==================== block 1
Fig. 1: block 1, close-up of the layout
Bar = 5 µm. Window x 30 to 50, y 47 to 67 µm. Cells in gray, sequential cells in the stronger gray; small squares are vias.
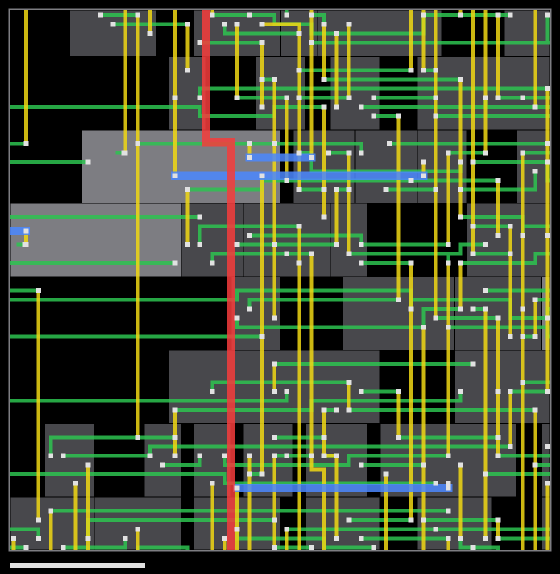

[src/rtl/button_debounce.sv]
`default_nettype none
// ============================================================================
// Module   : button_debounce
// Brief    : Synchronises and debounces one push-button; emits registered
//            press, release and long-press single-cycle pulses.
// Revision : 1.0 - initial release
// ============================================================================
module button_debounce #(
    parameter int DEBOUNCE_CYCLES = 1_000_000,
    parameter int LONG_CYCLES     = 50_000_000,
    parameter int ACTIVE_LOW      = 1
) (
    input  logic sys_clk,
    input  logic rst,
    input  logic btn_in,
    output logic btn_level,
    output logic press_pulse,
    output logic release_pulse,
    output logic long_pulse
);

    localparam int c_DB_W   = $clog2(DEBOUNCE_CYCLES);
    localparam int c_HOLD_W = $clog2(LONG_CYCLES);

    localparam logic [c_DB_W-1:0]   c_DB_LAST   = c_DB_W'(DEBOUNCE_CYCLES - 1);
    localparam logic [c_HOLD_W-1:0] c_HOLD_LAST = c_HOLD_W'(LONG_CYCLES - 1);
    localparam logic                c_IDLE_LVL  = (ACTIVE_LOW != 0);

    localparam logic [1:0] c_ST_RELEASED     = 2'd0;
    localparam logic [1:0] c_ST_PRESS_WAIT   = 2'd1;
    localparam logic [1:0] c_ST_PRESSED      = 2'd2;
    localparam logic [1:0] c_ST_RELEASE_WAIT = 2'd3;

    logic [1:0]          r_state;
    logic                r_sync1;
    logic                r_sync2;
    logic [c_DB_W-1:0]   r_db_cnt;
    logic [c_HOLD_W-1:0] r_hold_cnt;
    logic                r_long_fired;
    logic                r_level;
    logic                r_press;
    logic                r_release;
    logic                r_long;

    logic                w_s;
    logic [c_HOLD_W-1:0] w_hold_next;

    assign w_s         = r_sync2 ^ c_IDLE_LVL;
    assign w_hold_next = (r_hold_cnt == c_HOLD_LAST) ? r_hold_cnt : r_hold_cnt + 1'b1;

    always_ff @(posedge sys_clk) begin
        if (rst) begin
            r_state      <= c_ST_RELEASED;
            r_sync1      <= c_IDLE_LVL;
            r_sync2      <= c_IDLE_LVL;
            r_db_cnt     <= '0;
            r_hold_cnt   <= '0;
            r_long_fired <= 1'b0;
            r_level      <= 1'b0;
            r_press      <= 1'b0;
            r_release    <= 1'b0;
            r_long       <= 1'b0;
        end else begin
            r_press   <= 1'b0;
            r_release <= 1'b0;
            r_long    <= 1'b0;
            r_sync1   <= btn_in;
            r_sync2   <= r_sync1;

            if (r_state == c_ST_PRESSED || r_state == c_ST_RELEASE_WAIT) begin
                r_hold_cnt <= w_hold_next;
            end

            case (r_state)
                c_ST_RELEASED: begin
                    if (w_s) begin
                        r_state  <= c_ST_PRESS_WAIT;
                        r_db_cnt <= '0;
                    end
                end
                c_ST_PRESS_WAIT: begin
                    if (!w_s) begin
                        r_state <= c_ST_RELEASED;
                    end else if (r_db_cnt == c_DB_LAST) begin
                        r_state      <= c_ST_PRESSED;
                        r_level      <= 1'b1;
                        r_press      <= 1'b1;
                        r_hold_cnt   <= '0;
                        r_long_fired <= 1'b0;
                    end else begin
                        r_db_cnt <= r_db_cnt + 1'b1;
                    end
                end
                c_ST_PRESSED: begin
                    if (!w_s) begin
                        r_state  <= c_ST_RELEASE_WAIT;
                        r_db_cnt <= '0;
                    end
                    // Fire in PRESSED only, so long never lands on a release edge.
                    if (!r_long_fired && w_hold_next == c_HOLD_LAST) begin
                        r_long       <= 1'b1;
                        r_long_fired <= 1'b1;
                    end
                end
                c_ST_RELEASE_WAIT: begin
                    if (w_s) begin
                        r_state <= c_ST_PRESSED;
                    end else if (r_db_cnt == c_DB_LAST) begin
                        r_state   <= c_ST_RELEASED;
                        r_level   <= 1'b0;
                        r_release <= 1'b1;
                    end else begin
                        r_db_cnt <= r_db_cnt + 1'b1;
                    end
                end
                default: r_state <= c_ST_RELEASED;
            endcase
        end
    end

    assign btn_level     = r_level;
    assign press_pulse   = r_press;
    assign release_pulse = r_release;
    assign long_pulse    = r_long;

endmodule
`default_nettype wire

[config.mk]
export PLATFORM = sky130hd
export DESIGN_NAME = button_debounce
export DESIGN_NICKNAME = d
export VERILOG_FILES = /design/src/rtl/button_debounce.sv
export SDC_FILE = /design/constraint.sdc
export NUM_CORES = 1
export LEC_CHECK = 0
export CORE_MARGIN = 2
export CORE_UTILIZATION = 49
export DETAILED_ROUTE_END_ITERATION = 10
export GPL_ROUTABILITY_DRIVEN = 0
export PLACE_DENSITY = 0.65
export SLEW_MARGIN = 40
export SYNTH_ARGS = -nofsm -noshare
export SYNTH_HDL_FRONTEND = slang
export SYNTH_SLANG_ARGS = --single-unit
[constraint.sdc]
create_clock -name sys_clk -period 2.83 [get_ports sys_clk]
set_clock_uncertainty 0.15 [all_clocks]
set_input_delay 0.849 -clock sys_clk [delete_from_list [all_inputs] [get_ports sys_clk]]
set_output_delay 0.849 -clock sys_clk [all_outputs]
set_load 0.005 [all_outputs]
==================== block 2
File: src/rtl/matrix_load_sequencer.sv
// Byte-stream front end for the matrix coprocessor operand buffer: parses a size_x/size_y
// header, streams the payload into operand RAM and holds the buffer until the engine releases it.
module matrix_load_sequencer #(
  parameter int MIN_DIM = 2,
  parameter int MAX_DIM = 5,
  parameter int ADDR_W  = 6,
  parameter int TIMEOUT = 1000000
) (
  input  logic              i_clk,
  input  logic              reset,
  input  logic [7:0]        i_byte,
  input  logic              i_valid,
  output logic              o_ready,
  input  logic              i_consumed,
  output logic              o_wr_en,
  output logic [ADDR_W-1:0] o_wr_addr,
  output logic [7:0]        o_wr_data,
  output logic [7:0]        o_size_x,
  output logic [7:0]        o_size_y,
  output logic [7:0]        o_data_len,
  output logic              o_busy,
  output logic              o_done,
  output logic              o_err
);

  localparam int TO_W = (TIMEOUT > 1) ? $clog2(TIMEOUT) : 1;
  localparam logic [TO_W-1:0] IDLE_LAST = TO_W'((TIMEOUT > 0) ? TIMEOUT - 1 : 0);

  typedef enum logic [1:0] {
    S_IDLE,
    S_GET_Y,
    S_LOAD,
    S_HOLD
  } state_e;

  state_e            state_q;
  logic [7:0]        size_x_q, size_y_q, data_len_q, cnt_q;
  logic [TO_W-1:0]   idle_q;
  logic              wr_en_q, done_q, err_q;
  logic [ADDR_W-1:0] wr_addr_q;
  logic [7:0]        wr_data_q;

  logic       accept;
  logic       x_legal, y_legal, last_byte, timeout_hit;
  logic [7:0] sq_x, len_d;

  assign o_ready = !reset && (state_q != S_HOLD);
  assign o_busy  = (state_q != S_IDLE);
  assign accept  = i_valid && o_ready;

  assign x_legal = (i_byte >= 8'(MIN_DIM)) && (i_byte <= 8'(MAX_DIM));
  assign y_legal = (i_byte == 8'd0) || (i_byte == size_x_q);

  // size_x is already range-checked here, so 2*x*x always fits in 8 bits.
  assign sq_x  = size_x_q * size_x_q;
  assign len_d = (i_byte == 8'd0) ? (sq_x << 1) : (sq_x + 8'd1);

  assign last_byte   = (cnt_q == data_len_q - 8'd1);
  assign timeout_hit = (TIMEOUT != 0) && !accept && (idle_q == IDLE_LAST);

  always_ff @(posedge i_clk) begin
    if (reset) begin
      state_q    <= S_IDLE;
      size_x_q   <= '0;
      size_y_q   <= '0;
      data_len_q <= '0;
      cnt_q      <= '0;
      idle_q     <= '0;
      wr_en_q    <= 1'b0;
      wr_addr_q  <= '0;
      wr_data_q  <= '0;
      done_q     <= 1'b0;
      err_q      <= 1'b0;
    end else begin
      // NOTE: strobes default low every cycle so each assertion below is exactly one cycle wide.
      wr_en_q <= 1'b0;
      done_q  <= 1'b0;
      err_q   <= 1'b0;

      if (accept || state_q == S_IDLE || state_q == S_HOLD) begin
        idle_q <= '0;
      end else if (TIMEOUT != 0) begin
        idle_q <= idle_q + TO_W'(1);
      end

      unique case (state_q)
        S_IDLE: begin
          if (accept) begin
            size_x_q <= i_byte;
            if (x_legal) state_q <= S_GET_Y;
            else         err_q   <= 1'b1;
          end
        end

        S_GET_Y: begin
          if (accept) begin
            size_y_q <= i_byte;
            if (y_legal) begin
              data_len_q <= len_d;
              cnt_q      <= '0;
              state_q    <= S_LOAD;
            end else begin
              err_q   <= 1'b1;
              state_q <= S_IDLE;
            end
          end else if (timeout_hit) begin
            err_q   <= 1'b1;
            state_q <= S_IDLE;
          end
        end

        S_LOAD: begin
          if (accept) begin
            wr_en_q   <= 1'b1;
            wr_addr_q <= ADDR_W'(cnt_q);
            wr_data_q <= i_byte;
            cnt_q     <= cnt_q + 8'd1;
            if (last_byte) begin
              done_q  <= 1'b1;
              state_q <= S_HOLD;
            end
          end else if (timeout_hit) begin
            err_q   <= 1'b1;
            state_q <= S_IDLE;
          end
        end

        S_HOLD: begin
          // Release wins over a same-cycle byte: o_ready is low, so that byte is simply not taken.
          if (i_consumed)   state_q <= S_IDLE;
          else if (i_valid) err_q   <= 1'b1;
        end

        default: state_q <= S_IDLE;
      endcase
    end
  end

  assign o_wr_en    = wr_en_q;
  assign o_wr_addr  = wr_addr_q;
  assign o_wr_data  = wr_data_q;
  assign o_size_x   = size_x_q;
  assign o_size_y   = size_y_q;
  assign o_data_len = data_len_q;
  assign o_done     = done_q;
  assign o_err      = err_q;

endmodule

File: config.mk
export PLATFORM = sky130hd
export DESIGN_NAME = matrix_load_sequencer
export DESIGN_NICKNAME = d
export VERILOG_FILES = /design/src/rtl/matrix_load_sequencer.sv
export SDC_FILE = /design/constraint.sdc
export NUM_CORES = 1
export LEC_CHECK = 0
export CAP_MARGIN = 20
export CELL_PAD_IN_SITES_DETAIL_PLACEMENT = 0
export CELL_PAD_IN_SITES_GLOBAL_PLACEMENT = 1
export CORE_ASPECT_RATIO = 0.8
export CORE_MARGIN = 1
export CORE_UTILIZATION = 44
export DETAILED_ROUTE_END_ITERATION = 8
export PLACE_DENSITY = 0.91
export SKIP_CTS_REPAIR_TIMING = 1
export SYNTH_ARGS = -nofsm -noshare
export SYNTH_HDL_FRONTEND = slang
export SYNTH_SLANG_ARGS = --single-unit
export TNS_END_PERCENT = 1
File: constraint.sdc
create_clock -name i_clk -period 6.16 [get_ports i_clk]
set_clock_uncertainty 0.2 [all_clocks]
set_input_delay 0.616 -clock i_clk [delete_from_list [all_inputs] [get_ports i_clk]]
set_output_delay 0.616 -clock i_clk [all_outputs]
set_load 0.03 [all_outputs]
==================== block 3
===== config.mk =====
export PLATFORM = sky130hd
export DESIGN_NAME = align_shift_pipe
export DESIGN_NICKNAME = d
export VERILOG_FILES = /design/src/rtl/align_pkg.sv /design/src/rtl/align_shifter.sv /design/src/rtl/align_shift_pipe.sv
export SDC_FILE = /design/constraint.sdc
export NUM_CORES = 1
export LEC_CHECK = 0
export CAP_MARGIN = 40
export CORE_MARGIN = 5
export CORE_UTILIZATION = 40
export DETAILED_ROUTE_END_ITERATION = 10
export PLACE_DENSITY = 0.74
export SLEW_MARGIN = 20
export SYNTH_ARGS = -nofsm -noshare
export SYNTH_HDL_FRONTEND = slang
export SYNTH_SLANG_ARGS = --single-unit

===== constraint.sdc =====
create_clock -name i_clk -period 5 [get_ports i_clk]
set_input_delay 0.75 -clock i_clk [delete_from_list [all_inputs] [get_ports i_clk]]
set_output_delay 0.75 -clock i_clk [all_outputs]
set_load 0.1 [all_outputs]

===== src/rtl/align_pkg.sv =====
// rtl/align_pkg.sv - shared default widths for the alignment shift pipeline
package align_pkg;

    localparam int ALIGN_PP_W  = 3;
    localparam int ALIGN_EXP_W = 6;
    localparam int ALIGN_OUT_W = 15;
    localparam int ALIGN_SB_W  = 5;

endpackage


===== src/rtl/align_shifter.sv =====
// rtl/align_shifter.sv - left-justify a magnitude into M bits, right shift it, flag lost bits
module align_shifter #(
    parameter int PP_W = 3,
    parameter int M    = 14,
    parameter int DW   = 7
) (
    input  logic [PP_W-1:0] i_mag,
    input  logic [DW-1:0]   i_shamt,
    output logic [M-1:0]    o_value,
    output logic            o_sticky
);

    localparam logic [DW-1:0] M_AMT = DW'(M);

    logic [M-1:0] ext;
    logic [M-1:0] kept;

    always_comb begin
        ext      = M'(i_mag) << (M - PP_W);
        kept     = '0;
        o_value  = '0;
        o_sticky = 1'b0;
        if (i_shamt >= M_AMT) begin
            // everything falls off the bottom: any set magnitude bit is lost
            o_sticky = |i_mag;
        end else begin
            o_value  = ext >> i_shamt;
            kept     = o_value << i_shamt;
            o_sticky = (kept != ext);
        end
    end

endmodule


===== src/rtl/align_shift_pipe.sv =====
// rtl/align_shift_pipe.sv - two-stage exponent-difference alignment of a signed partial product
module align_shift_pipe
    import align_pkg::*;
#(
    parameter int PP_W  = ALIGN_PP_W,
    parameter int EXP_W = ALIGN_EXP_W,
    parameter int OUT_W = ALIGN_OUT_W,
    parameter int SB_W  = ALIGN_SB_W
) (
    input  logic             i_clk,
    input  logic             i_rst,
    input  logic             i_valid,
    output logic             o_ready,
    input  logic [PP_W:0]    i_denorm_pp,
    input  logic [EXP_W-1:0] i_exp,
    input  logic [EXP_W-1:0] i_max_exp,
    input  logic [SB_W-1:0]  i_Q_frac,
    output logic             o_valid,
    input  logic             i_ready,
    output logic [OUT_W-1:0] o_align_pp,
    output logic             o_sticky,
    output logic             o_underflow,
    output logic [SB_W-1:0]  o_Q_frac
);

    localparam int M  = OUT_W - 1;
    localparam int DW = EXP_W + 1;

    logic             s1_valid_q, s1_valid_d;
    logic [DW-1:0]    s1_diff_q, s1_diff_d;
    logic             s1_sign_q, s1_sign_d;
    logic [PP_W-1:0]  s1_mag_q, s1_mag_d;
    logic [SB_W-1:0]  s1_sb_q, s1_sb_d;

    logic             s2_valid_q, s2_valid_d;
    logic [OUT_W-1:0] s2_pp_q, s2_pp_d;
    logic             s2_sticky_q, s2_sticky_d;
    logic             s2_uf_q, s2_uf_d;
    logic [SB_W-1:0]  s2_sb_q, s2_sb_d;

    logic             s1_adv;
    logic             s2_adv;
    logic             in_accept;
    logic [M-1:0]     sh_value;
    logic             sh_sticky;
    logic [OUT_W-1:0] mag_ext;

    align_shifter #(
        .PP_W (PP_W),
        .M    (M),
        .DW   (DW)
    ) u_shifter (
        .i_mag    (s1_mag_q),
        .i_shamt  (s1_diff_q),
        .o_value  (sh_value),
        .o_sticky (sh_sticky)
    );

    always_comb begin
        s2_adv    = !s2_valid_q || i_ready;
        s1_adv    = !s1_valid_q || s2_adv;
        in_accept = i_valid && s1_adv;

        s1_valid_d  = s1_valid_q;
        s1_diff_d   = s1_diff_q;
        s1_sign_d   = s1_sign_q;
        s1_mag_d    = s1_mag_q;
        s1_sb_d     = s1_sb_q;
        s2_valid_d  = s2_valid_q;
        s2_pp_d     = s2_pp_q;
        s2_sticky_d = s2_sticky_q;
        s2_uf_d     = s2_uf_q;
        s2_sb_d     = s2_sb_q;
        mag_ext     = {1'b0, sh_value};

        if (s1_adv) begin
            s1_valid_d = i_valid;
        end
        if (in_accept) begin
            // MSB of the widened difference is the borrow: set when i_exp > i_max_exp
            s1_diff_d = {1'b0, i_max_exp} - {1'b0, i_exp};
            s1_sign_d = i_denorm_pp[PP_W];
            s1_mag_d  = i_denorm_pp[PP_W-1:0];
            s1_sb_d   = i_Q_frac;
        end

        if (s2_adv) begin
            s2_valid_d = s1_valid_q;
        end
        if (s2_adv && s1_valid_q) begin
            s2_sb_d = s1_sb_q;
            if (s1_diff_q[DW-1]) begin
                s2_pp_d     = '0;
                s2_sticky_d = 1'b0;
                s2_uf_d     = 1'b1;
            end else begin
                s2_pp_d     = s1_sign_q ? (~mag_ext + OUT_W'(1)) : mag_ext;
                s2_sticky_d = sh_sticky;
                s2_uf_d     = 1'b0;
            end
        end
    end

    always_ff @(posedge i_clk) begin
        if (i_rst) begin
            s1_valid_q  <= 1'b0;
            s1_diff_q   <= '0;
            s1_sign_q   <= 1'b0;
            s1_mag_q    <= '0;
            s1_sb_q     <= '0;
            s2_valid_q  <= 1'b0;
            s2_pp_q     <= '0;
            s2_sticky_q <= 1'b0;
            s2_uf_q     <= 1'b0;
            s2_sb_q     <= '0;
        end else begin
            s1_valid_q  <= s1_valid_d;
            s1_diff_q   <= s1_diff_d;
            s1_sign_q   <= s1_sign_d;
            s1_mag_q    <= s1_mag_d;
            s1_sb_q     <= s1_sb_d;
            s2_valid_q  <= s2_valid_d;
            s2_pp_q     <= s2_pp_d;
            s2_sticky_q <= s2_sticky_d;
            s2_uf_q     <= s2_uf_d;
            s2_sb_q     <= s2_sb_d;
        end
    end

    assign o_ready     = s1_adv;
    assign o_valid     = s2_valid_q;
    assign o_align_pp  = s2_pp_q;
    assign o_sticky    = s2_sticky_q;
    assign o_underflow = s2_uf_q;
    assign o_Q_frac    = s2_sb_q;

endmodule

Fig. 2: block 2, close-up of the layout
Bar = 5 µm. Window x 43 to 63, y 50 to 70 µm. Cells in gray, sequential cells in the stronger gray; small squares are vias.
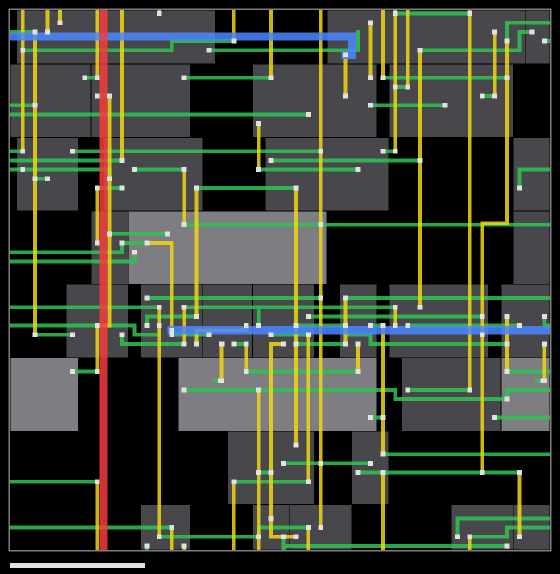
| color | layer |
|---|---|
| yellow | met2 |
| blue | met3 |
| green | met1 |
| red | met4 |
most frequent: ha_1 (3), clkdlybuf4s50_1 (3)
sequential cells in the window: 2
cells with their middle in the window: 26
netlist names of flops here include: o_data_len (2)

==> results.yml, block 2 <==
# synthesis and place-and-route metrics
outcome:
  status: "finished, final reports clean"
logic_synthesis:
  synthCells: 473
  mux_share: 0.01548
  top_cell: "nand2_1"
  ys_area_um2: 3879
  ff_type: "dfxtp_1"
  syn_nets: 508
  synth_cell_types: 54
  async_flop_share: 0
  synthTopLogicFamily: "simple AND/OR/NAND/NOR gates"
  top_cell_area_share: 0.3665
  ys.flops: 71
setup_path:
  cp_top_family: "adder cells"
  start_kind: "flop"
  crit_required_ns: 6.17
  cp_num_cells: 14
  r2r_slack_ns: 2.25
clock_network:
  cts_sinks: 71
  clk_latency_ns: 0.36
  root_buffer: "clkbuf_8"
floorplanning:
  io_pins: 55
  fp_util: 0.4552
  dieArea_um2: 9197
  fp-row-count: 30
grt:
  gr-usage-met3: 0.06915
  globalRouteMet2Util: 0.3167
  antenna_found_initial: 0
  grt_start_max_net_pins: 46
layout:
  layout.area.comb_um2: 2267
  seq_area_um2: 1421
  diodes: 0
  most-common-layout-cells: "nand2_1, dfxtp_1, clkdlybuf4s50_1"
  largest_cell_class: "combinational gates"
  drive_above_1_share: 0.05725
  top_register: "idle_q"
  fin_area_um2: 4701
  largest_register_ffs: 20
  seq-cell-share: 0.3024
placed_design:
  placed_area_um2: 4478
  port_buffers: 54
  gp_congestion: 0.7763
hold_path:
  hold-path-cell-count: 2
pwr:
  internal_power_uw: 724.8
  powerDensity_nw_per_um2: 201.2
timing:
  timing.final.ws_setup_ns: 2.246
  post-route-period-util: 0.6354
routing:
  wl_um: 9054
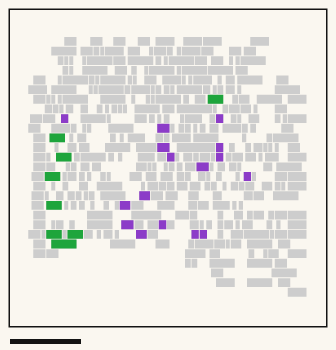
Fig. 3. Gate-type map (block 3).
Bar = 20 µm.
| color | family | cells |
|---|---|---|
| purple | AND and OR gates | 16 |
| green | adder and majority cells | 8 |
Post-Layout Cell Count: 457
Comb area share: 0.4435
most numerous logic cell after layout: nand2_1

==> results.yml, block 3 <==
# synthesis and place-and-route metrics
logic_synthesis:
  yosysSeqAreaShare: 0.3200
  yosys-stat-cells: 327
  ys_warn_count: 0
  xor_share: 0.02800
pwr:
  power.share.clock: 0.332
  p_sw_uw: 258.7
  fin_total_pwr_uw: 820.6
timing:
  hold_viol: 0
  setup_viol: 0
  relSlewSlack: 0.4374
setup_path:
  critPathBufInv: 3
  timing.critical_path.cells: "clkdlybuf4s50_1 -> nor2b_1 -> nand2_1 -> clkdlybuf4s50_1 -> buf_8"
  crit_fanout: 5
  arrival_ns: 2.20
  cpPeakStageDelay_ns: 0.47
  cp-end-kind: "output pin"
  r2r_start: "s1_diff_q[1]$_SDFFE_PP0P_"
grt:
  grt_start_max_net_pins: 35
  grt_usage: 0.1704
clock_network:
  clk_path_buf_depth: 2
  cts_sinks: 40
  cts_tree: "built"
  clk_latency_ns: 0.29
layout:
  largest_register_ffs: 15
  nNonClkBuffers: 73
  nonClkBufAreaFrac: 0.2491
hold_path:
  hold_end: "o_align_pp[12]$_SDFFE_PP0P_"
routing:
  final_antenna_net_count: 0
floorplanning:
  die_h_um: 89.10
outcome:
  status: "finished, final reports clean"
Fig. 4: block 1, register map, names as in the netlist
Bar = 20 µm. Other sequential cells in the stronger gray, the rest of the logic in the fainter gray.
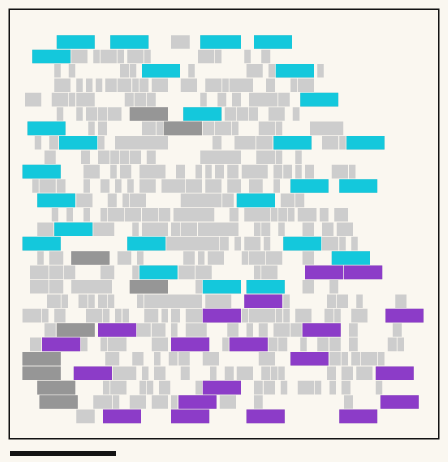
| color | signal | placed flops |
|---|---|---|
| purple | r_db_cnt | 20 |
| cyan | r_hold_cnt | 26 |
not colored: 9
fin util: 0.5634
fraction of area in registers: 0.3489
Register Area: 1102 µm²
sequential power: 780 µW

About Fig. 1:
| color | layer |
|---|---|
| blue | met3 |
| red | met4 |
| green | met1 |
| yellow | met2 |
sequential cells in the window: 2
most frequent: nand2_1 (5), nand3_1 (3)
netlist names of flops here include: r_hold_cnt (1), r_long_fired (1)
cells with their middle in the window: 34

==> results.yml, block 1 <==
# synthesis and place-and-route metrics
outcome:
  status: "finished, final reports clean"
run:
  drv_cap: 0
setup_path:
  crit_fanout: 2
  worstSetupStartpoint: "rst"
  cp_num_cells: 8
  cp_top_family: "AND-OR/OR-AND gates"
  crit_required_ns: 2.93
  critPathBufInv: 1
logic_synthesis:
  yosysTopAreaCell: "dfxtp_1"
  synthCells: 344
  ys_warn_count: 0
  top_cell_area_share: 0.3805
layout:
  clkCellAreaFrac: 0.03762
  diodes: 0
  layout.area.comb_um2: 1690
  clkbuf_count: 5
grt:
  grt_use_met1: 0.3002
  globalRouteMet2Util: 0.2868
timing:
  fin_tns_setup_ns: 0
  hold_ws_ns: 0.2826
routing:
  wl_met3_um: 183
  routed.top_layer: "met4"
clock_network:
  clk_path_buf_depth: 2
  ctsHoldBuffers: 0
  cts_tree: "built"
  clk_pin_slew_ns: 0.11
pwr:
  internal_power_uw: 1065
  vdd_ir_drop_max_uv: 261.5
floorplanning:
  io_pins: 7
  core_um2: 5608

==> screenshots <==
Routing congestion map.
(a)
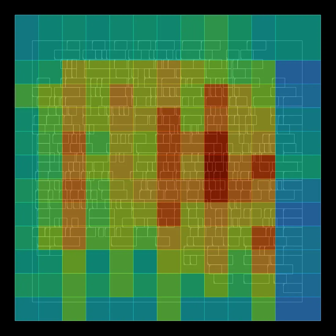
(b)
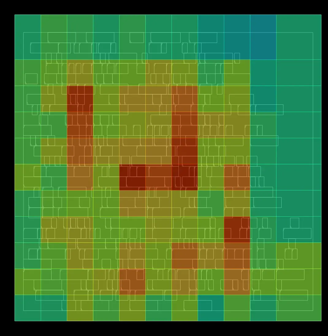
(c)
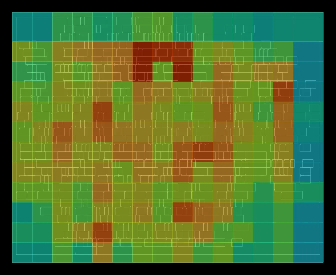
The one with the lowest track usage is (a).
block 1: (b)
block 3: (a)
block 2: (c)


==================== block 4
Fig. 5: block 4, register map, names as in the netlist
Bar = 50 µm. Other sequential cells in the stronger gray, the rest of the logic in the fainter gray.
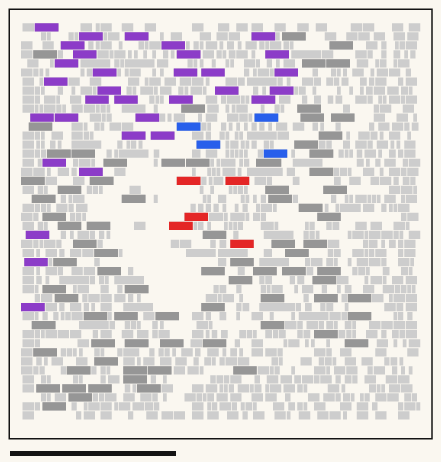

==> src/rtl/apb_pkg.sv <==
// Shared types for the APB4 master: FSM states, response record and a log2 helper.
package apb_pkg;

    // Upper bound on response data width; narrower buses zero-extend into it.
    localparam int unsigned RSP_DW = 256;

    typedef enum logic [1:0] {
        IDLE   = 2'd0,
        SETUP  = 2'd1,
        ACCESS = 2'd2
    } apb_state_e;

    typedef struct packed {
        logic [RSP_DW-1:0] rdata;
        logic              err;
        logic              timeout;
    } apb_rsp_t;

    function automatic int unsigned CLOG2(input int unsigned n);
        int unsigned r;
        r = 0;
        while ((64'd1 << r) < 64'(n)) r++;
        return r;
    endfunction

endpackage

==> src/rtl/apb4_master_mux_if.sv <==
// Bridge request/response handshake plus the APB4 bus towards NUM_SLAVES peripherals.
interface apb4_master_mux_if #(
    parameter int unsigned ADDR_WIDTH = 32,
    parameter int unsigned DATA_WIDTH = 32,
    parameter int unsigned NUM_SLAVES = 4
);
    logic                             req_valid_i;
    logic                             req_ready_o;
    logic [ADDR_WIDTH-1:0]            req_addr_i;
    logic                             req_write_i;
    logic [DATA_WIDTH-1:0]            req_wdata_i;
    logic [DATA_WIDTH/8-1:0]          req_strb_i;
    logic [2:0]                       req_prot_i;
    logic                             rsp_valid_o;
    logic [DATA_WIDTH-1:0]            rsp_rdata_o;
    logic                             rsp_err_o;
    logic                             rsp_timeout_o;
    logic [NUM_SLAVES-1:0]            psel;
    logic                             penable;
    logic                             pwrite;
    logic [ADDR_WIDTH-1:0]            paddr;
    logic [DATA_WIDTH-1:0]            pwdata;
    logic [DATA_WIDTH/8-1:0]          pstrb;
    logic [2:0]                       pprot;
    logic [NUM_SLAVES-1:0]            pready;
    logic [NUM_SLAVES-1:0]            pslverr;
    logic [NUM_SLAVES*DATA_WIDTH-1:0] prdata;

    modport master (
        input  req_valid_i, req_addr_i, req_write_i, req_wdata_i, req_strb_i, req_prot_i,
               pready, pslverr, prdata,
        output req_ready_o, rsp_valid_o, rsp_rdata_o, rsp_err_o, rsp_timeout_o,
               psel, penable, pwrite, paddr, pwdata, pstrb, pprot
    );

    modport slave (
        output req_valid_i, req_addr_i, req_write_i, req_wdata_i, req_strb_i, req_prot_i,
               pready, pslverr, prdata,
        input  req_ready_o, rsp_valid_o, rsp_rdata_o, rsp_err_o, rsp_timeout_o,
               psel, penable, pwrite, paddr, pwdata, pstrb, pprot
    );

endinterface

==> src/rtl/apb_addr_decoder.sv <==
// Combinational address decode: slave index field above the per-slave region, anything higher is an error.
module apb_addr_decoder
    import apb_pkg::*;
#(
    parameter int unsigned ADDR_WIDTH    = 32,
    parameter int unsigned NUM_SLAVES    = 4,
    parameter int unsigned SLV_ADDR_BITS = 12,
    parameter int unsigned IDX_W         = 2
) (
    input  logic [ADDR_WIDTH-1:0] i_addr,
    output logic [NUM_SLAVES-1:0] o_sel,
    output logic [IDX_W-1:0]      o_idx,
    output logic                  o_err
);
    localparam int unsigned FIELD_W = CLOG2(NUM_SLAVES);

    logic [ADDR_WIDTH-1:0] w_region;

    assign w_region = i_addr >> SLV_ADDR_BITS;
    assign o_err    = |(w_region >> FIELD_W);
    assign o_idx    = (NUM_SLAVES > 1) ? w_region[IDX_W-1:0] : '0;
    assign o_sel    = o_err ? '0 : (NUM_SLAVES'(1) << o_idx);

endmodule

==> src/rtl/apb4_master_mux.sv <==
// APB4 master: one bridge transfer at a time, decoded to a psel line, with pready timeout abort.
module apb4_master_mux
    import apb_pkg::*;
#(
    parameter int unsigned ADDR_WIDTH    = 32,
    parameter int unsigned DATA_WIDTH    = 32,
    parameter int unsigned NUM_SLAVES    = 4,
    parameter int unsigned SLV_ADDR_BITS = 12,
    parameter int unsigned TIMEOUT       = 16
) (
    input  logic              pclk,
    input  logic              preset,
    apb4_master_mux_if.master bus
);
    localparam int unsigned STRB_W = DATA_WIDTH / 8;
    localparam int unsigned IDX_W  = (NUM_SLAVES > 1) ? CLOG2(NUM_SLAVES) : 1;
    localparam int unsigned CNT_W  = (TIMEOUT > 0) ? CLOG2(TIMEOUT + 1) : 1;

    apb_state_e            r_state, w_state_nxt;
    logic [IDX_W-1:0]      r_idx, w_idx_nxt;
    logic [CNT_W-1:0]      r_cnt, w_cnt_nxt;
    logic [NUM_SLAVES-1:0] r_psel, w_psel_nxt;
    logic                  r_penable, w_penable_nxt;
    logic                  r_pwrite, w_pwrite_nxt;
    logic [ADDR_WIDTH-1:0] r_paddr, w_paddr_nxt;
    logic [DATA_WIDTH-1:0] r_pwdata, w_pwdata_nxt;
    logic [STRB_W-1:0]     r_pstrb, w_pstrb_nxt;
    logic [2:0]            r_pprot, w_pprot_nxt;
    logic                  r_rsp_valid, w_rsp_valid_nxt;
    apb_rsp_t              r_rsp, w_rsp_nxt;

    logic [NUM_SLAVES-1:0] w_dec_sel;
    logic [IDX_W-1:0]      w_dec_idx;
    logic                  w_dec_err;
    logic                  w_accept, w_pready, w_pslverr, w_timeout;
    logic [DATA_WIDTH-1:0] w_prdata;

    apb_addr_decoder #(
        .ADDR_WIDTH   (ADDR_WIDTH),
        .NUM_SLAVES   (NUM_SLAVES),
        .SLV_ADDR_BITS(SLV_ADDR_BITS),
        .IDX_W        (IDX_W)
    ) u_dec (
        .i_addr(bus.req_addr_i),
        .o_sel (w_dec_sel),
        .o_idx (w_dec_idx),
        .o_err (w_dec_err)
    );

    assign bus.req_ready_o = (r_state == IDLE) && !preset;
    assign w_accept        = bus.req_valid_i && bus.req_ready_o;

    // Only the latched slave's response lines matter for the whole transfer.
    assign w_pready  = bus.pready[r_idx];
    assign w_pslverr = bus.pslverr[r_idx];
    assign w_prdata  = bus.prdata[r_idx*DATA_WIDTH +: DATA_WIDTH];
    assign w_timeout = (TIMEOUT > 0) && !w_pready && (r_cnt == CNT_W'(TIMEOUT - 1));

    always_ff @(posedge pclk) begin
        if (preset) begin
            r_state     <= IDLE;
            r_idx       <= '0;
            r_cnt       <= '0;
            r_psel      <= '0;
            r_penable   <= 1'b0;
            r_pwrite    <= 1'b0;
            r_paddr     <= '0;
            r_pwdata    <= '0;
            r_pstrb     <= '0;
            r_pprot     <= '0;
            r_rsp_valid <= 1'b0;
            r_rsp       <= '0;
        end else begin
            r_state     <= w_state_nxt;
            r_idx       <= w_idx_nxt;
            r_cnt       <= w_cnt_nxt;
            r_psel      <= w_psel_nxt;
            r_penable   <= w_penable_nxt;
            r_pwrite    <= w_pwrite_nxt;
            r_paddr     <= w_paddr_nxt;
            r_pwdata    <= w_pwdata_nxt;
            r_pstrb     <= w_pstrb_nxt;
            r_pprot     <= w_pprot_nxt;
            r_rsp_valid <= w_rsp_valid_nxt;
            r_rsp       <= w_rsp_nxt;
        end
    end

    always_comb begin
        w_state_nxt = r_state;
        case (r_state)
            IDLE:    if (w_accept && !w_dec_err) w_state_nxt = SETUP;
            SETUP:   w_state_nxt = ACCESS;
            ACCESS:  if (w_pready || w_timeout) w_state_nxt = IDLE;
            default: w_state_nxt = IDLE;
        endcase
    end

    // Computes the next value of every registered output, so all APB pins come from flops.
    always_comb begin
        w_idx_nxt       = r_idx;
        w_cnt_nxt       = r_cnt;
        w_psel_nxt      = r_psel;
        w_penable_nxt   = r_penable;
        w_pwrite_nxt    = r_pwrite;
        w_paddr_nxt     = r_paddr;
        w_pwdata_nxt    = r_pwdata;
        w_pstrb_nxt     = r_pstrb;
        w_pprot_nxt     = r_pprot;
        w_rsp_valid_nxt = 1'b0;
        w_rsp_nxt       = r_rsp;
        case (r_state)
            IDLE: begin
                if (w_accept && w_dec_err) begin
                    w_rsp_valid_nxt   = 1'b1;
                    w_rsp_nxt.rdata   = '0;
                    w_rsp_nxt.err     = 1'b1;
                    w_rsp_nxt.timeout = 1'b0;
                end else if (w_accept) begin
                    w_idx_nxt    = w_dec_idx;
                    w_psel_nxt   = w_dec_sel;
                    w_pwrite_nxt = bus.req_write_i;
                    w_paddr_nxt  = bus.req_addr_i;
                    w_pprot_nxt  = bus.req_prot_i;
                    w_pwdata_nxt = bus.req_write_i ? bus.req_wdata_i : '0;
                    w_pstrb_nxt  = bus.req_write_i ? bus.req_strb_i : '0;
                end
            end
            SETUP: begin
                w_penable_nxt = 1'b1;
                w_cnt_nxt     = '0;
            end
            ACCESS: begin
                if (w_pready) begin
                    w_psel_nxt        = '0;
                    w_penable_nxt     = 1'b0;
                    w_rsp_valid_nxt   = 1'b1;
                    w_rsp_nxt.err     = w_pslverr;
                    w_rsp_nxt.timeout = 1'b0;
                    w_rsp_nxt.rdata   = (!r_pwrite && !w_pslverr) ? RSP_DW'(w_prdata) : '0;
                end else if (w_timeout) begin
                    w_psel_nxt        = '0;
                    w_penable_nxt     = 1'b0;
                    w_rsp_valid_nxt   = 1'b1;
                    w_rsp_nxt.err     = 1'b1;
                    w_rsp_nxt.timeout = 1'b1;
                    w_rsp_nxt.rdata   = '0;
                end else begin
                    w_cnt_nxt = r_cnt + 1'b1;
                end
            end
            default: ;
        endcase
    end

    assign bus.psel          = r_psel;
    assign bus.penable       = r_penable;
    assign bus.pwrite        = r_pwrite;
    assign bus.paddr         = r_paddr;
    assign bus.pwdata        = r_pwdata;
    assign bus.pstrb         = r_pstrb;
    assign bus.pprot         = r_pprot;
    assign bus.rsp_valid_o   = r_rsp_valid;
    assign bus.rsp_rdata_o   = DATA_WIDTH'(r_rsp.rdata);
    assign bus.rsp_err_o     = r_rsp.err;
    assign bus.rsp_timeout_o = r_rsp.timeout;

endmodule

==> src/flat_wrapper.sv <==
// flat-port wrapper written by rule: the top's interface ports become plain ports
module apb4_master_mux_flat import apb_pkg::*;
#(
    parameter int unsigned ADDR_WIDTH    = 32,
    parameter int unsigned DATA_WIDTH    = 32,
    parameter int unsigned NUM_SLAVES    = 4,
    parameter int unsigned SLV_ADDR_BITS = 12,
    parameter int unsigned TIMEOUT       = 16
)
  (pclk, preset, bus_req_valid_i, bus_req_addr_i, bus_req_write_i, bus_req_wdata_i, bus_req_strb_i, bus_req_prot_i, bus_pready, bus_pslverr, bus_prdata, bus_req_ready_o, bus_rsp_valid_o, bus_rsp_rdata_o, bus_rsp_err_o, bus_rsp_timeout_o, bus_psel, bus_penable, bus_pwrite, bus_paddr, bus_pwdata, bus_pstrb, bus_pprot);
  apb4_master_mux_if #(.ADDR_WIDTH(ADDR_WIDTH), .DATA_WIDTH(DATA_WIDTH), .NUM_SLAVES(NUM_SLAVES)) bus_i ();
  input  logic pclk;
  input  logic preset;
  input wire logic [$bits(bus_i.req_valid_i)-1:0] bus_req_valid_i;
  input wire logic [$bits(bus_i.req_addr_i)-1:0] bus_req_addr_i;
  input wire logic [$bits(bus_i.req_write_i)-1:0] bus_req_write_i;
  input wire logic [$bits(bus_i.req_wdata_i)-1:0] bus_req_wdata_i;
  input wire logic [$bits(bus_i.req_strb_i)-1:0] bus_req_strb_i;
  input wire logic [$bits(bus_i.req_prot_i)-1:0] bus_req_prot_i;
  input wire logic [$bits(bus_i.pready)-1:0] bus_pready;
  input wire logic [$bits(bus_i.pslverr)-1:0] bus_pslverr;
  input wire logic [$bits(bus_i.prdata)-1:0] bus_prdata;
  output wire logic [$bits(bus_i.req_ready_o)-1:0] bus_req_ready_o;
  output wire logic [$bits(bus_i.rsp_valid_o)-1:0] bus_rsp_valid_o;
  output wire logic [$bits(bus_i.rsp_rdata_o)-1:0] bus_rsp_rdata_o;
  output wire logic [$bits(bus_i.rsp_err_o)-1:0] bus_rsp_err_o;
  output wire logic [$bits(bus_i.rsp_timeout_o)-1:0] bus_rsp_timeout_o;
  output wire logic [$bits(bus_i.psel)-1:0] bus_psel;
  output wire logic [$bits(bus_i.penable)-1:0] bus_penable;
  output wire logic [$bits(bus_i.pwrite)-1:0] bus_pwrite;
  output wire logic [$bits(bus_i.paddr)-1:0] bus_paddr;
  output wire logic [$bits(bus_i.pwdata)-1:0] bus_pwdata;
  output wire logic [$bits(bus_i.pstrb)-1:0] bus_pstrb;
  output wire logic [$bits(bus_i.pprot)-1:0] bus_pprot;
  assign bus_i.req_valid_i = bus_req_valid_i;
  assign bus_i.req_addr_i = bus_req_addr_i;
  assign bus_i.req_write_i = bus_req_write_i;
  assign bus_i.req_wdata_i = bus_req_wdata_i;
  assign bus_i.req_strb_i = bus_req_strb_i;
  assign bus_i.req_prot_i = bus_req_prot_i;
  assign bus_i.pready = bus_pready;
  assign bus_i.pslverr = bus_pslverr;
  assign bus_i.prdata = bus_prdata;
  assign bus_req_ready_o = bus_i.req_ready_o;
  assign bus_rsp_valid_o = bus_i.rsp_valid_o;
  assign bus_rsp_rdata_o = bus_i.rsp_rdata_o;
  assign bus_rsp_err_o = bus_i.rsp_err_o;
  assign bus_rsp_timeout_o = bus_i.rsp_timeout_o;
  assign bus_psel = bus_i.psel;
  assign bus_penable = bus_i.penable;
  assign bus_pwrite = bus_i.pwrite;
  assign bus_paddr = bus_i.paddr;
  assign bus_pwdata = bus_i.pwdata;
  assign bus_pstrb = bus_i.pstrb;
  assign bus_pprot = bus_i.pprot;
  apb4_master_mux #(.ADDR_WIDTH(ADDR_WIDTH), .DATA_WIDTH(DATA_WIDTH), .NUM_SLAVES(NUM_SLAVES), .SLV_ADDR_BITS(SLV_ADDR_BITS), .TIMEOUT(TIMEOUT)) u_core (.pclk(pclk), .preset(preset), .bus(bus_i));
endmodule
==> config.mk <==
export PLATFORM = sky130hd
export DESIGN_NAME = apb4_master_mux_flat
export DESIGN_NICKNAME = d
export VERILOG_FILES = /design/src/rtl/apb_pkg.sv /design/src/rtl/apb4_master_mux_if.sv /design/src/rtl/apb_addr_decoder.sv /design/src/rtl/apb4_master_mux.sv /design/src/flat_wrapper.sv
export SDC_FILE = /design/constraint.sdc
export NUM_CORES = 1
export LEC_CHECK = 0
export ABC_AREA = 1
export CORE_AREA = 3 3 124 126
export CTS_CLUSTER_DIAMETER = 120
export DETAILED_ROUTE_END_ITERATION = 8
export DIE_AREA = 0 0 127 129
export PLACE_DENSITY_LB_ADDON = 0.2
export SLEW_MARGIN = 20
export SYNTH_ARGS = -nofsm -noshare
export SYNTH_HDL_FRONTEND = slang
export SYNTH_HIERARCHICAL = 1
export SYNTH_SLANG_ARGS = --single-unit
==> constraint.sdc <==
create_clock -name pclk -period 4.35 [get_ports pclk]
set_clock_uncertainty 0.2 [all_clocks]
set_input_delay 0.87 -clock pclk [delete_from_list [all_inputs] [get_ports pclk]]
set_output_delay 0.87 -clock pclk [all_outputs]
set_load 0.01 [all_outputs]
==================== block 5
$ cat config.mk
export PLATFORM = sky130hd
export DESIGN_NAME = disp_scan_ctrl
export DESIGN_NICKNAME = d
export VERILOG_FILES = /design/src/rtl/disp_scan_ctrl.sv
export SDC_FILE = /design/constraint.sdc
export NUM_CORES = 1
export LEC_CHECK = 0
export ABC_AREA = 1
export CORE_MARGIN = 3
export CORE_UTILIZATION = 54
export DETAILED_ROUTE_END_ITERATION = 12
export PLACE_DENSITY = 0.8
export SYNTH_ARGS = -nofsm -noshare
export SYNTH_HDL_FRONTEND = slang
export SYNTH_SLANG_ARGS = --single-unit
$ cat constraint.sdc
create_clock -name clkt -period 1.95 [get_ports clkt]
set_input_delay 0.585 -clock clkt [delete_from_list [all_inputs] [get_ports clkt]]
set_output_delay 0.585 -clock clkt [all_outputs]
set_load 0.1 [all_outputs]
$ cat src/rtl/disp_scan_ctrl.sv
// Two-digit-pair multiplexed display scanner: shows {seg0,seg2} then {seg1,seg3},
// with blank gaps between the pairs, a per-frame input snapshot and optional digit blinking.
module disp_scan_ctrl #(
  parameter int SCAN_DIV  = 8192,
  parameter int BLANK_CYC = 64,
  parameter int BLINK_DIV = 16
) (
  input  logic       clkt,
  input  logic       rst_n,
  input  logic       scan_en,
  input  logic [6:0] seg0,
  input  logic [6:0] seg1,
  input  logic [6:0] seg2,
  input  logic [6:0] seg3,
  input  logic       edit_en,
  input  logic [1:0] edit_digit,
  output logic       select_seg1,
  output logic       select_seg2,
  output logic [6:0] segAout,
  output logic [6:0] segBout,
  output logic       frame_tick
);

  localparam int CNT_MAX = (SCAN_DIV > BLANK_CYC) ? SCAN_DIV : BLANK_CYC;
  localparam int CNT_W   = (CNT_MAX > 1) ? $clog2(CNT_MAX) : 1;
  localparam int FRM_W   = (BLINK_DIV > 1) ? $clog2(BLINK_DIV) : 1;

  localparam logic [CNT_W-1:0] SCAN_LAST  = CNT_W'(SCAN_DIV - 1);
  localparam logic [CNT_W-1:0] BLANK_LAST = CNT_W'(BLANK_CYC - 1);
  localparam logic [FRM_W-1:0] FRM_LAST   = FRM_W'(BLINK_DIV - 1);

  typedef enum logic [1:0] {SHOW0, GAP0, SHOW1, GAP1} state_t;

  state_t           r_state, w_state_nxt;
  logic [CNT_W-1:0] r_cnt, w_cnt_nxt;
  logic [FRM_W-1:0] r_frame;
  logic             r_blink;
  logic [6:0]       r_snap0, r_snap1, r_snap2, r_snap3;
  logic             r_sel;
  logic [6:0]       r_seg_a, r_seg_b;
  logic             r_tick;

  logic             w_enter_show0;
  logic             w_tick;
  logic             w_wrap;
  logic             w_blink_nxt;
  logic             w_mask_en;

  always_comb begin
    w_state_nxt = r_state;
    w_cnt_nxt   = r_cnt + CNT_W'(1);
    if (!scan_en) begin
      w_state_nxt = GAP1;
      w_cnt_nxt   = '0;
    end else begin
      unique case (r_state)
        SHOW0: if (r_cnt == SCAN_LAST)  begin w_state_nxt = GAP0;  w_cnt_nxt = '0; end
        GAP0:  if (r_cnt == BLANK_LAST) begin w_state_nxt = SHOW1; w_cnt_nxt = '0; end
        SHOW1: if (r_cnt == SCAN_LAST)  begin w_state_nxt = GAP1;  w_cnt_nxt = '0; end
        GAP1:  if (r_cnt == BLANK_LAST) begin w_state_nxt = SHOW0; w_cnt_nxt = '0; end
        default: begin w_state_nxt = GAP1; w_cnt_nxt = '0; end
      endcase
    end
  end

  always_ff @(posedge clkt or negedge rst_n) begin
    if (!rst_n) begin
      r_state <= GAP1;
      r_cnt   <= '0;
    end else begin
      r_state <= w_state_nxt;
      r_cnt   <= w_cnt_nxt;
    end
  end

  // Outputs lag the state by one cycle; the blink phase used for masking is the
  // post-update value so a whole frame sees one consistent phase.
  assign w_enter_show0 = scan_en && (r_state == GAP1) && (r_cnt == BLANK_LAST);
  assign w_tick        = scan_en && (r_state == SHOW0) && (r_cnt == '0);
  assign w_wrap        = w_tick && (r_frame == FRM_LAST);
  assign w_blink_nxt   = w_wrap ? ~r_blink : r_blink;
  assign w_mask_en     = edit_en && w_blink_nxt;

  always_ff @(posedge clkt or negedge rst_n) begin
    if (!rst_n) begin
      r_snap0 <= '0;
      r_snap1 <= '0;
      r_snap2 <= '0;
      r_snap3 <= '0;
    end else if (w_enter_show0) begin
      r_snap0 <= seg0;
      r_snap1 <= seg1;
      r_snap2 <= seg2;
      r_snap3 <= seg3;
    end
  end

  always_ff @(posedge clkt or negedge rst_n) begin
    if (!rst_n) begin
      r_frame <= '0;
      r_blink <= 1'b0;
    end else if (w_tick) begin
      r_frame <= w_wrap ? '0 : r_frame + FRM_W'(1);
      r_blink <= w_blink_nxt;
    end
  end

  always_ff @(posedge clkt or negedge rst_n) begin
    if (!rst_n) begin
      r_sel   <= 1'b0;
      r_seg_a <= '0;
      r_seg_b <= '0;
      r_tick  <= 1'b0;
    end else if (!scan_en) begin
      r_sel   <= 1'b0;
      r_seg_a <= '0;
      r_seg_b <= '0;
      r_tick  <= 1'b0;
    end else begin
      r_tick <= w_tick;
      unique case (r_state)
        SHOW0: begin
          r_sel   <= 1'b0;
          r_seg_a <= (w_mask_en && edit_digit == 2'd0) ? 7'h00 : r_snap0;
          r_seg_b <= (w_mask_en && edit_digit == 2'd2) ? 7'h00 : r_snap2;
        end
        SHOW1: begin
          r_sel   <= 1'b1;
          r_seg_a <= (w_mask_en && edit_digit == 2'd1) ? 7'h00 : r_snap1;
          r_seg_b <= (w_mask_en && edit_digit == 2'd3) ? 7'h00 : r_snap3;
        end
        default: begin
          r_seg_a <= '0;
          r_seg_b <= '0;
        end
      endcase
    end
  end

  assign select_seg1 = r_sel;
  assign select_seg2 = r_sel;
  assign segAout     = r_seg_a;
  assign segBout     = r_seg_b;
  assign frame_tick  = r_tick;

endmodule
==================== block 6
--- src/rtl/circ_buf_ctrl.sv ---
// Handshake controller for the circular-buffer datapath: producer/consumer level-req/pulse-ack to write_en/cntW/cntR strobes.
// Optional transfer statistics counters are built when CIRC_BUF_CTRL_STATS_EN is defined.
module circ_buf_ctrl #(
    parameter int STALL_LIMIT = 16,
    parameter int CNT_W       = 16
) (
    input  logic             clk,
    input  logic             rst,
    input  logic             put_req,
    output logic             put_ack,
    input  logic             get_req,
    output logic             get_ack,
    input  logic             dp_ready,
    input  logic             dp_valid,
    output logic             dp_write_en,
    output logic             dp_cntW,
    output logic             dp_cntR,
    input  logic             err_clr,
    output logic             put_stall,
    output logic             get_stall,
    output logic [CNT_W-1:0] wr_count,
    output logic [CNT_W-1:0] rd_count
);

    typedef enum logic [1:0] {W_IDLE, W_PUSH, W_WAIT} w_state_t;
    typedef enum logic [1:0] {R_IDLE, R_POP, R_WAIT} r_state_t;

    localparam logic [7:0] LIMIT = 8'(STALL_LIMIT);

    w_state_t   w_state, w_next;
    r_state_t   r_state, r_next;
    logic [7:0] w_stall_cnt, r_stall_cnt;
    logic       w_blocked, r_blocked;

    always_ff @(posedge clk or negedge rst) begin
        if (!rst) begin
            w_state <= W_IDLE;
            r_state <= R_IDLE;
        end else begin
            w_state <= w_next;
            r_state <= r_next;
        end
    end

    // Outputs decode the registered state only, so no input reaches an output combinationally.
    always_comb begin
        w_next      = w_state;
        put_ack     = 1'b0;
        dp_write_en = 1'b0;
        dp_cntW     = 1'b0;
        unique case (w_state)
            W_IDLE: if (put_req && dp_ready) w_next = W_PUSH;
            W_PUSH: begin
                put_ack     = 1'b1;
                dp_write_en = 1'b1;
                dp_cntW     = 1'b1;
                w_next      = W_WAIT;
            end
            W_WAIT: if (!put_req) w_next = W_IDLE;
            default: w_next = W_IDLE;
        endcase
    end

    always_comb begin
        r_next  = r_state;
        get_ack = 1'b0;
        dp_cntR = 1'b0;
        unique case (r_state)
            R_IDLE: if (get_req && dp_valid) r_next = R_POP;
            R_POP: begin
                get_ack = 1'b1;
                dp_cntR = 1'b1;
                r_next  = R_WAIT;
            end
            R_WAIT: if (!get_req) r_next = R_IDLE;
            default: r_next = R_IDLE;
        endcase
    end

    assign w_blocked = (w_state == W_IDLE) && put_req && !dp_ready;
    assign r_blocked = (r_state == R_IDLE) && get_req && !dp_valid;

    // Flag sets on the edge where the counter reaches the limit; err_clr wins over a same-cycle set.
    always_ff @(posedge clk or negedge rst) begin
        if (!rst) begin
            w_stall_cnt <= '0;
            put_stall   <= 1'b0;
        end else if (err_clr) begin
            w_stall_cnt <= '0;
            put_stall   <= 1'b0;
        end else if (w_blocked) begin
            if (w_stall_cnt != LIMIT) w_stall_cnt <= w_stall_cnt + 8'd1;
            if (w_stall_cnt >= LIMIT - 8'd1) put_stall <= 1'b1;
        end else begin
            w_stall_cnt <= '0;
        end
    end

    always_ff @(posedge clk or negedge rst) begin
        if (!rst) begin
            r_stall_cnt <= '0;
            get_stall   <= 1'b0;
        end else if (err_clr) begin
            r_stall_cnt <= '0;
            get_stall   <= 1'b0;
        end else if (r_blocked) begin
            if (r_stall_cnt != LIMIT) r_stall_cnt <= r_stall_cnt + 8'd1;
            if (r_stall_cnt >= LIMIT - 8'd1) get_stall <= 1'b1;
        end else begin
            r_stall_cnt <= '0;
        end
    end

`ifdef CIRC_BUF_CTRL_STATS_EN
    always_ff @(posedge clk or negedge rst) begin
        if (!rst) begin
            wr_count <= '0;
            rd_count <= '0;
        end else begin
            if (w_state == W_PUSH) wr_count <= wr_count + CNT_W'(1);
            if (r_state == R_POP)  rd_count <= rd_count + CNT_W'(1);
        end
    end
`else
    assign wr_count = '0;
    assign rd_count = '0;
`endif

endmodule

--- config.mk ---
export PLATFORM = sky130hd
export DESIGN_NAME = circ_buf_ctrl
export DESIGN_NICKNAME = d
export VERILOG_FILES = /design/src/rtl/circ_buf_ctrl.sv
export SDC_FILE = /design/constraint.sdc
export NUM_CORES = 1
export LEC_CHECK = 0
export ABC_AREA = 1
export CORE_ASPECT_RATIO = 1.4
export CORE_MARGIN = 2
export CORE_UTILIZATION = 40
export DETAILED_ROUTE_END_ITERATION = 10
export GPL_ROUTABILITY_DRIVEN = 0
export PLACE_DENSITY = 0.72
export SYNTH_ARGS = -nofsm -noshare
export SYNTH_HDL_FRONTEND = slang
export SYNTH_SLANG_ARGS = --single-unit
export TNS_END_PERCENT = 100
--- constraint.sdc ---
create_clock -name clk -period 1.1 [get_ports clk]
set_input_delay 0.165 -clock clk [delete_from_list [all_inputs] [get_ports clk]]
set_output_delay 0.165 -clock clk [all_outputs]
set_load 0.01 [all_outputs]
Fig. 6: block 4, gate-type map
Bar = 50 µm.
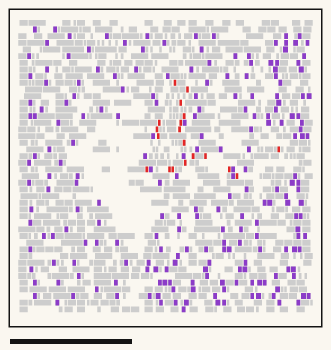
| color | family | cells | where |
|---|---|---|---|
| purple | inverting AOI/OAI gates | 216 | all over the die |
| red | inverters | 19 | center |
most numerous logic cell after layout: clkdlybuf4s50_1
Comb area share: 0.2941
Post-Layout Cell Count: 1,265

Notes on Fig. 5 above:
| color | signal | placed flops |
|---|---|---|
| blue | u_core/bus.psel | 4 |
| purple | u_core/bus.paddr | 32 |
| red | u_core/r_cnt | 5 |
fraction of area in registers: 0.2599
Register Area: 2424 µm²
fin util: 0.6466
sequential power: 1110 µW

==> results.yml, block 4 <==
# synthesis and place-and-route metrics
outcome:
  status: "finished, final reports clean"
setup_path:
  r2r_end: "u_core/bus.rsp_rdata_o[31]$_SDFFE_PP0P_"
  r2r_start: "u_core/r_idx[0]$_SDFFE_PP0P_"
  r2r_slack_ns: 1.44
  crit_fanout: 35
  crit_end: "bus_req_ready_o"
routing:
  drc: 0
  wl_met2_um: 9662
  num_vias: 6420
  final_antenna_net_count: 0
floorplanning:
  fp_util: 0.3854
timing:
  tightest_slew_ns: 0.9002
  post-route-period-util: 0.6923
  relSlewSlack: 0.3998
  grt_setup_unrepaired: "false"
  setup_viol: 0
hold_path:
  hold-path-cell-count: 2
placed_design:
  placed_area_um2: 8768
pwr:
  leakagePower_uw: 0.003245
layout:
  drive_above_1_share: 0.04810
  fillers: 1335
logic_synthesis:
  synthSimpleGateAreaFrac: 0.2852
  synth_adder_area_share: 0.004501
  avgSynthCellArea_um2: 7.082
clock_network:
  cts_buffers: 17
  clk_latency_ns: 0.41
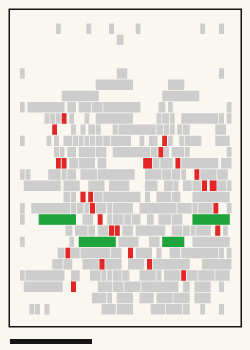
Fig. 7. Gate-type map (block 6).
Bar = 20 µm.
| color | family | cells |
|---|---|---|
| green | adder and majority cells | 4 |
| red | inverters | 25 |
Comb area share: 0.4460
most numerous logic cell after layout: conb_1

Fig. 8: block 6, close-up of the layout
Bar = 5 µm. Window x 18 to 38, y 44 to 64 µm. Cells in gray, sequential cells in the stronger gray; small squares are vias.
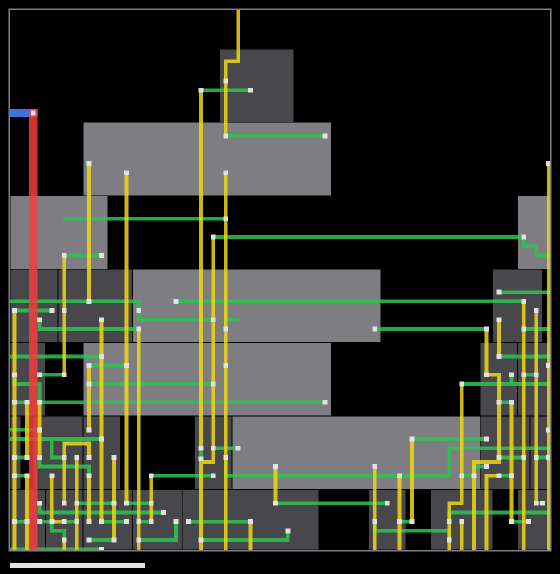
| color | layer |
|---|---|
| blue | met3 |
| red | met4 |
| yellow | met2 |
| green | met1 |
netlist names of flops here include: w_stall_cnt (2)
most frequent: nand2_1 (5), dfrtp_1 (4)
cells with their middle in the window: 24
sequential cells in the window: 4

==> results.yml, block 6 <==
# synthesis and place-and-route metrics
pwr:
  powerDensity_nw_per_um2: 916.1
  p_comb_uw: 407
  internal_power_uw: 1329
  p_sw_uw: 519.3
  p_comb_frac: 0.220
  power.share.clock: 0.318
setup_path:
  r2r_start: "r_stall_cnt[1]$_DFFE_PN0P_"
  r2r_slack_ns: -0.15
  cpMostUsedCell: "nand2_2"
  crit_fanout: 4
  arrival_ns: 1.40
  cp_top_family: "flip-flops"
  cp_num_cells: 9
  start_kind: "flop"
  critPathBufInv: 2
  cpPeakStageDelay_ns: 0.45
  reg2regPathDepth: 9
logic_synthesis:
  syn_area_um2: 1506
  yosys.area_share.aoi: 0.04070
  top_cell_area_share: 0.3654
  yosysTopAreaCell: "dfrtp_1"
  synthTopLogicFamily: "simple AND/OR/NAND/NOR gates"
  edf_count: 0
  top_cell: "buf_4"
  ff_type: "dfrtp_1"
  xor_share: 0.01744
  avgSynthCellArea_um2: 7.686
  ys_warn_count: 0
  ys_top_cells_by_count: "buf_4, nand2_1, nor2_1"
floorplanning:
  dieArea_um2: 4280
  fp_util: 0.4135
  n_tap_cell: 42
  io_pins: 46
grt:
  grt_pass1_vias: 1129
  grt_use_met1: 0.1619
  grt_usage: 0.1400
placed_design:
  pre_cts_slack_ns: -0.2239
  port_buffers: 13
timing:
  setup_viol: 23
  timing.final.ws_setup_ns: -0.1490
  hold_ws_ns: 0.2448
  fin_skew_ns: 0.003579
  hold_viol: 0
  post-route-period-util: 1.135
  report.final.slew_viol_count: 0
  fin_tns_setup_ns: -1.245
  min_period_ns: 1.249
layout:
  seq_area_um2: 554.3
  inv_count: 25
  post-route-util: 0.5536
  flops: 22
  fin_cells: 279
  most-common-layout-cells: "conb_1, nand2_1, nor2_1"
  fillers: 323
  clkbuf_count: 4
  largest_cell_class: "combinational gates"
  top_regs: "r_stall_cnt (8), w_stall_cnt (8)"
clock_network:
  ctsHoldBuffers: 0
  clk_pin_slew_ns: 0.08
  cts_buffers: 3
  clk_path_buf_depth: 2
routing:
  avgRoutedWirePerCell_um: 10.48
  wl_met1_um: 1151
  drc: 0
  drt_iter0_markers: 32
  wl_um: 2925
outcome:
  violations: "setup timing"
  status: "finished with violations"
run:
  drv_cap: 0
Fig. 9: block 5, register map, names as in the netlist
Bar = 20 µm. Other sequential cells in the stronger gray, the rest of the logic in the fainter gray.
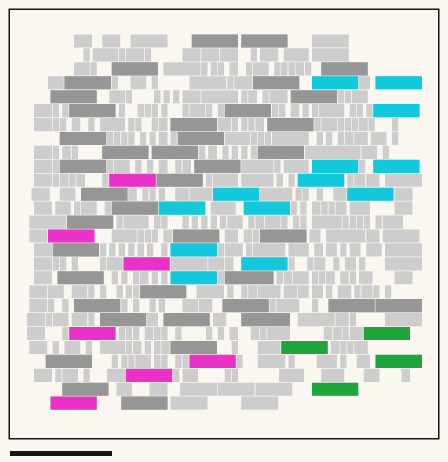
| color | signal | placed flops |
|---|---|---|
| cyan | r_cnt | 13 |
| green | r_frame | 4 |
| magenta | r_snap1 | 7 |
fraction of area in registers: 0.3718
sequential power: 1530 µW
fin util: 0.7601
Register Area: 1604 µm²

Fig. 10: block 5, routing congestion map
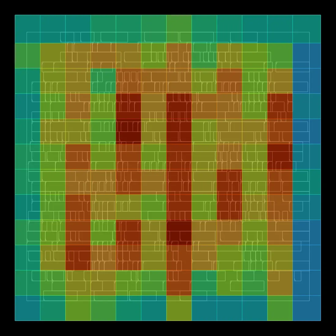
met1 usage: 0.2685
Overall Global Routing Usage: 0.2170
Top Usage Layer GRT: met2

==> results.yml, block 5 <==
# synthesis and place-and-route metrics
timing:
  tightest_slew_ns: 0.5197
  report.final.slew_viol_count: 0
layout:
  nNonClkBuffers: 63
  flops: 64
grt:
  antenna_found_initial: 0
  globalRouteMet2Util: 0.3651
placed_design:
  placed_area_um2: 4033
routing:
  wl_met2_um: 3632
  num_vias: 2558
  firstDrtPassIters: 6
setup_path:
  crit_fanout: 8
  timing.critical_path.cells: "ha_2 -> nand3_2 -> nor3_4 -> nand2_4 -> nor2_4 -> nand2_2 -> a31oi_4 -> nor2_1"
  crit_required_ns: 2.16
logic_synthesis:
  top_cell_area_share: 0.4775
  yosysSeqAreaShare: 0.4936
  ff_type: "dfrtp_1"
  synthCells: 387
pwr:
  power.share.clock: 0.330
  vdd_ir_drop_max_uv: 960.5
  p_comb_frac: 0.258
  fin_total_pwr_uw: 3708
outcome:
  status: "finished, final reports clean"
clock_network:
  postCtsSetupBuffers: 0
  cts_buffers: 9
run:
  drv_cap: 0

==> gallery <==
Signal wires by layer.
picture 1
Bar = 50 µm.
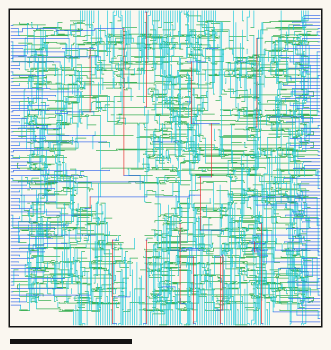
picture 2
Bar = 20 µm.
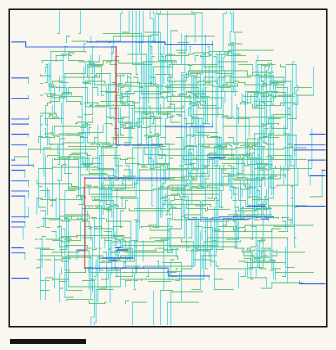
picture 3
Bar = 20 µm.
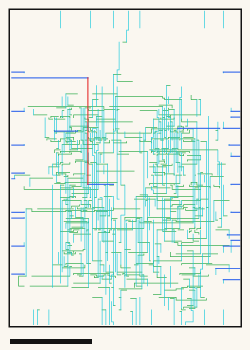
- picture 1 = block 4
- picture 3 = block 6
- picture 2 = block 5


==================== block 7
### config.mk
export PLATFORM = sky130hd
export DESIGN_NAME = pipe_adder
export DESIGN_NICKNAME = d
export VERILOG_FILES = /design/src/rtl/pipe_adder_pkg.sv /design/src/rtl/adder_seg.sv /design/src/rtl/pipe_adder.sv
export SDC_FILE = /design/constraint.sdc
export NUM_CORES = 1
export LEC_CHECK = 0
export CORE_UTILIZATION = 40
export CTS_BUF_LIST = sky130_fd_sc_hd__clkbuf_16
export DETAILED_ROUTE_END_ITERATION = 6
export HOLD_SLACK_MARGIN = 0.05
export SLEW_MARGIN = 20
export SYNTH_ARGS = -nofsm -noshare
export SYNTH_HDL_FRONTEND = slang
export SYNTH_SLANG_ARGS = --single-unit
### constraint.sdc
create_clock -name clk -period 5.3 [get_ports clk]
set_input_delay 0.53 -clock clk [delete_from_list [all_inputs] [get_ports clk]]
set_output_delay 0.53 -clock clk [all_outputs]
set_load 0.02 [all_outputs]
### src/rtl/pipe_adder_pkg.sv
// Shared configuration for the pipelined adder: default geometry, a
// configuration sanity check and the per-stage control record.
package pipe_adder_pkg;

    localparam int PA_DEF_WIDTH  = 16;
    localparam int PA_DEF_STAGES = 4;

    // Control half of a stage payload; the data half (partial sum and the
    // pending operand bits) shrinks/grows per stage and lives in the top.
    typedef struct packed {
        logic vld;
        logic carry;
    } stage_ctl_t;

    function automatic bit pa_cfg_ok(input int width, input int stages);
        return (stages >= 1) && (stages <= width) && ((width % stages) == 0);
    endfunction

endpackage

### src/rtl/adder_seg.sv
// Combinational W-bit ripple of full-adder cells. With PIPE_ADDER_OVF_EN the
// carry into the MSB is also exported so the caller can derive overflow.
module adder_seg #(
    parameter int W = 4
) (
    input  logic [W-1:0] a_i,
    input  logic [W-1:0] b_i,
    input  logic         cin_i,
    output logic [W-1:0] s_o,
`ifdef PIPE_ADDER_OVF_EN
    output logic         cmsb_o,
`endif
    output logic         cout_o
);

    logic [W:0] c;

    always_comb begin
        c    = '0;
        s_o  = '0;
        c[0] = cin_i;
        for (int i = 0; i < W; i++) begin
            s_o[i]   = a_i[i] ^ b_i[i] ^ c[i];
            c[i+1]   = (a_i[i] & b_i[i]) | (c[i] & (a_i[i] ^ b_i[i]));
        end
    end

    assign cout_o = c[W];
`ifdef PIPE_ADDER_OVF_EN
    assign cmsb_o = c[W-1];
`endif

endmodule

### src/rtl/pipe_adder.sv
// Pipelined ripple-carry adder, one SEG-bit segment per stage, valid/ready on
// both sides. Define PIPE_ADDER_OVF_EN to add the registered signed-overflow output.
module pipe_adder
    import pipe_adder_pkg::*;
#(
    parameter int WIDTH  = PA_DEF_WIDTH,
    parameter int STAGES = PA_DEF_STAGES
) (
    input  logic             clk,
    input  logic             rst,
    input  logic             in_valid,
    output logic             in_ready,
    input  logic [WIDTH-1:0] a,
    input  logic [WIDTH-1:0] b,
    input  logic             cin,
    output logic             out_valid,
    input  logic             out_ready,
    output logic [WIDTH-1:0] sum,
`ifdef PIPE_ADDER_OVF_EN
    output logic             ovf,
`endif
    output logic             cout
);

    localparam int SEG = WIDTH / STAGES;

    if (!pa_cfg_ok(WIDTH, STAGES)) begin : g_bad_cfg
        $error("pipe_adder: STAGES must be in 1..WIDTH and divide WIDTH");
    end

    // Handshake: a beat moves on an edge where valid & ready are both high.
    // The whole pipe advances together; it only freezes when the last stage
    // holds a result the consumer has not taken.
    logic adv;
    assign adv      = out_ready | ~g_stage[STAGES-1].ctl_q.vld;
    assign in_ready = adv;

    for (genvar k = 0; k < STAGES; k++) begin : g_stage
        localparam int REM = WIDTH - k * SEG;

        logic [REM-1:0]         a_src, b_src;
        logic                   c_src, v_src;
        logic [SEG-1:0]         seg_s;
        logic                   seg_c;
        logic [(k+1)*SEG-1:0]   psum_d, psum_q;
        stage_ctl_t             ctl_d, ctl_q;
`ifdef PIPE_ADDER_OVF_EN
        logic                   seg_cmsb;
`endif

        if (k == 0) begin : g_src
            assign a_src  = a;
            assign b_src  = b;
            assign c_src  = cin;
            assign v_src  = in_valid;
            assign psum_d = seg_s;
        end else begin : g_src
            assign a_src  = g_stage[k-1].g_pend.a_pend_q;
            assign b_src  = g_stage[k-1].g_pend.b_pend_q;
            assign c_src  = g_stage[k-1].ctl_q.carry;
            assign v_src  = g_stage[k-1].ctl_q.vld;
            assign psum_d = {seg_s, g_stage[k-1].psum_q};
        end

        adder_seg #(.W(SEG)) u_seg (
            .a_i    (a_src[SEG-1:0]),
            .b_i    (b_src[SEG-1:0]),
            .cin_i  (c_src),
            .s_o    (seg_s),
`ifdef PIPE_ADDER_OVF_EN
            .cmsb_o (seg_cmsb),
`endif
            .cout_o (seg_c)
        );

        assign ctl_d = '{vld: v_src, carry: seg_c};

        always_ff @(posedge clk) begin
            if (rst) begin
                ctl_q  <= '0;
                psum_q <= '0;
            end else if (adv) begin
                ctl_q  <= ctl_d;
                psum_q <= psum_d;
            end
        end

        // Operand skew: only the bits later stages still need travel onward.
        if (k < STAGES - 1) begin : g_pend
            logic [REM-SEG-1:0] a_pend_q, b_pend_q;

            always_ff @(posedge clk) begin
                if (rst) begin
                    a_pend_q <= '0;
                    b_pend_q <= '0;
                end else if (adv) begin
                    a_pend_q <= a_src[REM-1:SEG];
                    b_pend_q <= b_src[REM-1:SEG];
                end
            end
        end
    end

    assign out_valid = g_stage[STAGES-1].ctl_q.vld;
    assign sum       = g_stage[STAGES-1].psum_q;
    assign cout      = g_stage[STAGES-1].ctl_q.carry;

`ifdef PIPE_ADDER_OVF_EN
    logic ovf_d, ovf_q;
    assign ovf_d = g_stage[STAGES-1].seg_cmsb ^ g_stage[STAGES-1].seg_c;

    always_ff @(posedge clk) begin
        if (rst) begin
            ovf_q <= 1'b0;
        end else if (adv) begin
            ovf_q <= ovf_d;
        end
    end

    assign ovf = ovf_q;
`endif

endmodule

==================== block 8
### src/rtl/reduce_sequencer_pkg.sv
// reduce_sequencer shared definitions:
// ALU op codes, FSM states and command legality helper.
package reduce_pkg;

    localparam logic [3:0] ALU_AND = 4'b0000;
    localparam logic [3:0] ALU_OR  = 4'b0001;
    localparam logic [3:0] ALU_ADD = 4'b0010;
    localparam logic [3:0] ALU_SUB = 4'b0110;

    typedef enum logic [2:0] {
        S_IDLE,
        S_RUN,
        S_WB,
        S_STORE,
        S_DONE
    } state_t;

    function automatic logic is_legal_op(input logic [3:0] op);
        return (op == ALU_AND) || (op == ALU_OR) ||
               (op == ALU_ADD) || (op == ALU_SUB);
    endfunction

endpackage

### src/rtl/reduce_sequencer_if.sv
// Command, status, register-file and memory bundle
// between the reduce engine and its datapath.
interface reduce_sequencer_if #(
    parameter int DATA_W = 32,
    parameter int REG_AW = 5,
    parameter int MEM_AW = 7
);
    logic              start;
    logic [3:0]        op;
    logic [REG_AW-1:0] src_base;
    logic [REG_AW-1:0] count;
    logic [REG_AW-1:0] dst_reg;
    logic              store_en;
    logic [MEM_AW-1:0] store_addr;
    logic              busy;
    logic              done;
    logic              err;
    logic              ovf;
    logic [DATA_W-1:0] result;
    logic [REG_AW-1:0] rf_read_reg;
    logic [DATA_W-1:0] rf_read_data;
    logic              rf_write;
    logic [REG_AW-1:0] rf_write_reg;
    logic [DATA_W-1:0] rf_write_data;
    logic              mem_write;
    logic [MEM_AW-1:0] mem_addr;
    logic [DATA_W-1:0] mem_wdata;

    modport master (
        output start, op, src_base, count, dst_reg,
        output store_en, store_addr, rf_read_data,
        input  busy, done, err, ovf, result,
        input  rf_read_reg, rf_write, rf_write_reg,
        input  rf_write_data, mem_write, mem_addr, mem_wdata
    );

    modport slave (
        input  start, op, src_base, count, dst_reg,
        input  store_en, store_addr, rf_read_data,
        output busy, done, err, ovf, result,
        output rf_read_reg, rf_write, rf_write_reg,
        output rf_write_data, mem_write, mem_addr, mem_wdata
    );
endinterface

### src/rtl/reduce_alu.sv
// Single-step fold operator with signed overflow flag
// (overflow only meaningful for ADD/SUB, else 0).
module reduce_alu
    import reduce_pkg::*;
#(
    parameter int DATA_W = 32
) (
    input  logic [3:0]        op,
    input  logic [DATA_W-1:0] a,
    input  logic [DATA_W-1:0] b,
    output logic [DATA_W-1:0] y,
    output logic              ovf
);
    localparam int MSB = DATA_W - 1;

    // combinational op(a,b) and overflow detect
    always_comb begin
        y   = '0;
        ovf = 1'b0;
        case (op)
            ALU_AND: y = a & b;
            ALU_OR:  y = a | b;
            ALU_ADD: begin
                y   = a + b;
                ovf = (a[MSB] == b[MSB]) && (y[MSB] != a[MSB]);
            end
            ALU_SUB: begin
                y   = a - b;
                ovf = (a[MSB] != b[MSB]) && (y[MSB] != a[MSB]);
            end
            default: y = '0;
        endcase
    end
endmodule

### src/rtl/reduce_sequencer.sv
// Multi-cycle register-run reduction engine:
// fold src_base..src_base+count-1, write back, optionally store.
module reduce_sequencer
    import reduce_pkg::*;
#(
    parameter int DATA_W = 32,
    parameter int REG_AW = 5,
    parameter int MEM_AW = 7
) (
    input  logic               clock,
    input  logic               reset,
    reduce_sequencer_if.slave  bus
);
    localparam logic [REG_AW:0] NREG = {1'b1, {REG_AW{1'b0}}};

    state_t            state_q, state_d;
    logic [3:0]        op_q;
    logic [REG_AW-1:0] base_q, cnt_q, dst_q, i_q;
    logic              st_en_q;
    logic [MEM_AW-1:0] st_addr_q;
    logic [DATA_W-1:0] acc_q, res_q, alu_y;
    logic              err_q, ovf_q, alu_ovf;
    logic              accept, legal, last;
    logic [REG_AW:0]   span;

    assign span   = {1'b0, bus.src_base} + {1'b0, bus.count};
    assign legal  = is_legal_op(bus.op) && (bus.count != '0) &&
                    (span <= NREG);
    assign accept = (state_q == S_IDLE) && bus.start;
    assign last   = (i_q == cnt_q - REG_AW'(1));

    reduce_alu #(.DATA_W(DATA_W)) u_alu (
        .op (op_q),
        .a  (acc_q),
        .b  (bus.rf_read_data),
        .y  (alu_y),
        .ovf(alu_ovf)
    );

    // state register
    always_ff @(posedge clock or posedge reset) begin
        if (reset) state_q <= S_IDLE;
        else       state_q <= state_d;
    end

    // next-state logic
    always_comb begin
        state_d = state_q;
        case (state_q)
            S_IDLE:  if (bus.start) state_d = legal ? S_RUN : S_DONE;
            S_RUN:   if (last) state_d = S_WB;
            S_WB:    state_d = st_en_q ? S_STORE : S_DONE;
            S_STORE: state_d = S_DONE;
            S_DONE:  state_d = S_IDLE;
            default: state_d = S_IDLE;
        endcase
    end

    // command latch, operand counter, accumulator and flags
    always_ff @(posedge clock or posedge reset) begin
        if (reset) begin
            op_q      <= '0;
            base_q    <= '0;
            cnt_q     <= '0;
            dst_q     <= '0;
            st_en_q   <= 1'b0;
            st_addr_q <= '0;
            i_q       <= '0;
            acc_q     <= '0;
            res_q     <= '0;
            err_q     <= 1'b0;
            ovf_q     <= 1'b0;
        end else if (accept) begin
            op_q      <= bus.op;
            base_q    <= bus.src_base;
            cnt_q     <= bus.count;
            dst_q     <= bus.dst_reg;
            st_en_q   <= bus.store_en;
            st_addr_q <= bus.store_addr;
            i_q       <= '0;
            acc_q     <= '0;
            res_q     <= '0;
            err_q     <= !legal;
            ovf_q     <= 1'b0;
        end else begin
            if (state_q == S_RUN) begin
                i_q   <= i_q + REG_AW'(1);
                acc_q <= (i_q == '0) ? bus.rf_read_data : alu_y;
                if (i_q != '0 && alu_ovf) ovf_q <= 1'b1;
            end
            if (state_q != S_DONE && state_d == S_DONE)
                res_q <= acc_q;
        end
    end

    // state-decoded outputs; buses idle at zero
    always_comb begin
        bus.busy          = (state_q != S_IDLE);
        bus.done          = (state_q == S_DONE);
        bus.err           = err_q;
        bus.ovf           = ovf_q;
        bus.result        = res_q;
        bus.rf_read_reg   = '0;
        bus.rf_write      = 1'b0;
        bus.rf_write_reg  = '0;
        bus.rf_write_data = '0;
        bus.mem_write     = 1'b0;
        bus.mem_addr      = '0;
        bus.mem_wdata     = '0;
        case (state_q)
            S_RUN: bus.rf_read_reg = base_q + i_q;
            S_WB: begin
                bus.rf_write      = 1'b1;
                bus.rf_write_reg  = dst_q;
                bus.rf_write_data = acc_q;
            end
            S_STORE: begin
                bus.mem_write = 1'b1;
                bus.mem_addr  = st_addr_q;
                bus.mem_wdata = acc_q;
            end
            default: ;
        endcase
    end
endmodule

### src/flat_wrapper.sv
// flat-port wrapper written by rule: the top's interface ports become plain ports
module reduce_sequencer_flat import reduce_pkg::*;
#(
    parameter int DATA_W = 32,
    parameter int REG_AW = 5,
    parameter int MEM_AW = 7
)
  (clock, reset, bus_start, bus_op, bus_src_base, bus_count, bus_dst_reg, bus_store_en, bus_store_addr, bus_rf_read_data, bus_busy, bus_done, bus_err, bus_ovf, bus_result, bus_rf_read_reg, bus_rf_write, bus_rf_write_reg, bus_rf_write_data, bus_mem_write, bus_mem_addr, bus_mem_wdata);
  reduce_sequencer_if #(.DATA_W(DATA_W), .REG_AW(REG_AW), .MEM_AW(MEM_AW)) bus_i ();
  input  logic clock;
  input  logic reset;
  input wire logic [$bits(bus_i.start)-1:0] bus_start;
  input wire logic [$bits(bus_i.op)-1:0] bus_op;
  input wire logic [$bits(bus_i.src_base)-1:0] bus_src_base;
  input wire logic [$bits(bus_i.count)-1:0] bus_count;
  input wire logic [$bits(bus_i.dst_reg)-1:0] bus_dst_reg;
  input wire logic [$bits(bus_i.store_en)-1:0] bus_store_en;
  input wire logic [$bits(bus_i.store_addr)-1:0] bus_store_addr;
  input wire logic [$bits(bus_i.rf_read_data)-1:0] bus_rf_read_data;
  output wire logic [$bits(bus_i.busy)-1:0] bus_busy;
  output wire logic [$bits(bus_i.done)-1:0] bus_done;
  output wire logic [$bits(bus_i.err)-1:0] bus_err;
  output wire logic [$bits(bus_i.ovf)-1:0] bus_ovf;
  output wire logic [$bits(bus_i.result)-1:0] bus_result;
  output wire logic [$bits(bus_i.rf_read_reg)-1:0] bus_rf_read_reg;
  output wire logic [$bits(bus_i.rf_write)-1:0] bus_rf_write;
  output wire logic [$bits(bus_i.rf_write_reg)-1:0] bus_rf_write_reg;
  output wire logic [$bits(bus_i.rf_write_data)-1:0] bus_rf_write_data;
  output wire logic [$bits(bus_i.mem_write)-1:0] bus_mem_write;
  output wire logic [$bits(bus_i.mem_addr)-1:0] bus_mem_addr;
  output wire logic [$bits(bus_i.mem_wdata)-1:0] bus_mem_wdata;
  assign bus_i.start = bus_start;
  assign bus_i.op = bus_op;
  assign bus_i.src_base = bus_src_base;
  assign bus_i.count = bus_count;
  assign bus_i.dst_reg = bus_dst_reg;
  assign bus_i.store_en = bus_store_en;
  assign bus_i.store_addr = bus_store_addr;
  assign bus_i.rf_read_data = bus_rf_read_data;
  assign bus_busy = bus_i.busy;
  assign bus_done = bus_i.done;
  assign bus_err = bus_i.err;
  assign bus_ovf = bus_i.ovf;
  assign bus_result = bus_i.result;
  assign bus_rf_read_reg = bus_i.rf_read_reg;
  assign bus_rf_write = bus_i.rf_write;
  assign bus_rf_write_reg = bus_i.rf_write_reg;
  assign bus_rf_write_data = bus_i.rf_write_data;
  assign bus_mem_write = bus_i.mem_write;
  assign bus_mem_addr = bus_i.mem_addr;
  assign bus_mem_wdata = bus_i.mem_wdata;
  reduce_sequencer #(.DATA_W(DATA_W), .REG_AW(REG_AW), .MEM_AW(MEM_AW)) u_core (.clock(clock), .reset(reset), .bus(bus_i));
endmodule
### config.mk
export PLATFORM = sky130hd
export DESIGN_NAME = reduce_sequencer_flat
export DESIGN_NICKNAME = d
export VERILOG_FILES = /design/src/rtl/reduce_sequencer_pkg.sv /design/src/rtl/reduce_sequencer_if.sv /design/src/rtl/reduce_alu.sv /design/src/rtl/reduce_sequencer.sv /design/src/flat_wrapper.sv
export SDC_FILE = /design/constraint.sdc
export NUM_CORES = 1
export LEC_CHECK = 0
export CAP_MARGIN = 20
export CORE_MARGIN = 4
export CORE_UTILIZATION = 47
export DETAILED_ROUTE_END_ITERATION = 10
export PLACE_DENSITY = 0.82
export SLEW_MARGIN = 20
export SYNTH_ARGS = -nofsm -noshare
export SYNTH_HDL_FRONTEND = slang
export SYNTH_SLANG_ARGS = --single-unit
### constraint.sdc
create_clock -name clock -period 4 [get_ports clock]
set_clock_uncertainty 0.15 [all_clocks]
set_input_delay 0.8 -clock clock [delete_from_list [all_inputs] [get_ports clock]]
set_output_delay 0.8 -clock clock [all_outputs]
set_load 0.05 [all_outputs]
==================== block 9
File: config.mk
export PLATFORM = sky130hd
export DESIGN_NAME = forward_sb
export DESIGN_NICKNAME = d
export VERILOG_FILES = /design/src/rtl/fwd_pkg.sv /design/src/rtl/fwd_match.sv /design/src/rtl/forward_sb.sv
export SDC_FILE = /design/constraint.sdc
export NUM_CORES = 1
export LEC_CHECK = 0
export CAP_MARGIN = 20
export CORE_ASPECT_RATIO = 1.2
export CORE_MARGIN = 4
export CORE_UTILIZATION = 43
export CTS_CLUSTER_SIZE = 28
export DETAILED_ROUTE_END_ITERATION = 10
export PLACE_DENSITY = 0.8
export SYNTH_ARGS = -nofsm -noshare
export SYNTH_HDL_FRONTEND = slang
export SYNTH_SLANG_ARGS = --single-unit
File: constraint.sdc
create_clock -name clk -period 2.02 [get_ports clk]
set_input_delay 0.404 -clock clk [delete_from_list [all_inputs] [get_ports clk]]
set_output_delay 0.404 -clock clk [all_outputs]
set_load 0.01 [all_outputs]
File: src/rtl/fwd_pkg.sv
// Shared types and helpers for the scoreboard forwarding unit.
package fwd_pkg;

  localparam int FWD_ADDR_W     = 5;
  localparam int FWD_ADDR_MAX_W = 8;   // widest register address an entry can hold
  localparam int FWD_RDY_MAX_W  = 4;   // widest ready index an entry can hold (DEPTH <= 16)
  localparam int FWD_RF         = 0;   // select encoding: register-file value

  // An entry writes a register only when vld is set and dst is nonzero.
  // Non-writing instructions are stored with dst = 0.
  typedef struct packed {
    logic                      vld;
    logic [FWD_ADDR_MAX_W-1:0] dst;
    logic [FWD_RDY_MAX_W-1:0]  rdy;
  } fwd_ent_t;

  function automatic int fwd_clog2(input int v);
    int r;
    r = 0;
    while ((1 << r) < v) r++;
    return r;
  endfunction

endpackage

File: src/rtl/fwd_match.sv
// Priority lookup of one source operand against the in-flight entries.
// Produces a forwarding select or a hazard.
module fwd_match
  import fwd_pkg::*;
#(
  parameter int DEPTH = 3,
  parameter int SEL_W = 2
) (
  input  logic [FWD_ADDR_MAX_W-1:0] src_i,
  input  logic                      use_i,
  input  fwd_ent_t [DEPTH-2:0]      ent_i,
  output logic [SEL_W-1:0]          sel_o,
  output logic                      hazard_o
);

  // Scan oldest to youngest so the youngest live match is applied last and wins.
  always_comb begin
    sel_o    = SEL_W'(FWD_RF);
    hazard_o = 1'b0;
    if (use_i && (src_i != '0)) begin
      for (int k = DEPTH-2; k >= 0; k--) begin
        if (ent_i[k].vld && (ent_i[k].dst != '0) && (ent_i[k].dst == src_i)) begin
          if ((k + 1) > int'(ent_i[k].rdy)) begin
            sel_o    = SEL_W'(k + 1);
            hazard_o = 1'b0;
          end else begin
            sel_o    = SEL_W'(FWD_RF);
            hazard_o = 1'b1;
          end
        end
      end
    end
  end

endmodule

File: src/rtl/forward_sb.sv
// Scoreboard forwarding/interlock unit at the decode/execute boundary.
// Tracks in-flight destinations, stalls decode on unready results and registers E-stage selects.
module forward_sb
  import fwd_pkg::*;
#(
  parameter int DEPTH   = 3,
  parameter int NUM_SRC = 2,
  parameter int ADDR_W  = FWD_ADDR_W,
  parameter int SEL_W   = fwd_clog2(DEPTH),
  parameter int RDY_W   = fwd_clog2(DEPTH)
) (
  input  logic                      clk,
  input  logic                      rst_n,
  input  logic                      dec_valid,
  input  logic                      dec_wen,
  input  logic [ADDR_W-1:0]         dec_dst,
  input  logic [RDY_W-1:0]          dec_rdy,
  input  logic [NUM_SRC*ADDR_W-1:0] dec_src,
  input  logic [NUM_SRC-1:0]        dec_use,
  input  logic                      hold,
  input  logic                      flush,
  output logic                      stall_d,
  output logic [NUM_SRC*SEL_W-1:0]  fwd_sel_e,
  output logic                      e_valid
);

  // The last stage retires on the edge it is looked up and the register file
  // already supplies its value, so only entries 0..DEPTH-2 are stored.
  localparam int NE = DEPTH - 1;

  fwd_ent_t [NE-1:0]             ent_q, ent_d;
  logic [NUM_SRC-1:0][SEL_W-1:0] sel_q, sel_d, sel_w;
  logic [NUM_SRC-1:0]            haz_w;
  logic                          issue;
  fwd_ent_t                      new_ent;

  for (genvar i = 0; i < NUM_SRC; i++) begin : g_src
    fwd_match #(
      .DEPTH (DEPTH),
      .SEL_W (SEL_W)
    ) u_match (
      .src_i    (FWD_ADDR_MAX_W'(dec_src[i*ADDR_W +: ADDR_W])),
      .use_i    (dec_use[i]),
      .ent_i    (ent_q),
      .sel_o    (sel_w[i]),
      .hazard_o (haz_w[i])
    );
  end

  assign stall_d   = hold | (dec_valid & (|haz_w));
  assign issue     = dec_valid & ~stall_d;
  assign fwd_sel_e = sel_q;
  assign e_valid   = ent_q[0].vld;

  always_comb begin
    new_ent     = '0;
    new_ent.vld = 1'b1;
    new_ent.dst = dec_wen ? FWD_ADDR_MAX_W'(dec_dst) : '0;
    new_ent.rdy = (int'(dec_rdy) >= DEPTH - 1) ? FWD_RDY_MAX_W'(DEPTH - 2)
                                                : FWD_RDY_MAX_W'(dec_rdy);
  end

  always_comb begin
    ent_d = ent_q;
    sel_d = sel_q;
    if (flush) begin
      ent_d = '0;
      sel_d = '0;
    end else if (!hold) begin
      for (int k = NE-1; k >= 1; k--) ent_d[k] = ent_q[k-1];
      ent_d[0] = issue ? new_ent : '0;
      sel_d    = issue ? sel_w   : '0;
    end
  end

  always_ff @(posedge clk or negedge rst_n) begin
    if (!rst_n) begin
      ent_q <= '0;
      sel_q <= '0;
    end else begin
      ent_q <= ent_d;
      sel_q <= sel_d;
    end
  end

endmodule

==================== block 10
## src/rtl/counter_pkg.sv

```systemverilog
// rtl/counter_pkg.sv - shared direction constants and next-count helper for the modulo counter
package counter_pkg;

    localparam logic DIR_DOWN = 1'b0;
    localparam logic DIR_UP   = 1'b1;

    // Next count value for one step inside 0..max_val.
    // Values are carried at 32 bits so any legal WIDTH (2..32) fits; callers truncate.
    // At a range end the count wraps to the opposite end, or holds when sat is set.
    function automatic logic [31:0] next_count(
        input logic [31:0] cur,
        input logic        dir,
        input logic [31:0] max_val,
        input logic        sat
    );
        logic [31:0] result;
        result = cur;
        if (dir == DIR_UP) begin
            if (cur >= max_val) begin
                result = sat ? max_val : 32'd0;
            end else begin
                result = cur + 32'd1;
            end
        end else begin
            if (cur == 32'd0) begin
                result = sat ? 32'd0 : max_val;
            end else if (cur > max_val) begin
                result = max_val;
            end else begin
                result = cur - 32'd1;
            end
        end
        return result;
    endfunction

endpackage

```

## src/rtl/counter_prescaler.sv

```systemverilog
// rtl/counter_prescaler.sv - enabled-cycle divider producing one step tick every PRESCALE enabled cycles
module counter_prescaler #(
    parameter int PRESCALE = 1
) (
    input  logic i_clk,
    input  logic i_rst,
    input  logic i_en,
    input  logic i_clr,
    output logic o_tick
);

    localparam int              PS_W = (PRESCALE > 1) ? $clog2(PRESCALE) : 1;
    localparam logic [PS_W-1:0] LAST = PS_W'(PRESCALE - 1);

    logic [PS_W-1:0] r_div;
    logic            w_last;

    assign w_last = (r_div == LAST);
    assign o_tick = w_last;

    // Count enabled cycles 0..PRESCALE-1; a load restarts the phase, en=0 freezes it.
    always_ff @(posedge i_clk) begin
        if (i_rst || i_clr) begin
            r_div <= '0;
        end else if (i_en) begin
            if (w_last) begin
                r_div <= '0;
            end else begin
                r_div <= r_div + 1'b1;
            end
        end
    end

endmodule

```

## src/rtl/counter.sv

```systemverilog
// rtl/counter.sv - parameterised modulo up/down counter with terminal count and sticky wrap; optional prescaler under COUNTER_PRESCALE_EN
module counter
    import counter_pkg::*;
#(
    parameter int               WIDTH    = 4,
    parameter logic [WIDTH-1:0] MAX_VAL  = {WIDTH{1'b1}},
    parameter int               SATURATE = 0,
    parameter int               PRESCALE = 1
) (
    input  logic             clk,
    input  logic             rst,
    input  logic             en,
    input  logic             up_dn,
    input  logic             load,
    input  logic [WIDTH-1:0] load_val,
    input  logic             clr_wrap,
    output logic [WIDTH-1:0] cnt,
    output logic             tc,
    output logic             wrapped
);

    logic [WIDTH-1:0] r_cnt;
    logic             r_wrapped;
    logic             w_qual;
    logic             w_step;
    logic             w_at_end;
    logic             w_tc;
    logic [WIDTH-1:0] w_next;
    logic [WIDTH-1:0] w_load_clamped;

`ifdef COUNTER_PRESCALE_EN
    counter_prescaler #(
        .PRESCALE (PRESCALE)
    ) u_prescaler (
        .i_clk  (clk),
        .i_rst  (rst),
        .i_en   (en),
        .i_clr  (load),
        .o_tick (w_qual)
    );
`else
    assign w_qual = 1'b1;
`endif

    assign w_step   = en & ~load & w_qual;
    assign w_at_end = (up_dn == DIR_UP) ? (r_cnt == MAX_VAL) : (r_cnt == '0);
    assign w_tc     = w_step & w_at_end;

    assign cnt     = r_cnt;
    assign tc      = w_tc;
    assign wrapped = r_wrapped;

    // Next step value and range-clamped load value.
    always_comb begin
        w_next         = WIDTH'(next_count(32'(r_cnt), up_dn, 32'(MAX_VAL), SATURATE != 0));
        w_load_clamped = (load_val > MAX_VAL) ? MAX_VAL : load_val;
    end

    // Count register: reset, then load, then step, otherwise hold.
    always_ff @(posedge clk) begin
        if (rst) begin
            r_cnt <= '0;
        end else if (load) begin
            r_cnt <= w_load_clamped;
        end else if (w_step) begin
            r_cnt <= w_next;
        end
    end

    // Sticky wrap flag: a real wrap sets it and beats a simultaneous clear.
    always_ff @(posedge clk) begin
        if (rst) begin
            r_wrapped <= 1'b0;
        end else if (w_tc && (SATURATE == 0)) begin
            r_wrapped <= 1'b1;
        end else if (clr_wrap) begin
            r_wrapped <= 1'b0;
        end
    end

endmodule

```

## config.mk

```make
export PLATFORM = sky130hd
export DESIGN_NAME = counter
export DESIGN_NICKNAME = d
export VERILOG_FILES = /design/src/rtl/counter_pkg.sv /design/src/rtl/counter_prescaler.sv /design/src/rtl/counter.sv
export SDC_FILE = /design/constraint.sdc
export NUM_CORES = 1
export LEC_CHECK = 0
export CELL_PAD_IN_SITES_DETAIL_PLACEMENT = 1
export CELL_PAD_IN_SITES_GLOBAL_PLACEMENT = 1
export CORE_AREA = 2 2 39 41
export CTS_CLUSTER_SIZE = 20
export DETAILED_ROUTE_END_ITERATION = 6
export DIE_AREA = 0 0 41 43
export PLACE_DENSITY_LB_ADDON = 0.3
export SLEW_MARGIN = 20
export SYNTH_ARGS = -nofsm -noshare
export SYNTH_HDL_FRONTEND = slang
export SYNTH_SLANG_ARGS = --single-unit
```

## constraint.sdc

```tcl
create_clock -name clk -period 3.3 [get_ports clk]
set_input_delay 0.66 -clock clk [delete_from_list [all_inputs] [get_ports clk]]
set_output_delay 0.66 -clock clk [all_outputs]
set_load 0.02 [all_outputs]
```


==> notes/layouts.md <==
Pictures saved along the way, in no particular order.

Routing congestion map.
panel A
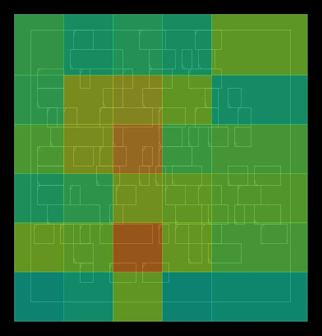
panel B
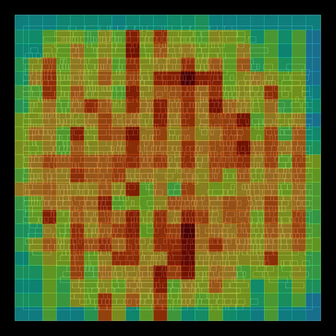
panel C
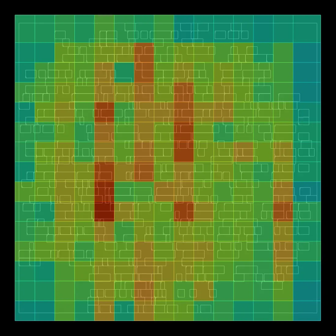
panel D
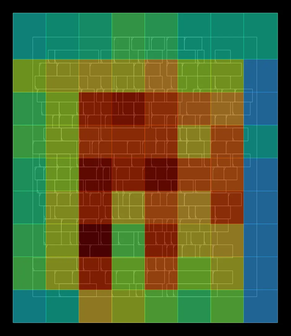
Of these, highest track usage: panel B
Of these, lowest utilization: panel A
- block 9 = panel D
- block 10 = panel A
- block 7 = panel C
- block 8 = panel B

Fig. 11: block 8, signal wires by layer
Bar = 50 µm.
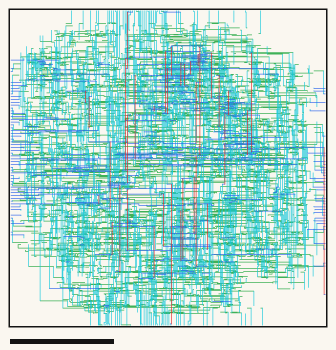
| color | layer | wire length |
|---|---|---|
| red | met4 | 987 µm |
| green | met1 | 14,100 µm |
| blue | met3 | 2,830 µm |
| cyan | met2 | 16,500 µm |
total wire length: 34,390 µm
mean routed wirelength per cell: 19.13 µm

Fig. 12: block 8, gate-type map
Bar = 50 µm.
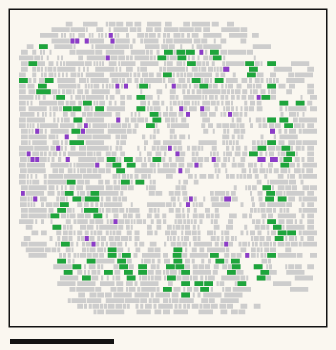
| color | family | cells |
|---|---|---|
| purple | AND and OR gates | 45 |
| green | adder and majority cells | 117 |
most numerous logic cell after layout: buf_4
Comb area share: 0.4815
Post-Layout Cell Count: 1,798

==> results.yml, block 8 <==
# synthesis and place-and-route metrics
layout:
  fin_area_um2: 13590
  nonClkBufAreaFrac: 0.2492
  nNonClkBuffers: 331
  clkCellAreaFrac: 0.02312
  nets: 1700
setup_path:
  cpPeakStageDelay_ns: 0.52
  cp-end-kind: "flop"
  reg2regPathDepth: 11
  start_kind: "primary input"
  crit_required_ns: 4.10
  r2r_start: "u_core.acc_q[19]$_DFFE_PP0P_"
timing:
  hold_ws_ns: 0.3230
  tightest_slew_ns: 1.163
  timing.final.ws_setup_ns: 0.1741
  report.final.slew_viol_count: 0
  relSlewSlack: 0.2218
  grt_setup_unrepaired: "true"
logic_synthesis:
  yosysTopAreaCell: "dfrtp_1"
  synth_cell_types: 71
  xor_share: 0.03938
  yosysSeqAreaShare: 0.2583
  avgSynthCellArea_um2: 7.797
run:
  warnings: 97
  drv_cap: 0
floorplanning:
  dieArea_um2: 23190
  core_um2: 20360
pwr:
  p_comb_frac: 0.640
  powerDensity_nw_per_um2: 531.1
  p_sw_frac: 0.4927
placed_design:
  gp_congestion: 0.9880
  pre_cts_slack_ns: -0.3638
  placed_area_um2: 13240
outcome:
  status: "finished, final reports clean"
hold_path:
  hp-class: "reg -> reg"
  hold-path-cell-count: 2
routing:
  wl_met1_um: 14100
  final_antenna_net_count: 0
clock_network:
  clk_pin_slew_ns: 0.08
Fig. 13: block 9, register map, names as in the netlist
Bar = 20 µm. Other sequential cells in the stronger gray, the rest of the logic in the fainter gray.
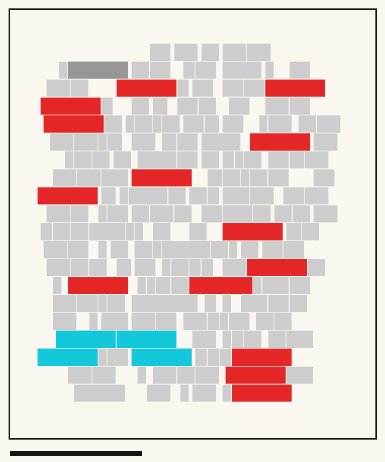
| color | signal | placed flops |
|---|---|---|
| red | ent_q | 14 |
| cyan | fwd_sel_e | 4 |
not colored: 1
fin util: 0.7578
sequential power: 393 µW
Register Area: 476.7 µm²
fraction of area in registers: 0.2464

==> results.yml, block 9 <==
# synthesis and place-and-route metrics
logic_synthesis:
  area_leaders: "dfrtp_1, xnor2_1, xor2_1"
  synthCells: 126
  synth_adder_area_share: 0
  ys_top_cells_by_count: "dfrtp_1, nand2_1, nor2_1, xnor2_1, xor2_1"
  top_cell_area_share: 0.4099
floorplanning:
  dieArea_um2: 3596
  die_h_um: 64.89
  core_um2: 2552
layout:
  fillers: 191
  sh_comb_area: 0.3900
  fin_cells: 230
  drive_above_1_share: 0.3350
  nNonClkBuffers: 71
pwr:
  p_sw_uw: 232.0
  vdd_ir_drop_max_uv: 363.4
  seqPwrFrac: 0.491
  p_comb_uw: 193
  fin_total_pwr_uw: 801.2
clock_network:
  cts_tree: "built"
  ctsHoldBuffers: 0
  cts_sinks: 19
outcome:
  status: "finished with violations"
  violations: "setup timing"
timing:
  grt_setup_unrepaired: "true"
  min_period_ns: 2.667
  setup_viol: 12
  timing.final.ws_setup_ns: -0.6472
grt:
  grt_start_max_net_pins: 20
  grt_pass1_wl_um: 6078
  grt_usage: 0.2217
  grt_pass1_vias: 1294
routing:
  wl_met3_um: 182
  drt_iter0_markers: 60
  routed.top_layer: "met4"
setup_path:
  cp-end-kind: "output pin"
  r2r_end: "ent_q[8]$_DFFE_PN0P_"
  crit_end: "stall_d"
  arrival_ns: 2.26
run:
  drv_cap: 0
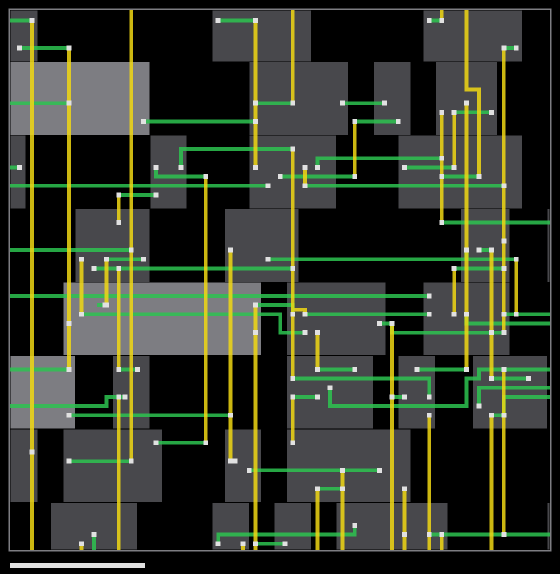
Fig. 14. Close-up of the layout (block 10).
Bar = 5 µm. Window x 10 to 30, y 20 to 40 µm. Cells in gray, sequential cells in the stronger gray; small squares are vias.
| color | layer |
|---|---|
| yellow | met2 |
| green | met1 |
most frequent: inv_1 (4), clkdlybuf4s50_1 (4)
netlist names of flops here include: cnt (1), wrapped (1)
sequential cells in the window: 2
cells with their middle in the window: 26

==> results.yml, block 10 <==
# synthesis and place-and-route metrics
outcome:
  status: "finished, final reports clean"
floorplanning:
  core_um2: 1384
  die_h_um: 43
  die_x_um: 41
  fp-row-count: 14
pwr:
  p_comb_uw: 64.0
  powerDensity_nw_per_um2: 358.0
  p_comb_frac: 0.309
  fin_total_pwr_uw: 207.0
  leakagePower_uw: 0.0002449
  p_sw_frac: 0.2926
  seqPwrFrac: 0.346
clock_network:
  clk_latency_ns: 0.24
  postCtsSetupBuffers: 0
  ctsHoldBuffers: 0
  clk_path_buf_depth: 2
  root_buffer: "clkbuf_4"
placed_design:
  placed_area_um2: 549.3
  dp_cells: 79
layout:
  seq-cell-share: 0.1732
  syn_to_final_growth_pct: 57.14
  layout.area.comb_um2: 241.5
  sh_comb_area: 0.4177
grt:
  grt_pass1_wl_um: 1821
logic_synthesis:
  synthTopLogicFamily: "AND-OR/OR-AND gates"
  ff_type: "dfxtp_1"
  syn_nets: 59
  async_flop_share: 0
  edf_count: 0
routing:
  num_vias: 417
  firstDrtPassIters: 2
  final_antenna_net_count: 0
  wl_met2_um: 507
setup_path:
  cpPeakStageDelay_ns: 0.46
  cp_top_family: "buffers and inverters"
  r2r_start: "cnt[1]$_SDFFE_PP0P_"
  critPathKind: "in -> out"
timing:
  fin_tns_setup_ns: 0
  fin_skew_ns: 0.001392
  hold_ws_ns: 0.4912
run:
  drv_cap: 0
Fig. 15: block 7, close-up of the layout
Bar = 5 µm. Window x 43 to 63, y 64 to 84 µm. Cells in gray, sequential cells in the stronger gray; small squares are vias.
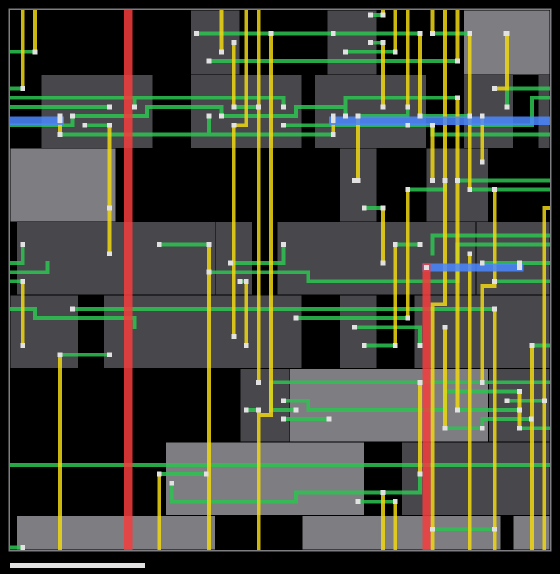
| color | layer |
|---|---|
| red | met4 |
| blue | met3 |
| green | met1 |
| yellow | met2 |
most frequent: nand4bb_1 (4), o21ai_1 (4), fa_1 (4)
cells with their middle in the window: 19
sequential cells in the window: 3

Fig. 16: block 7, signal wires by layer
Bar = 20 µm.
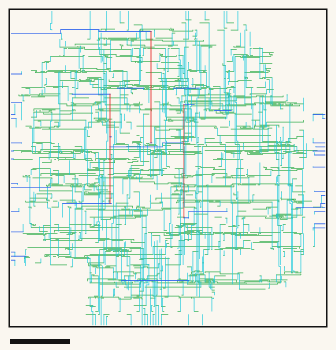
| color | layer | wire length |
|---|---|---|
| green | met1 | 3,850 µm |
| cyan | met2 | 3,310 µm |
| blue | met3 | 259 µm |
| red | met4 | 112 µm |
Vias: 2,779
Overall Global Routing Usage: 0.1432
total wire length: 7523 µm

==> results.yml, block 7 <==
# synthesis and place-and-route metrics
outcome:
  status: "finished, final reports clean"
logic_synthesis:
  syn_area_um2: 4342
  synthTopLogicFamily: "simple AND/OR/NAND/NOR gates"
  xor_share: 0
  async_flop_share: 0
  yosys.area_share.aoi: 0.07378
routing:
  wl_met2_um: 3306
  routed.top_layer: "met4"
layout:
  nNonClkBuffers: 58
  layout_top_cell: "dfxtp_1"
  layout.area.comb_um2: 2143
  fin_cells: 582
  nonClkBufAreaFrac: 0.1091
placed_design:
  gp_congestion: 0.6885
  dp_hpwl_um: 4569
  port_buffers: 55
clock_network:
  ctsHoldBuffers: 0
  postCtsSetupBuffers: 0
  cts_tree: "built"
setup_path:
  r2r_slack_ns: 2.80
  cp_num_cells: 5
  timing.critical_path.cells: "clkdlybuf4s50_1 -> buf_4 -> nor2b_4 -> inv_2 -> clkdlybuf4s50_1"
  slowest_stage: "clkdlybuf4s50_1"
  arrival_ns: 2.51
timing:
  tightest_slew_ns: 1.082
  grt_setup_unrepaired: "false"
  hold_viol: 0
  min_period_ns: 3.036
  fin_tns_setup_ns: 0
hold_path:
  hold_end: "out_valid$_SDFFE_PP0P_"
grt:
  grt_pass1_vias: 2614
  antenna_found_initial: 0
  top_usage_layer: "met2"
  globalRouteMet2Util: 0.2147
floorplanning:
  fp_util: 0.4168
  dieArea_um2: 11280
  n_tap_cell: 136
pwr:
  p_clk_uw: 622

==================== block 11
==> src/rtl/rename_ctrl_pkg.sv <==
// Shared types and sizing helpers for the rename dispatch controller.
// Optional build macro RENAME_BYPASS_EN is consumed by the files that import this package.
package rename_ctrl_pkg;

    localparam int ARCH_W  = 5;
    localparam int STALL_W = 16;

    typedef enum logic [1:0] {
        ST_IDLE   = 2'd0,
        ST_RENAME = 2'd1,
        ST_STALL  = 2'd2
    } state_e;

    typedef struct packed {
        logic [ARCH_W-1:0] rs1;
        logic [ARCH_W-1:0] rs2;
        logic [ARCH_W-1:0] rd;
        logic              valid;
    } lane_t;

    function automatic int phys_w(input int phys_regs);
        return $clog2(phys_regs);
    endfunction

endpackage

==> src/rtl/rename_slice_select.sv <==
// Picks the in-order slice of pending lanes that fits the free list and has no intra-slice hazard.
// With RENAME_BYPASS_EN defined the hazard cut is skipped (the top forwards operands instead).
module rename_slice_select
    import rename_ctrl_pkg::*;
#(
    parameter int ISSUE_WIDTH = 4,
    parameter int PW          = 6
) (
    input  logic [ISSUE_WIDTH-1:0]        pending_i,
    input  logic [ISSUE_WIDTH*ARCH_W-1:0] rd_i,
    input  logic [ISSUE_WIDTH*ARCH_W-1:0] rs1_i,
    input  logic [ISSUE_WIDTH*ARCH_W-1:0] rs2_i,
    input  logic [PW:0]                   free_count_i,
    output logic [ISSUE_WIDTH-1:0]        slice_o,
    output logic [PW:0]                   alloc_cnt_o
);

    logic              stop;
    logic              dep;
    logic              need;
    logic [ARCH_W-1:0] rd_j;
    logic [ARCH_W-1:0] rs1_j;
    logic [ARCH_W-1:0] rs2_j;
`ifndef RENAME_BYPASS_EN
    logic [ARCH_W-1:0] rd_k;
`endif

    always_comb begin
        slice_o     = '0;
        alloc_cnt_o = '0;
        stop        = 1'b0;
        dep         = 1'b0;
        need        = 1'b0;
        rd_j        = '0;
        rs1_j       = '0;
        rs2_j       = '0;
`ifndef RENAME_BYPASS_EN
        rd_k        = '0;
`endif
        for (int j = 0; j < ISSUE_WIDTH; j++) begin
            rd_j  = rd_i[j*ARCH_W +: ARCH_W];
            rs1_j = rs1_i[j*ARCH_W +: ARCH_W];
            rs2_j = rs2_i[j*ARCH_W +: ARCH_W];
            need  = (rd_j != '0);
            dep   = 1'b0;
`ifndef RENAME_BYPASS_EN
            // A nonzero rd already in the slice makes equality imply a nonzero source.
            for (int k = 0; k < j; k++) begin
                rd_k = rd_i[k*ARCH_W +: ARCH_W];
                if (slice_o[k] && rd_k != '0 &&
                    (rs1_j == rd_k || rs2_j == rd_k || rd_j == rd_k)) begin
                    dep = 1'b1;
                end
            end
`endif
            if (pending_i[j] && !stop) begin
                if (dep || ((alloc_cnt_o + {{PW{1'b0}}, need}) > free_count_i)) begin
                    stop = 1'b1;
                end else begin
                    slice_o[j]  = 1'b1;
                    alloc_cnt_o = alloc_cnt_o + {{PW{1'b0}}, need};
                end
            end
        end
    end

endmodule

==> src/rtl/rename_dispatch_ctrl.sv <==
// Sequencer between decode and register_rename_table: slices groups, owns stalls, flush and dispatch output.
// Build macro RENAME_BYPASS_EN: keep dependent lanes in one slice and forward phys_rd within it.
module rename_dispatch_ctrl
    import rename_ctrl_pkg::*;
#(
    parameter int ISSUE_WIDTH = 4,
    parameter int PHYS_REGS   = 64,
    parameter int ARCH_REGS   = 32,
    localparam int PW         = phys_w(PHYS_REGS),
    localparam int AW         = $clog2(ARCH_REGS),
    localparam int IW         = ISSUE_WIDTH
) (
    input  logic                 clk_i,
    input  logic                 rst_i,
    input  logic                 flush_i,
    input  logic                 grp_valid_i,
    output logic                 grp_ready_o,
    input  logic [IW-1:0]        grp_lane_valid_i,
    input  logic [IW*AW-1:0]     grp_rs1_i,
    input  logic [IW*AW-1:0]     grp_rs2_i,
    input  logic [IW*AW-1:0]     grp_rd_i,
    output logic [IW-1:0]        rt_rename_valid_o,
    output logic [IW*AW-1:0]     rt_arch_rs1_o,
    output logic [IW*AW-1:0]     rt_arch_rs2_o,
    output logic [IW*AW-1:0]     rt_arch_rd_o,
    input  logic [IW-1:0]        rt_rename_ready_i,
    input  logic [IW*PW-1:0]     rt_phys_rs1_i,
    input  logic [IW*PW-1:0]     rt_phys_rs2_i,
    input  logic [IW*PW-1:0]     rt_phys_rd_i,
    input  logic [IW*PW-1:0]     rt_old_phys_rd_i,
    input  logic [PW:0]          rt_free_count_i,
    output logic                 out_valid_o,
    input  logic                 out_ready_i,
    output logic [IW-1:0]        out_lane_valid_o,
    output logic [IW*PW-1:0]     out_phys_rs1_o,
    output logic [IW*PW-1:0]     out_phys_rs2_o,
    output logic [IW*PW-1:0]     out_phys_rd_o,
    output logic [IW*PW-1:0]     out_old_phys_rd_o,
    output logic [STALL_W-1:0]   stall_cycles_o
);

    state_e               state_q, state_d;
    lane_t                lane_q [IW];
    lane_t                lane_d [IW];
    logic                 out_valid_q;
    logic [IW-1:0]        out_lane_q;
    logic [IW*PW-1:0]     out_rs1_q, out_rs2_q, out_rd_q, out_old_q;
    logic [IW*PW-1:0]     nxt_rs1, nxt_rs2, nxt_rd, nxt_old;
    logic [STALL_W-1:0]   stall_q;

    logic [IW-1:0]        pending;
    logic [IW-1:0]        slice_mask;
    logic [PW:0]          alloc_cnt;
    logic                 lowest_alloc;
    logic                 found;
    logic                 free_zero;
    logic                 out_free;
    logic                 can_req;
    logic                 issue;
    logic                 stall_inc;

    // Handshake: a transfer happens on a cycle where valid && ready; valid never depends on ready.
    assign grp_ready_o       = (state_q == ST_IDLE) && !flush_i;
    assign free_zero         = (rt_free_count_i == '0);
    assign out_free          = !out_valid_q || out_ready_i;
    assign can_req           = !flush_i && ((state_q == ST_RENAME) ||
                                            (state_q == ST_STALL && !free_zero));
    assign issue             = can_req && out_free && (slice_mask != '0);
    assign rt_rename_valid_o = issue ? slice_mask : '0;
    assign stall_inc         = (state_q == ST_STALL) || (state_q == ST_RENAME && !out_free);

    always_comb begin
        pending       = '0;
        rt_arch_rs1_o = '0;
        rt_arch_rs2_o = '0;
        rt_arch_rd_o  = '0;
        lowest_alloc  = 1'b0;
        found         = 1'b0;
        for (int i = 0; i < IW; i++) begin
            pending[i]              = lane_q[i].valid;
            rt_arch_rs1_o[i*AW +: AW] = lane_q[i].rs1;
            rt_arch_rs2_o[i*AW +: AW] = lane_q[i].rs2;
            rt_arch_rd_o[i*AW +: AW]  = lane_q[i].rd;
            if (lane_q[i].valid && !found) begin
                found        = 1'b1;
                lowest_alloc = (lane_q[i].rd != '0);
            end
        end
    end

    rename_slice_select #(
        .ISSUE_WIDTH (IW),
        .PW          (PW)
    ) u_slice (
        .pending_i    (pending),
        .rd_i         (rt_arch_rd_o),
        .rs1_i        (rt_arch_rs1_o),
        .rs2_i        (rt_arch_rs2_o),
        .free_count_i (rt_free_count_i),
        .slice_o      (slice_mask),
        .alloc_cnt_o  (alloc_cnt)
    );

    always_comb begin
        nxt_rs1 = rt_phys_rs1_i;
        nxt_rs2 = rt_phys_rs2_i;
        nxt_rd  = rt_phys_rd_i;
        nxt_old = rt_old_phys_rd_i;
`ifdef RENAME_BYPASS_EN
        // Ascending k lets the nearest earlier writer overwrite farther ones.
        for (int j = 1; j < IW; j++) begin
            for (int k = 0; k < j; k++) begin
                if (slice_mask[j] && slice_mask[k] && lane_q[k].rd != '0) begin
                    if (lane_q[j].rs1 == lane_q[k].rd) nxt_rs1[j*PW +: PW] = rt_phys_rd_i[k*PW +: PW];
                    if (lane_q[j].rs2 == lane_q[k].rd) nxt_rs2[j*PW +: PW] = rt_phys_rd_i[k*PW +: PW];
                    if (lane_q[j].rd  == lane_q[k].rd) nxt_old[j*PW +: PW] = rt_phys_rd_i[k*PW +: PW];
                end
            end
        end
`endif
        for (int j = 0; j < IW; j++) begin
            if (!slice_mask[j]) begin
                nxt_rs1[j*PW +: PW] = '0;
                nxt_rs2[j*PW +: PW] = '0;
                nxt_rd[j*PW +: PW]  = '0;
                nxt_old[j*PW +: PW] = '0;
            end
        end
    end

    always_comb begin
        state_d = state_q;
        lane_d  = lane_q;
        if (flush_i) begin
            state_d = ST_IDLE;
            for (int i = 0; i < IW; i++) lane_d[i].valid = 1'b0;
        end else begin
            case (state_q)
                ST_IDLE: begin
                    if (grp_valid_i) begin
                        for (int i = 0; i < IW; i++) begin
                            lane_d[i].rs1   = grp_rs1_i[i*AW +: AW];
                            lane_d[i].rs2   = grp_rs2_i[i*AW +: AW];
                            lane_d[i].rd    = grp_rd_i[i*AW +: AW];
                            lane_d[i].valid = grp_lane_valid_i[i];
                        end
                        state_d = (grp_lane_valid_i != '0) ? ST_RENAME : ST_IDLE;
                    end
                end
                default: begin
                    if (issue) begin
                        for (int i = 0; i < IW; i++) begin
                            if (slice_mask[i]) lane_d[i].valid = 1'b0;
                        end
                        state_d = ((pending & ~slice_mask) == '0) ? ST_IDLE : ST_RENAME;
                    end else if (lowest_alloc && free_zero) begin
                        state_d = ST_STALL;
                    end else begin
                        state_d = ST_RENAME;
                    end
                end
            endcase
        end
    end

    always_ff @(posedge clk_i) begin
        if (rst_i) begin
            state_q     <= ST_IDLE;
            lane_q      <= '{default: '0};
            out_valid_q <= 1'b0;
            out_lane_q  <= '0;
            out_rs1_q   <= '0;
            out_rs2_q   <= '0;
            out_rd_q    <= '0;
            out_old_q   <= '0;
            stall_q     <= '0;
        end else begin
            state_q <= state_d;
            lane_q  <= lane_d;
            if (flush_i) begin
                out_valid_q <= 1'b0;
                out_lane_q  <= '0;
            end else if (issue) begin
                out_valid_q <= 1'b1;
                out_lane_q  <= slice_mask;
                out_rs1_q   <= nxt_rs1;
                out_rs2_q   <= nxt_rs2;
                out_rd_q    <= nxt_rd;
                out_old_q   <= nxt_old;
            end else if (out_ready_i) begin
                out_valid_q <= 1'b0;
                out_lane_q  <= '0;
            end
            if (stall_inc && stall_q != {STALL_W{1'b1}}) begin
                stall_q <= stall_q + 1'b1;
            end
        end
    end

    assign out_valid_o       = out_valid_q;
    assign out_lane_valid_o  = out_lane_q;
    assign out_phys_rs1_o    = out_rs1_q;
    assign out_phys_rs2_o    = out_rs2_q;
    assign out_phys_rd_o     = out_rd_q;
    assign out_old_phys_rd_o = out_old_q;
    assign stall_cycles_o    = stall_q;

    a_slice_ready: assert property (@(posedge clk_i) disable iff (rst_i)
        ((rt_rename_valid_o & ~rt_rename_ready_i) == '0));
    a_slice_fits: assert property (@(posedge clk_i) disable iff (rst_i)
        (issue |-> (alloc_cnt <= rt_free_count_i)));

endmodule

==> config.mk <==
export PLATFORM = sky130hd
export DESIGN_NAME = rename_dispatch_ctrl
export DESIGN_NICKNAME = d
export VERILOG_FILES = /design/src/rtl/rename_ctrl_pkg.sv /design/src/rtl/rename_slice_select.sv /design/src/rtl/rename_dispatch_ctrl.sv
export SDC_FILE = /design/constraint.sdc
export NUM_CORES = 1
export LEC_CHECK = 0
export ABC_AREA = 1
export CAP_MARGIN = 30
export CELL_PAD_IN_SITES_DETAIL_PLACEMENT = 0
export CELL_PAD_IN_SITES_GLOBAL_PLACEMENT = 1
export CORE_MARGIN = 5
export CORE_UTILIZATION = 35
export CTS_BUF_LIST = sky130_fd_sc_hd__clkbuf_4
export CTS_CLUSTER_DIAMETER = 30
export DETAILED_ROUTE_END_ITERATION = 8
export HOLD_SLACK_MARGIN = 0.02
export PLACE_DENSITY = 0.95
export SLEW_MARGIN = 20
export SYNTH_ARGS = -nofsm -noshare
export SYNTH_HDL_FRONTEND = slang
export SYNTH_HIERARCHICAL = 1
export SYNTH_SLANG_ARGS = --single-unit
export TNS_END_PERCENT = 1
==> constraint.sdc <==
create_clock -name clk_i -period 16.65 [get_ports clk_i]
set_input_delay 2.4975 -clock clk_i [delete_from_list [all_inputs] [get_ports clk_i]]
set_output_delay 2.4975 -clock clk_i [all_outputs]
set_load 0.02 [all_outputs]
Fig. 17: block 11, register map, names as in the netlist
Bar = 50 µm. Other sequential cells in the stronger gray, the rest of the logic in the fainter gray.
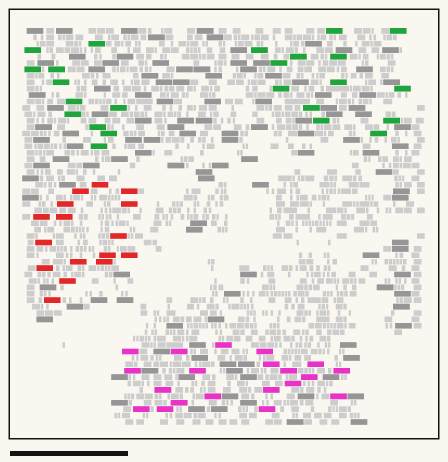
| color | signal | placed flops |
|---|---|---|
| green | out_phys_rs1_o | 24 |
| magenta | rt_arch_rs1_o | 20 |
| red | stall_cycles_o | 16 |
not colored: 123
fraction of area in registers: 0.2654
sequential power: 472 µW

Fig. 18: block 11, gate-type map
Bar = 50 µm.
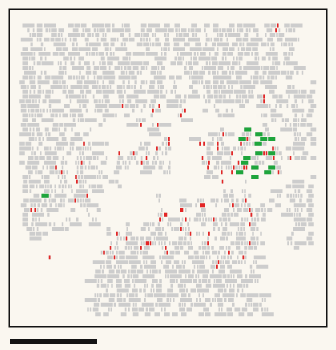
| color | family | cells |
|---|---|---|
| red | inverters | 83 |
| green | adder and majority cells | 16 |
most numerous logic cell after layout: clkdlybuf4s50_1
Post-Layout Cell Count: 2,085
Comb area share: 0.3881

==> results.yml <==
# synthesis and place-and-route metrics
run:
  drv_cap: 0
layout:
  largest_cell_class: "combinational gates"
  drive_above_1_share: 0.05948
  most-common-layout-cells: "clkdlybuf4s50_1, nand2_1, nor2_1"
  nets: 1877
  logic_gate_count: 1035
hold_path:
  hold-path-cell-count: 2
  hp-class: "reg -> reg"
routing:
  wl_um: 35810
  drc: 0
  routed.top_layer: "met5"
  firstDrtPassIters: 6
placed_design:
  port_buffers: 353
floorplanning:
  io_pins: 358
  die_x_um: 181.6
pwr:
  power.share.clock: 0.287
setup_path:
  r2r_slack_ns: 6.43
  critPathKind: "in -> out"
  arrival_ns: 11.81
  crit_required_ns: 14.15
grt:
  top_usage_layer: "met2"
  grt_usage: 0.2076
  globalRouteMet2Util: 0.3510
outcome:
  status: "finished, final reports clean"
timing:
  min_period_ns: 14.31
clock_network:
  root_buffer: "clkbuf_4"
  ctsHoldBuffers: 0


==> layout pictures side by side <==
Register map, names as in the netlist.
Plate I
Bar = 50 µm. Other sequential cells in the stronger gray, the rest of the logic in the fainter gray.
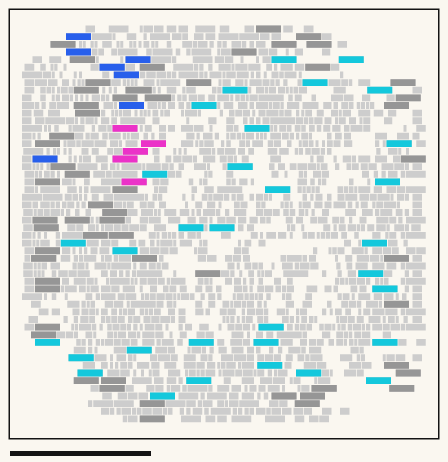
Plate II
Bar = 20 µm. Other sequential cells in the stronger gray, the rest of the logic in the fainter gray.
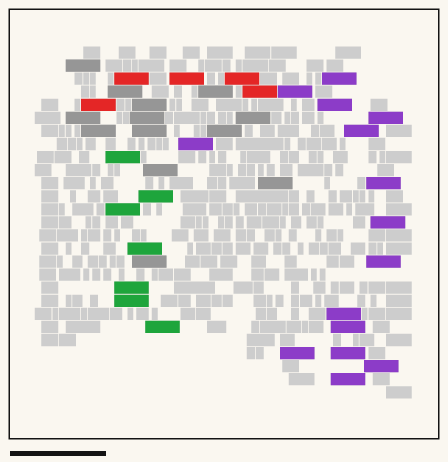
Plate III
Bar = 20 µm. Other sequential cells in the stronger gray, the rest of the logic in the fainter gray.
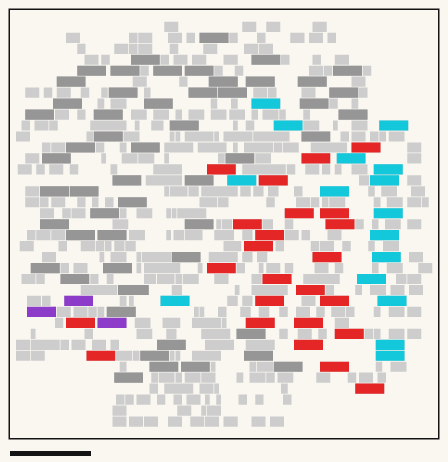
Plate IV
Bar = 20 µm. Other sequential cells in the stronger gray, the rest of the logic in the fainter gray.
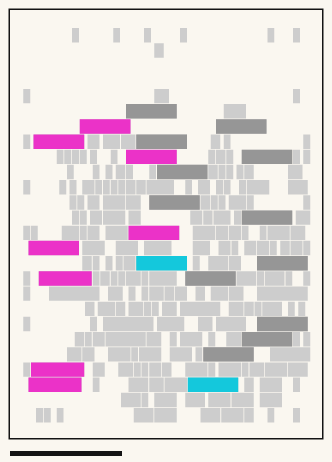
Plate V
Bar = 20 µm. Other sequential cells in the stronger gray, the rest of the logic in the fainter gray.
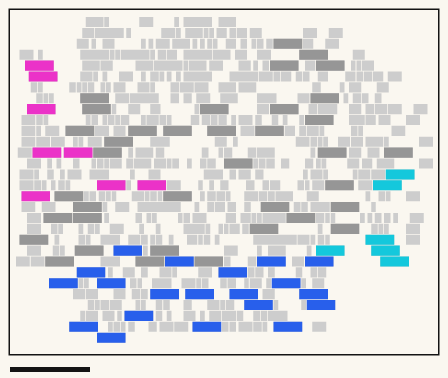
Plate I is block 8.
Plate II is block 3.
Plate IV is block 6.
Plate III is block 7.
Plate V is block 2.

Key to Plate IV:
| color | signal | placed flops |
|---|---|---|
| cyan | r_state | 2 |
| magenta | r_stall_cnt | 8 |
not colored: 12


==> layout pictures side by side <==
Signal wires by layer.
image #1
Bar = 10 µm.
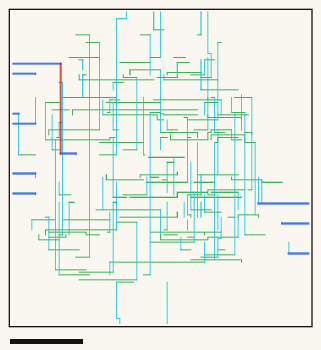
image #2
Bar = 50 µm.
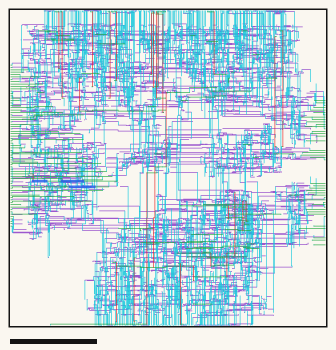
image #3
Bar = 20 µm.
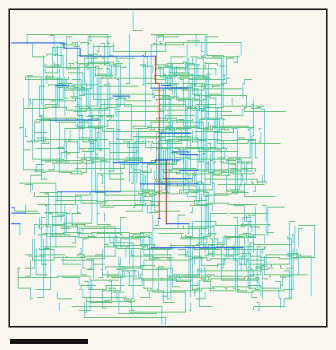
image #4
Bar = 20 µm.
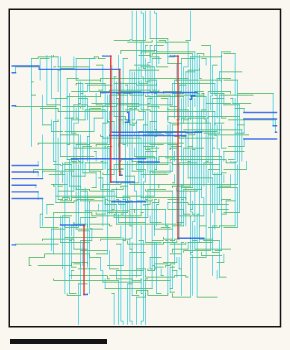
image #5
Bar = 20 µm.
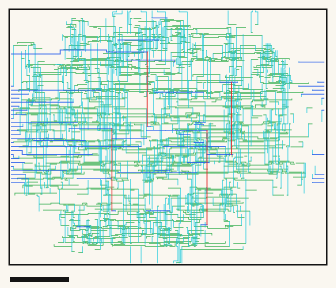
image #6
Bar = 20 µm.
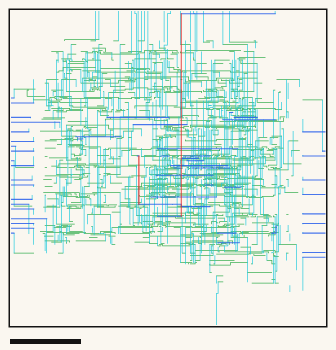
The one with the smallest die is image #1.
- image #4 = block 9
- image #2 = block 11
- image #1 = block 10
- image #6 = block 3
- image #3 = block 1
- image #5 = block 2

Power is estimated from default activity; no workload was simulated.
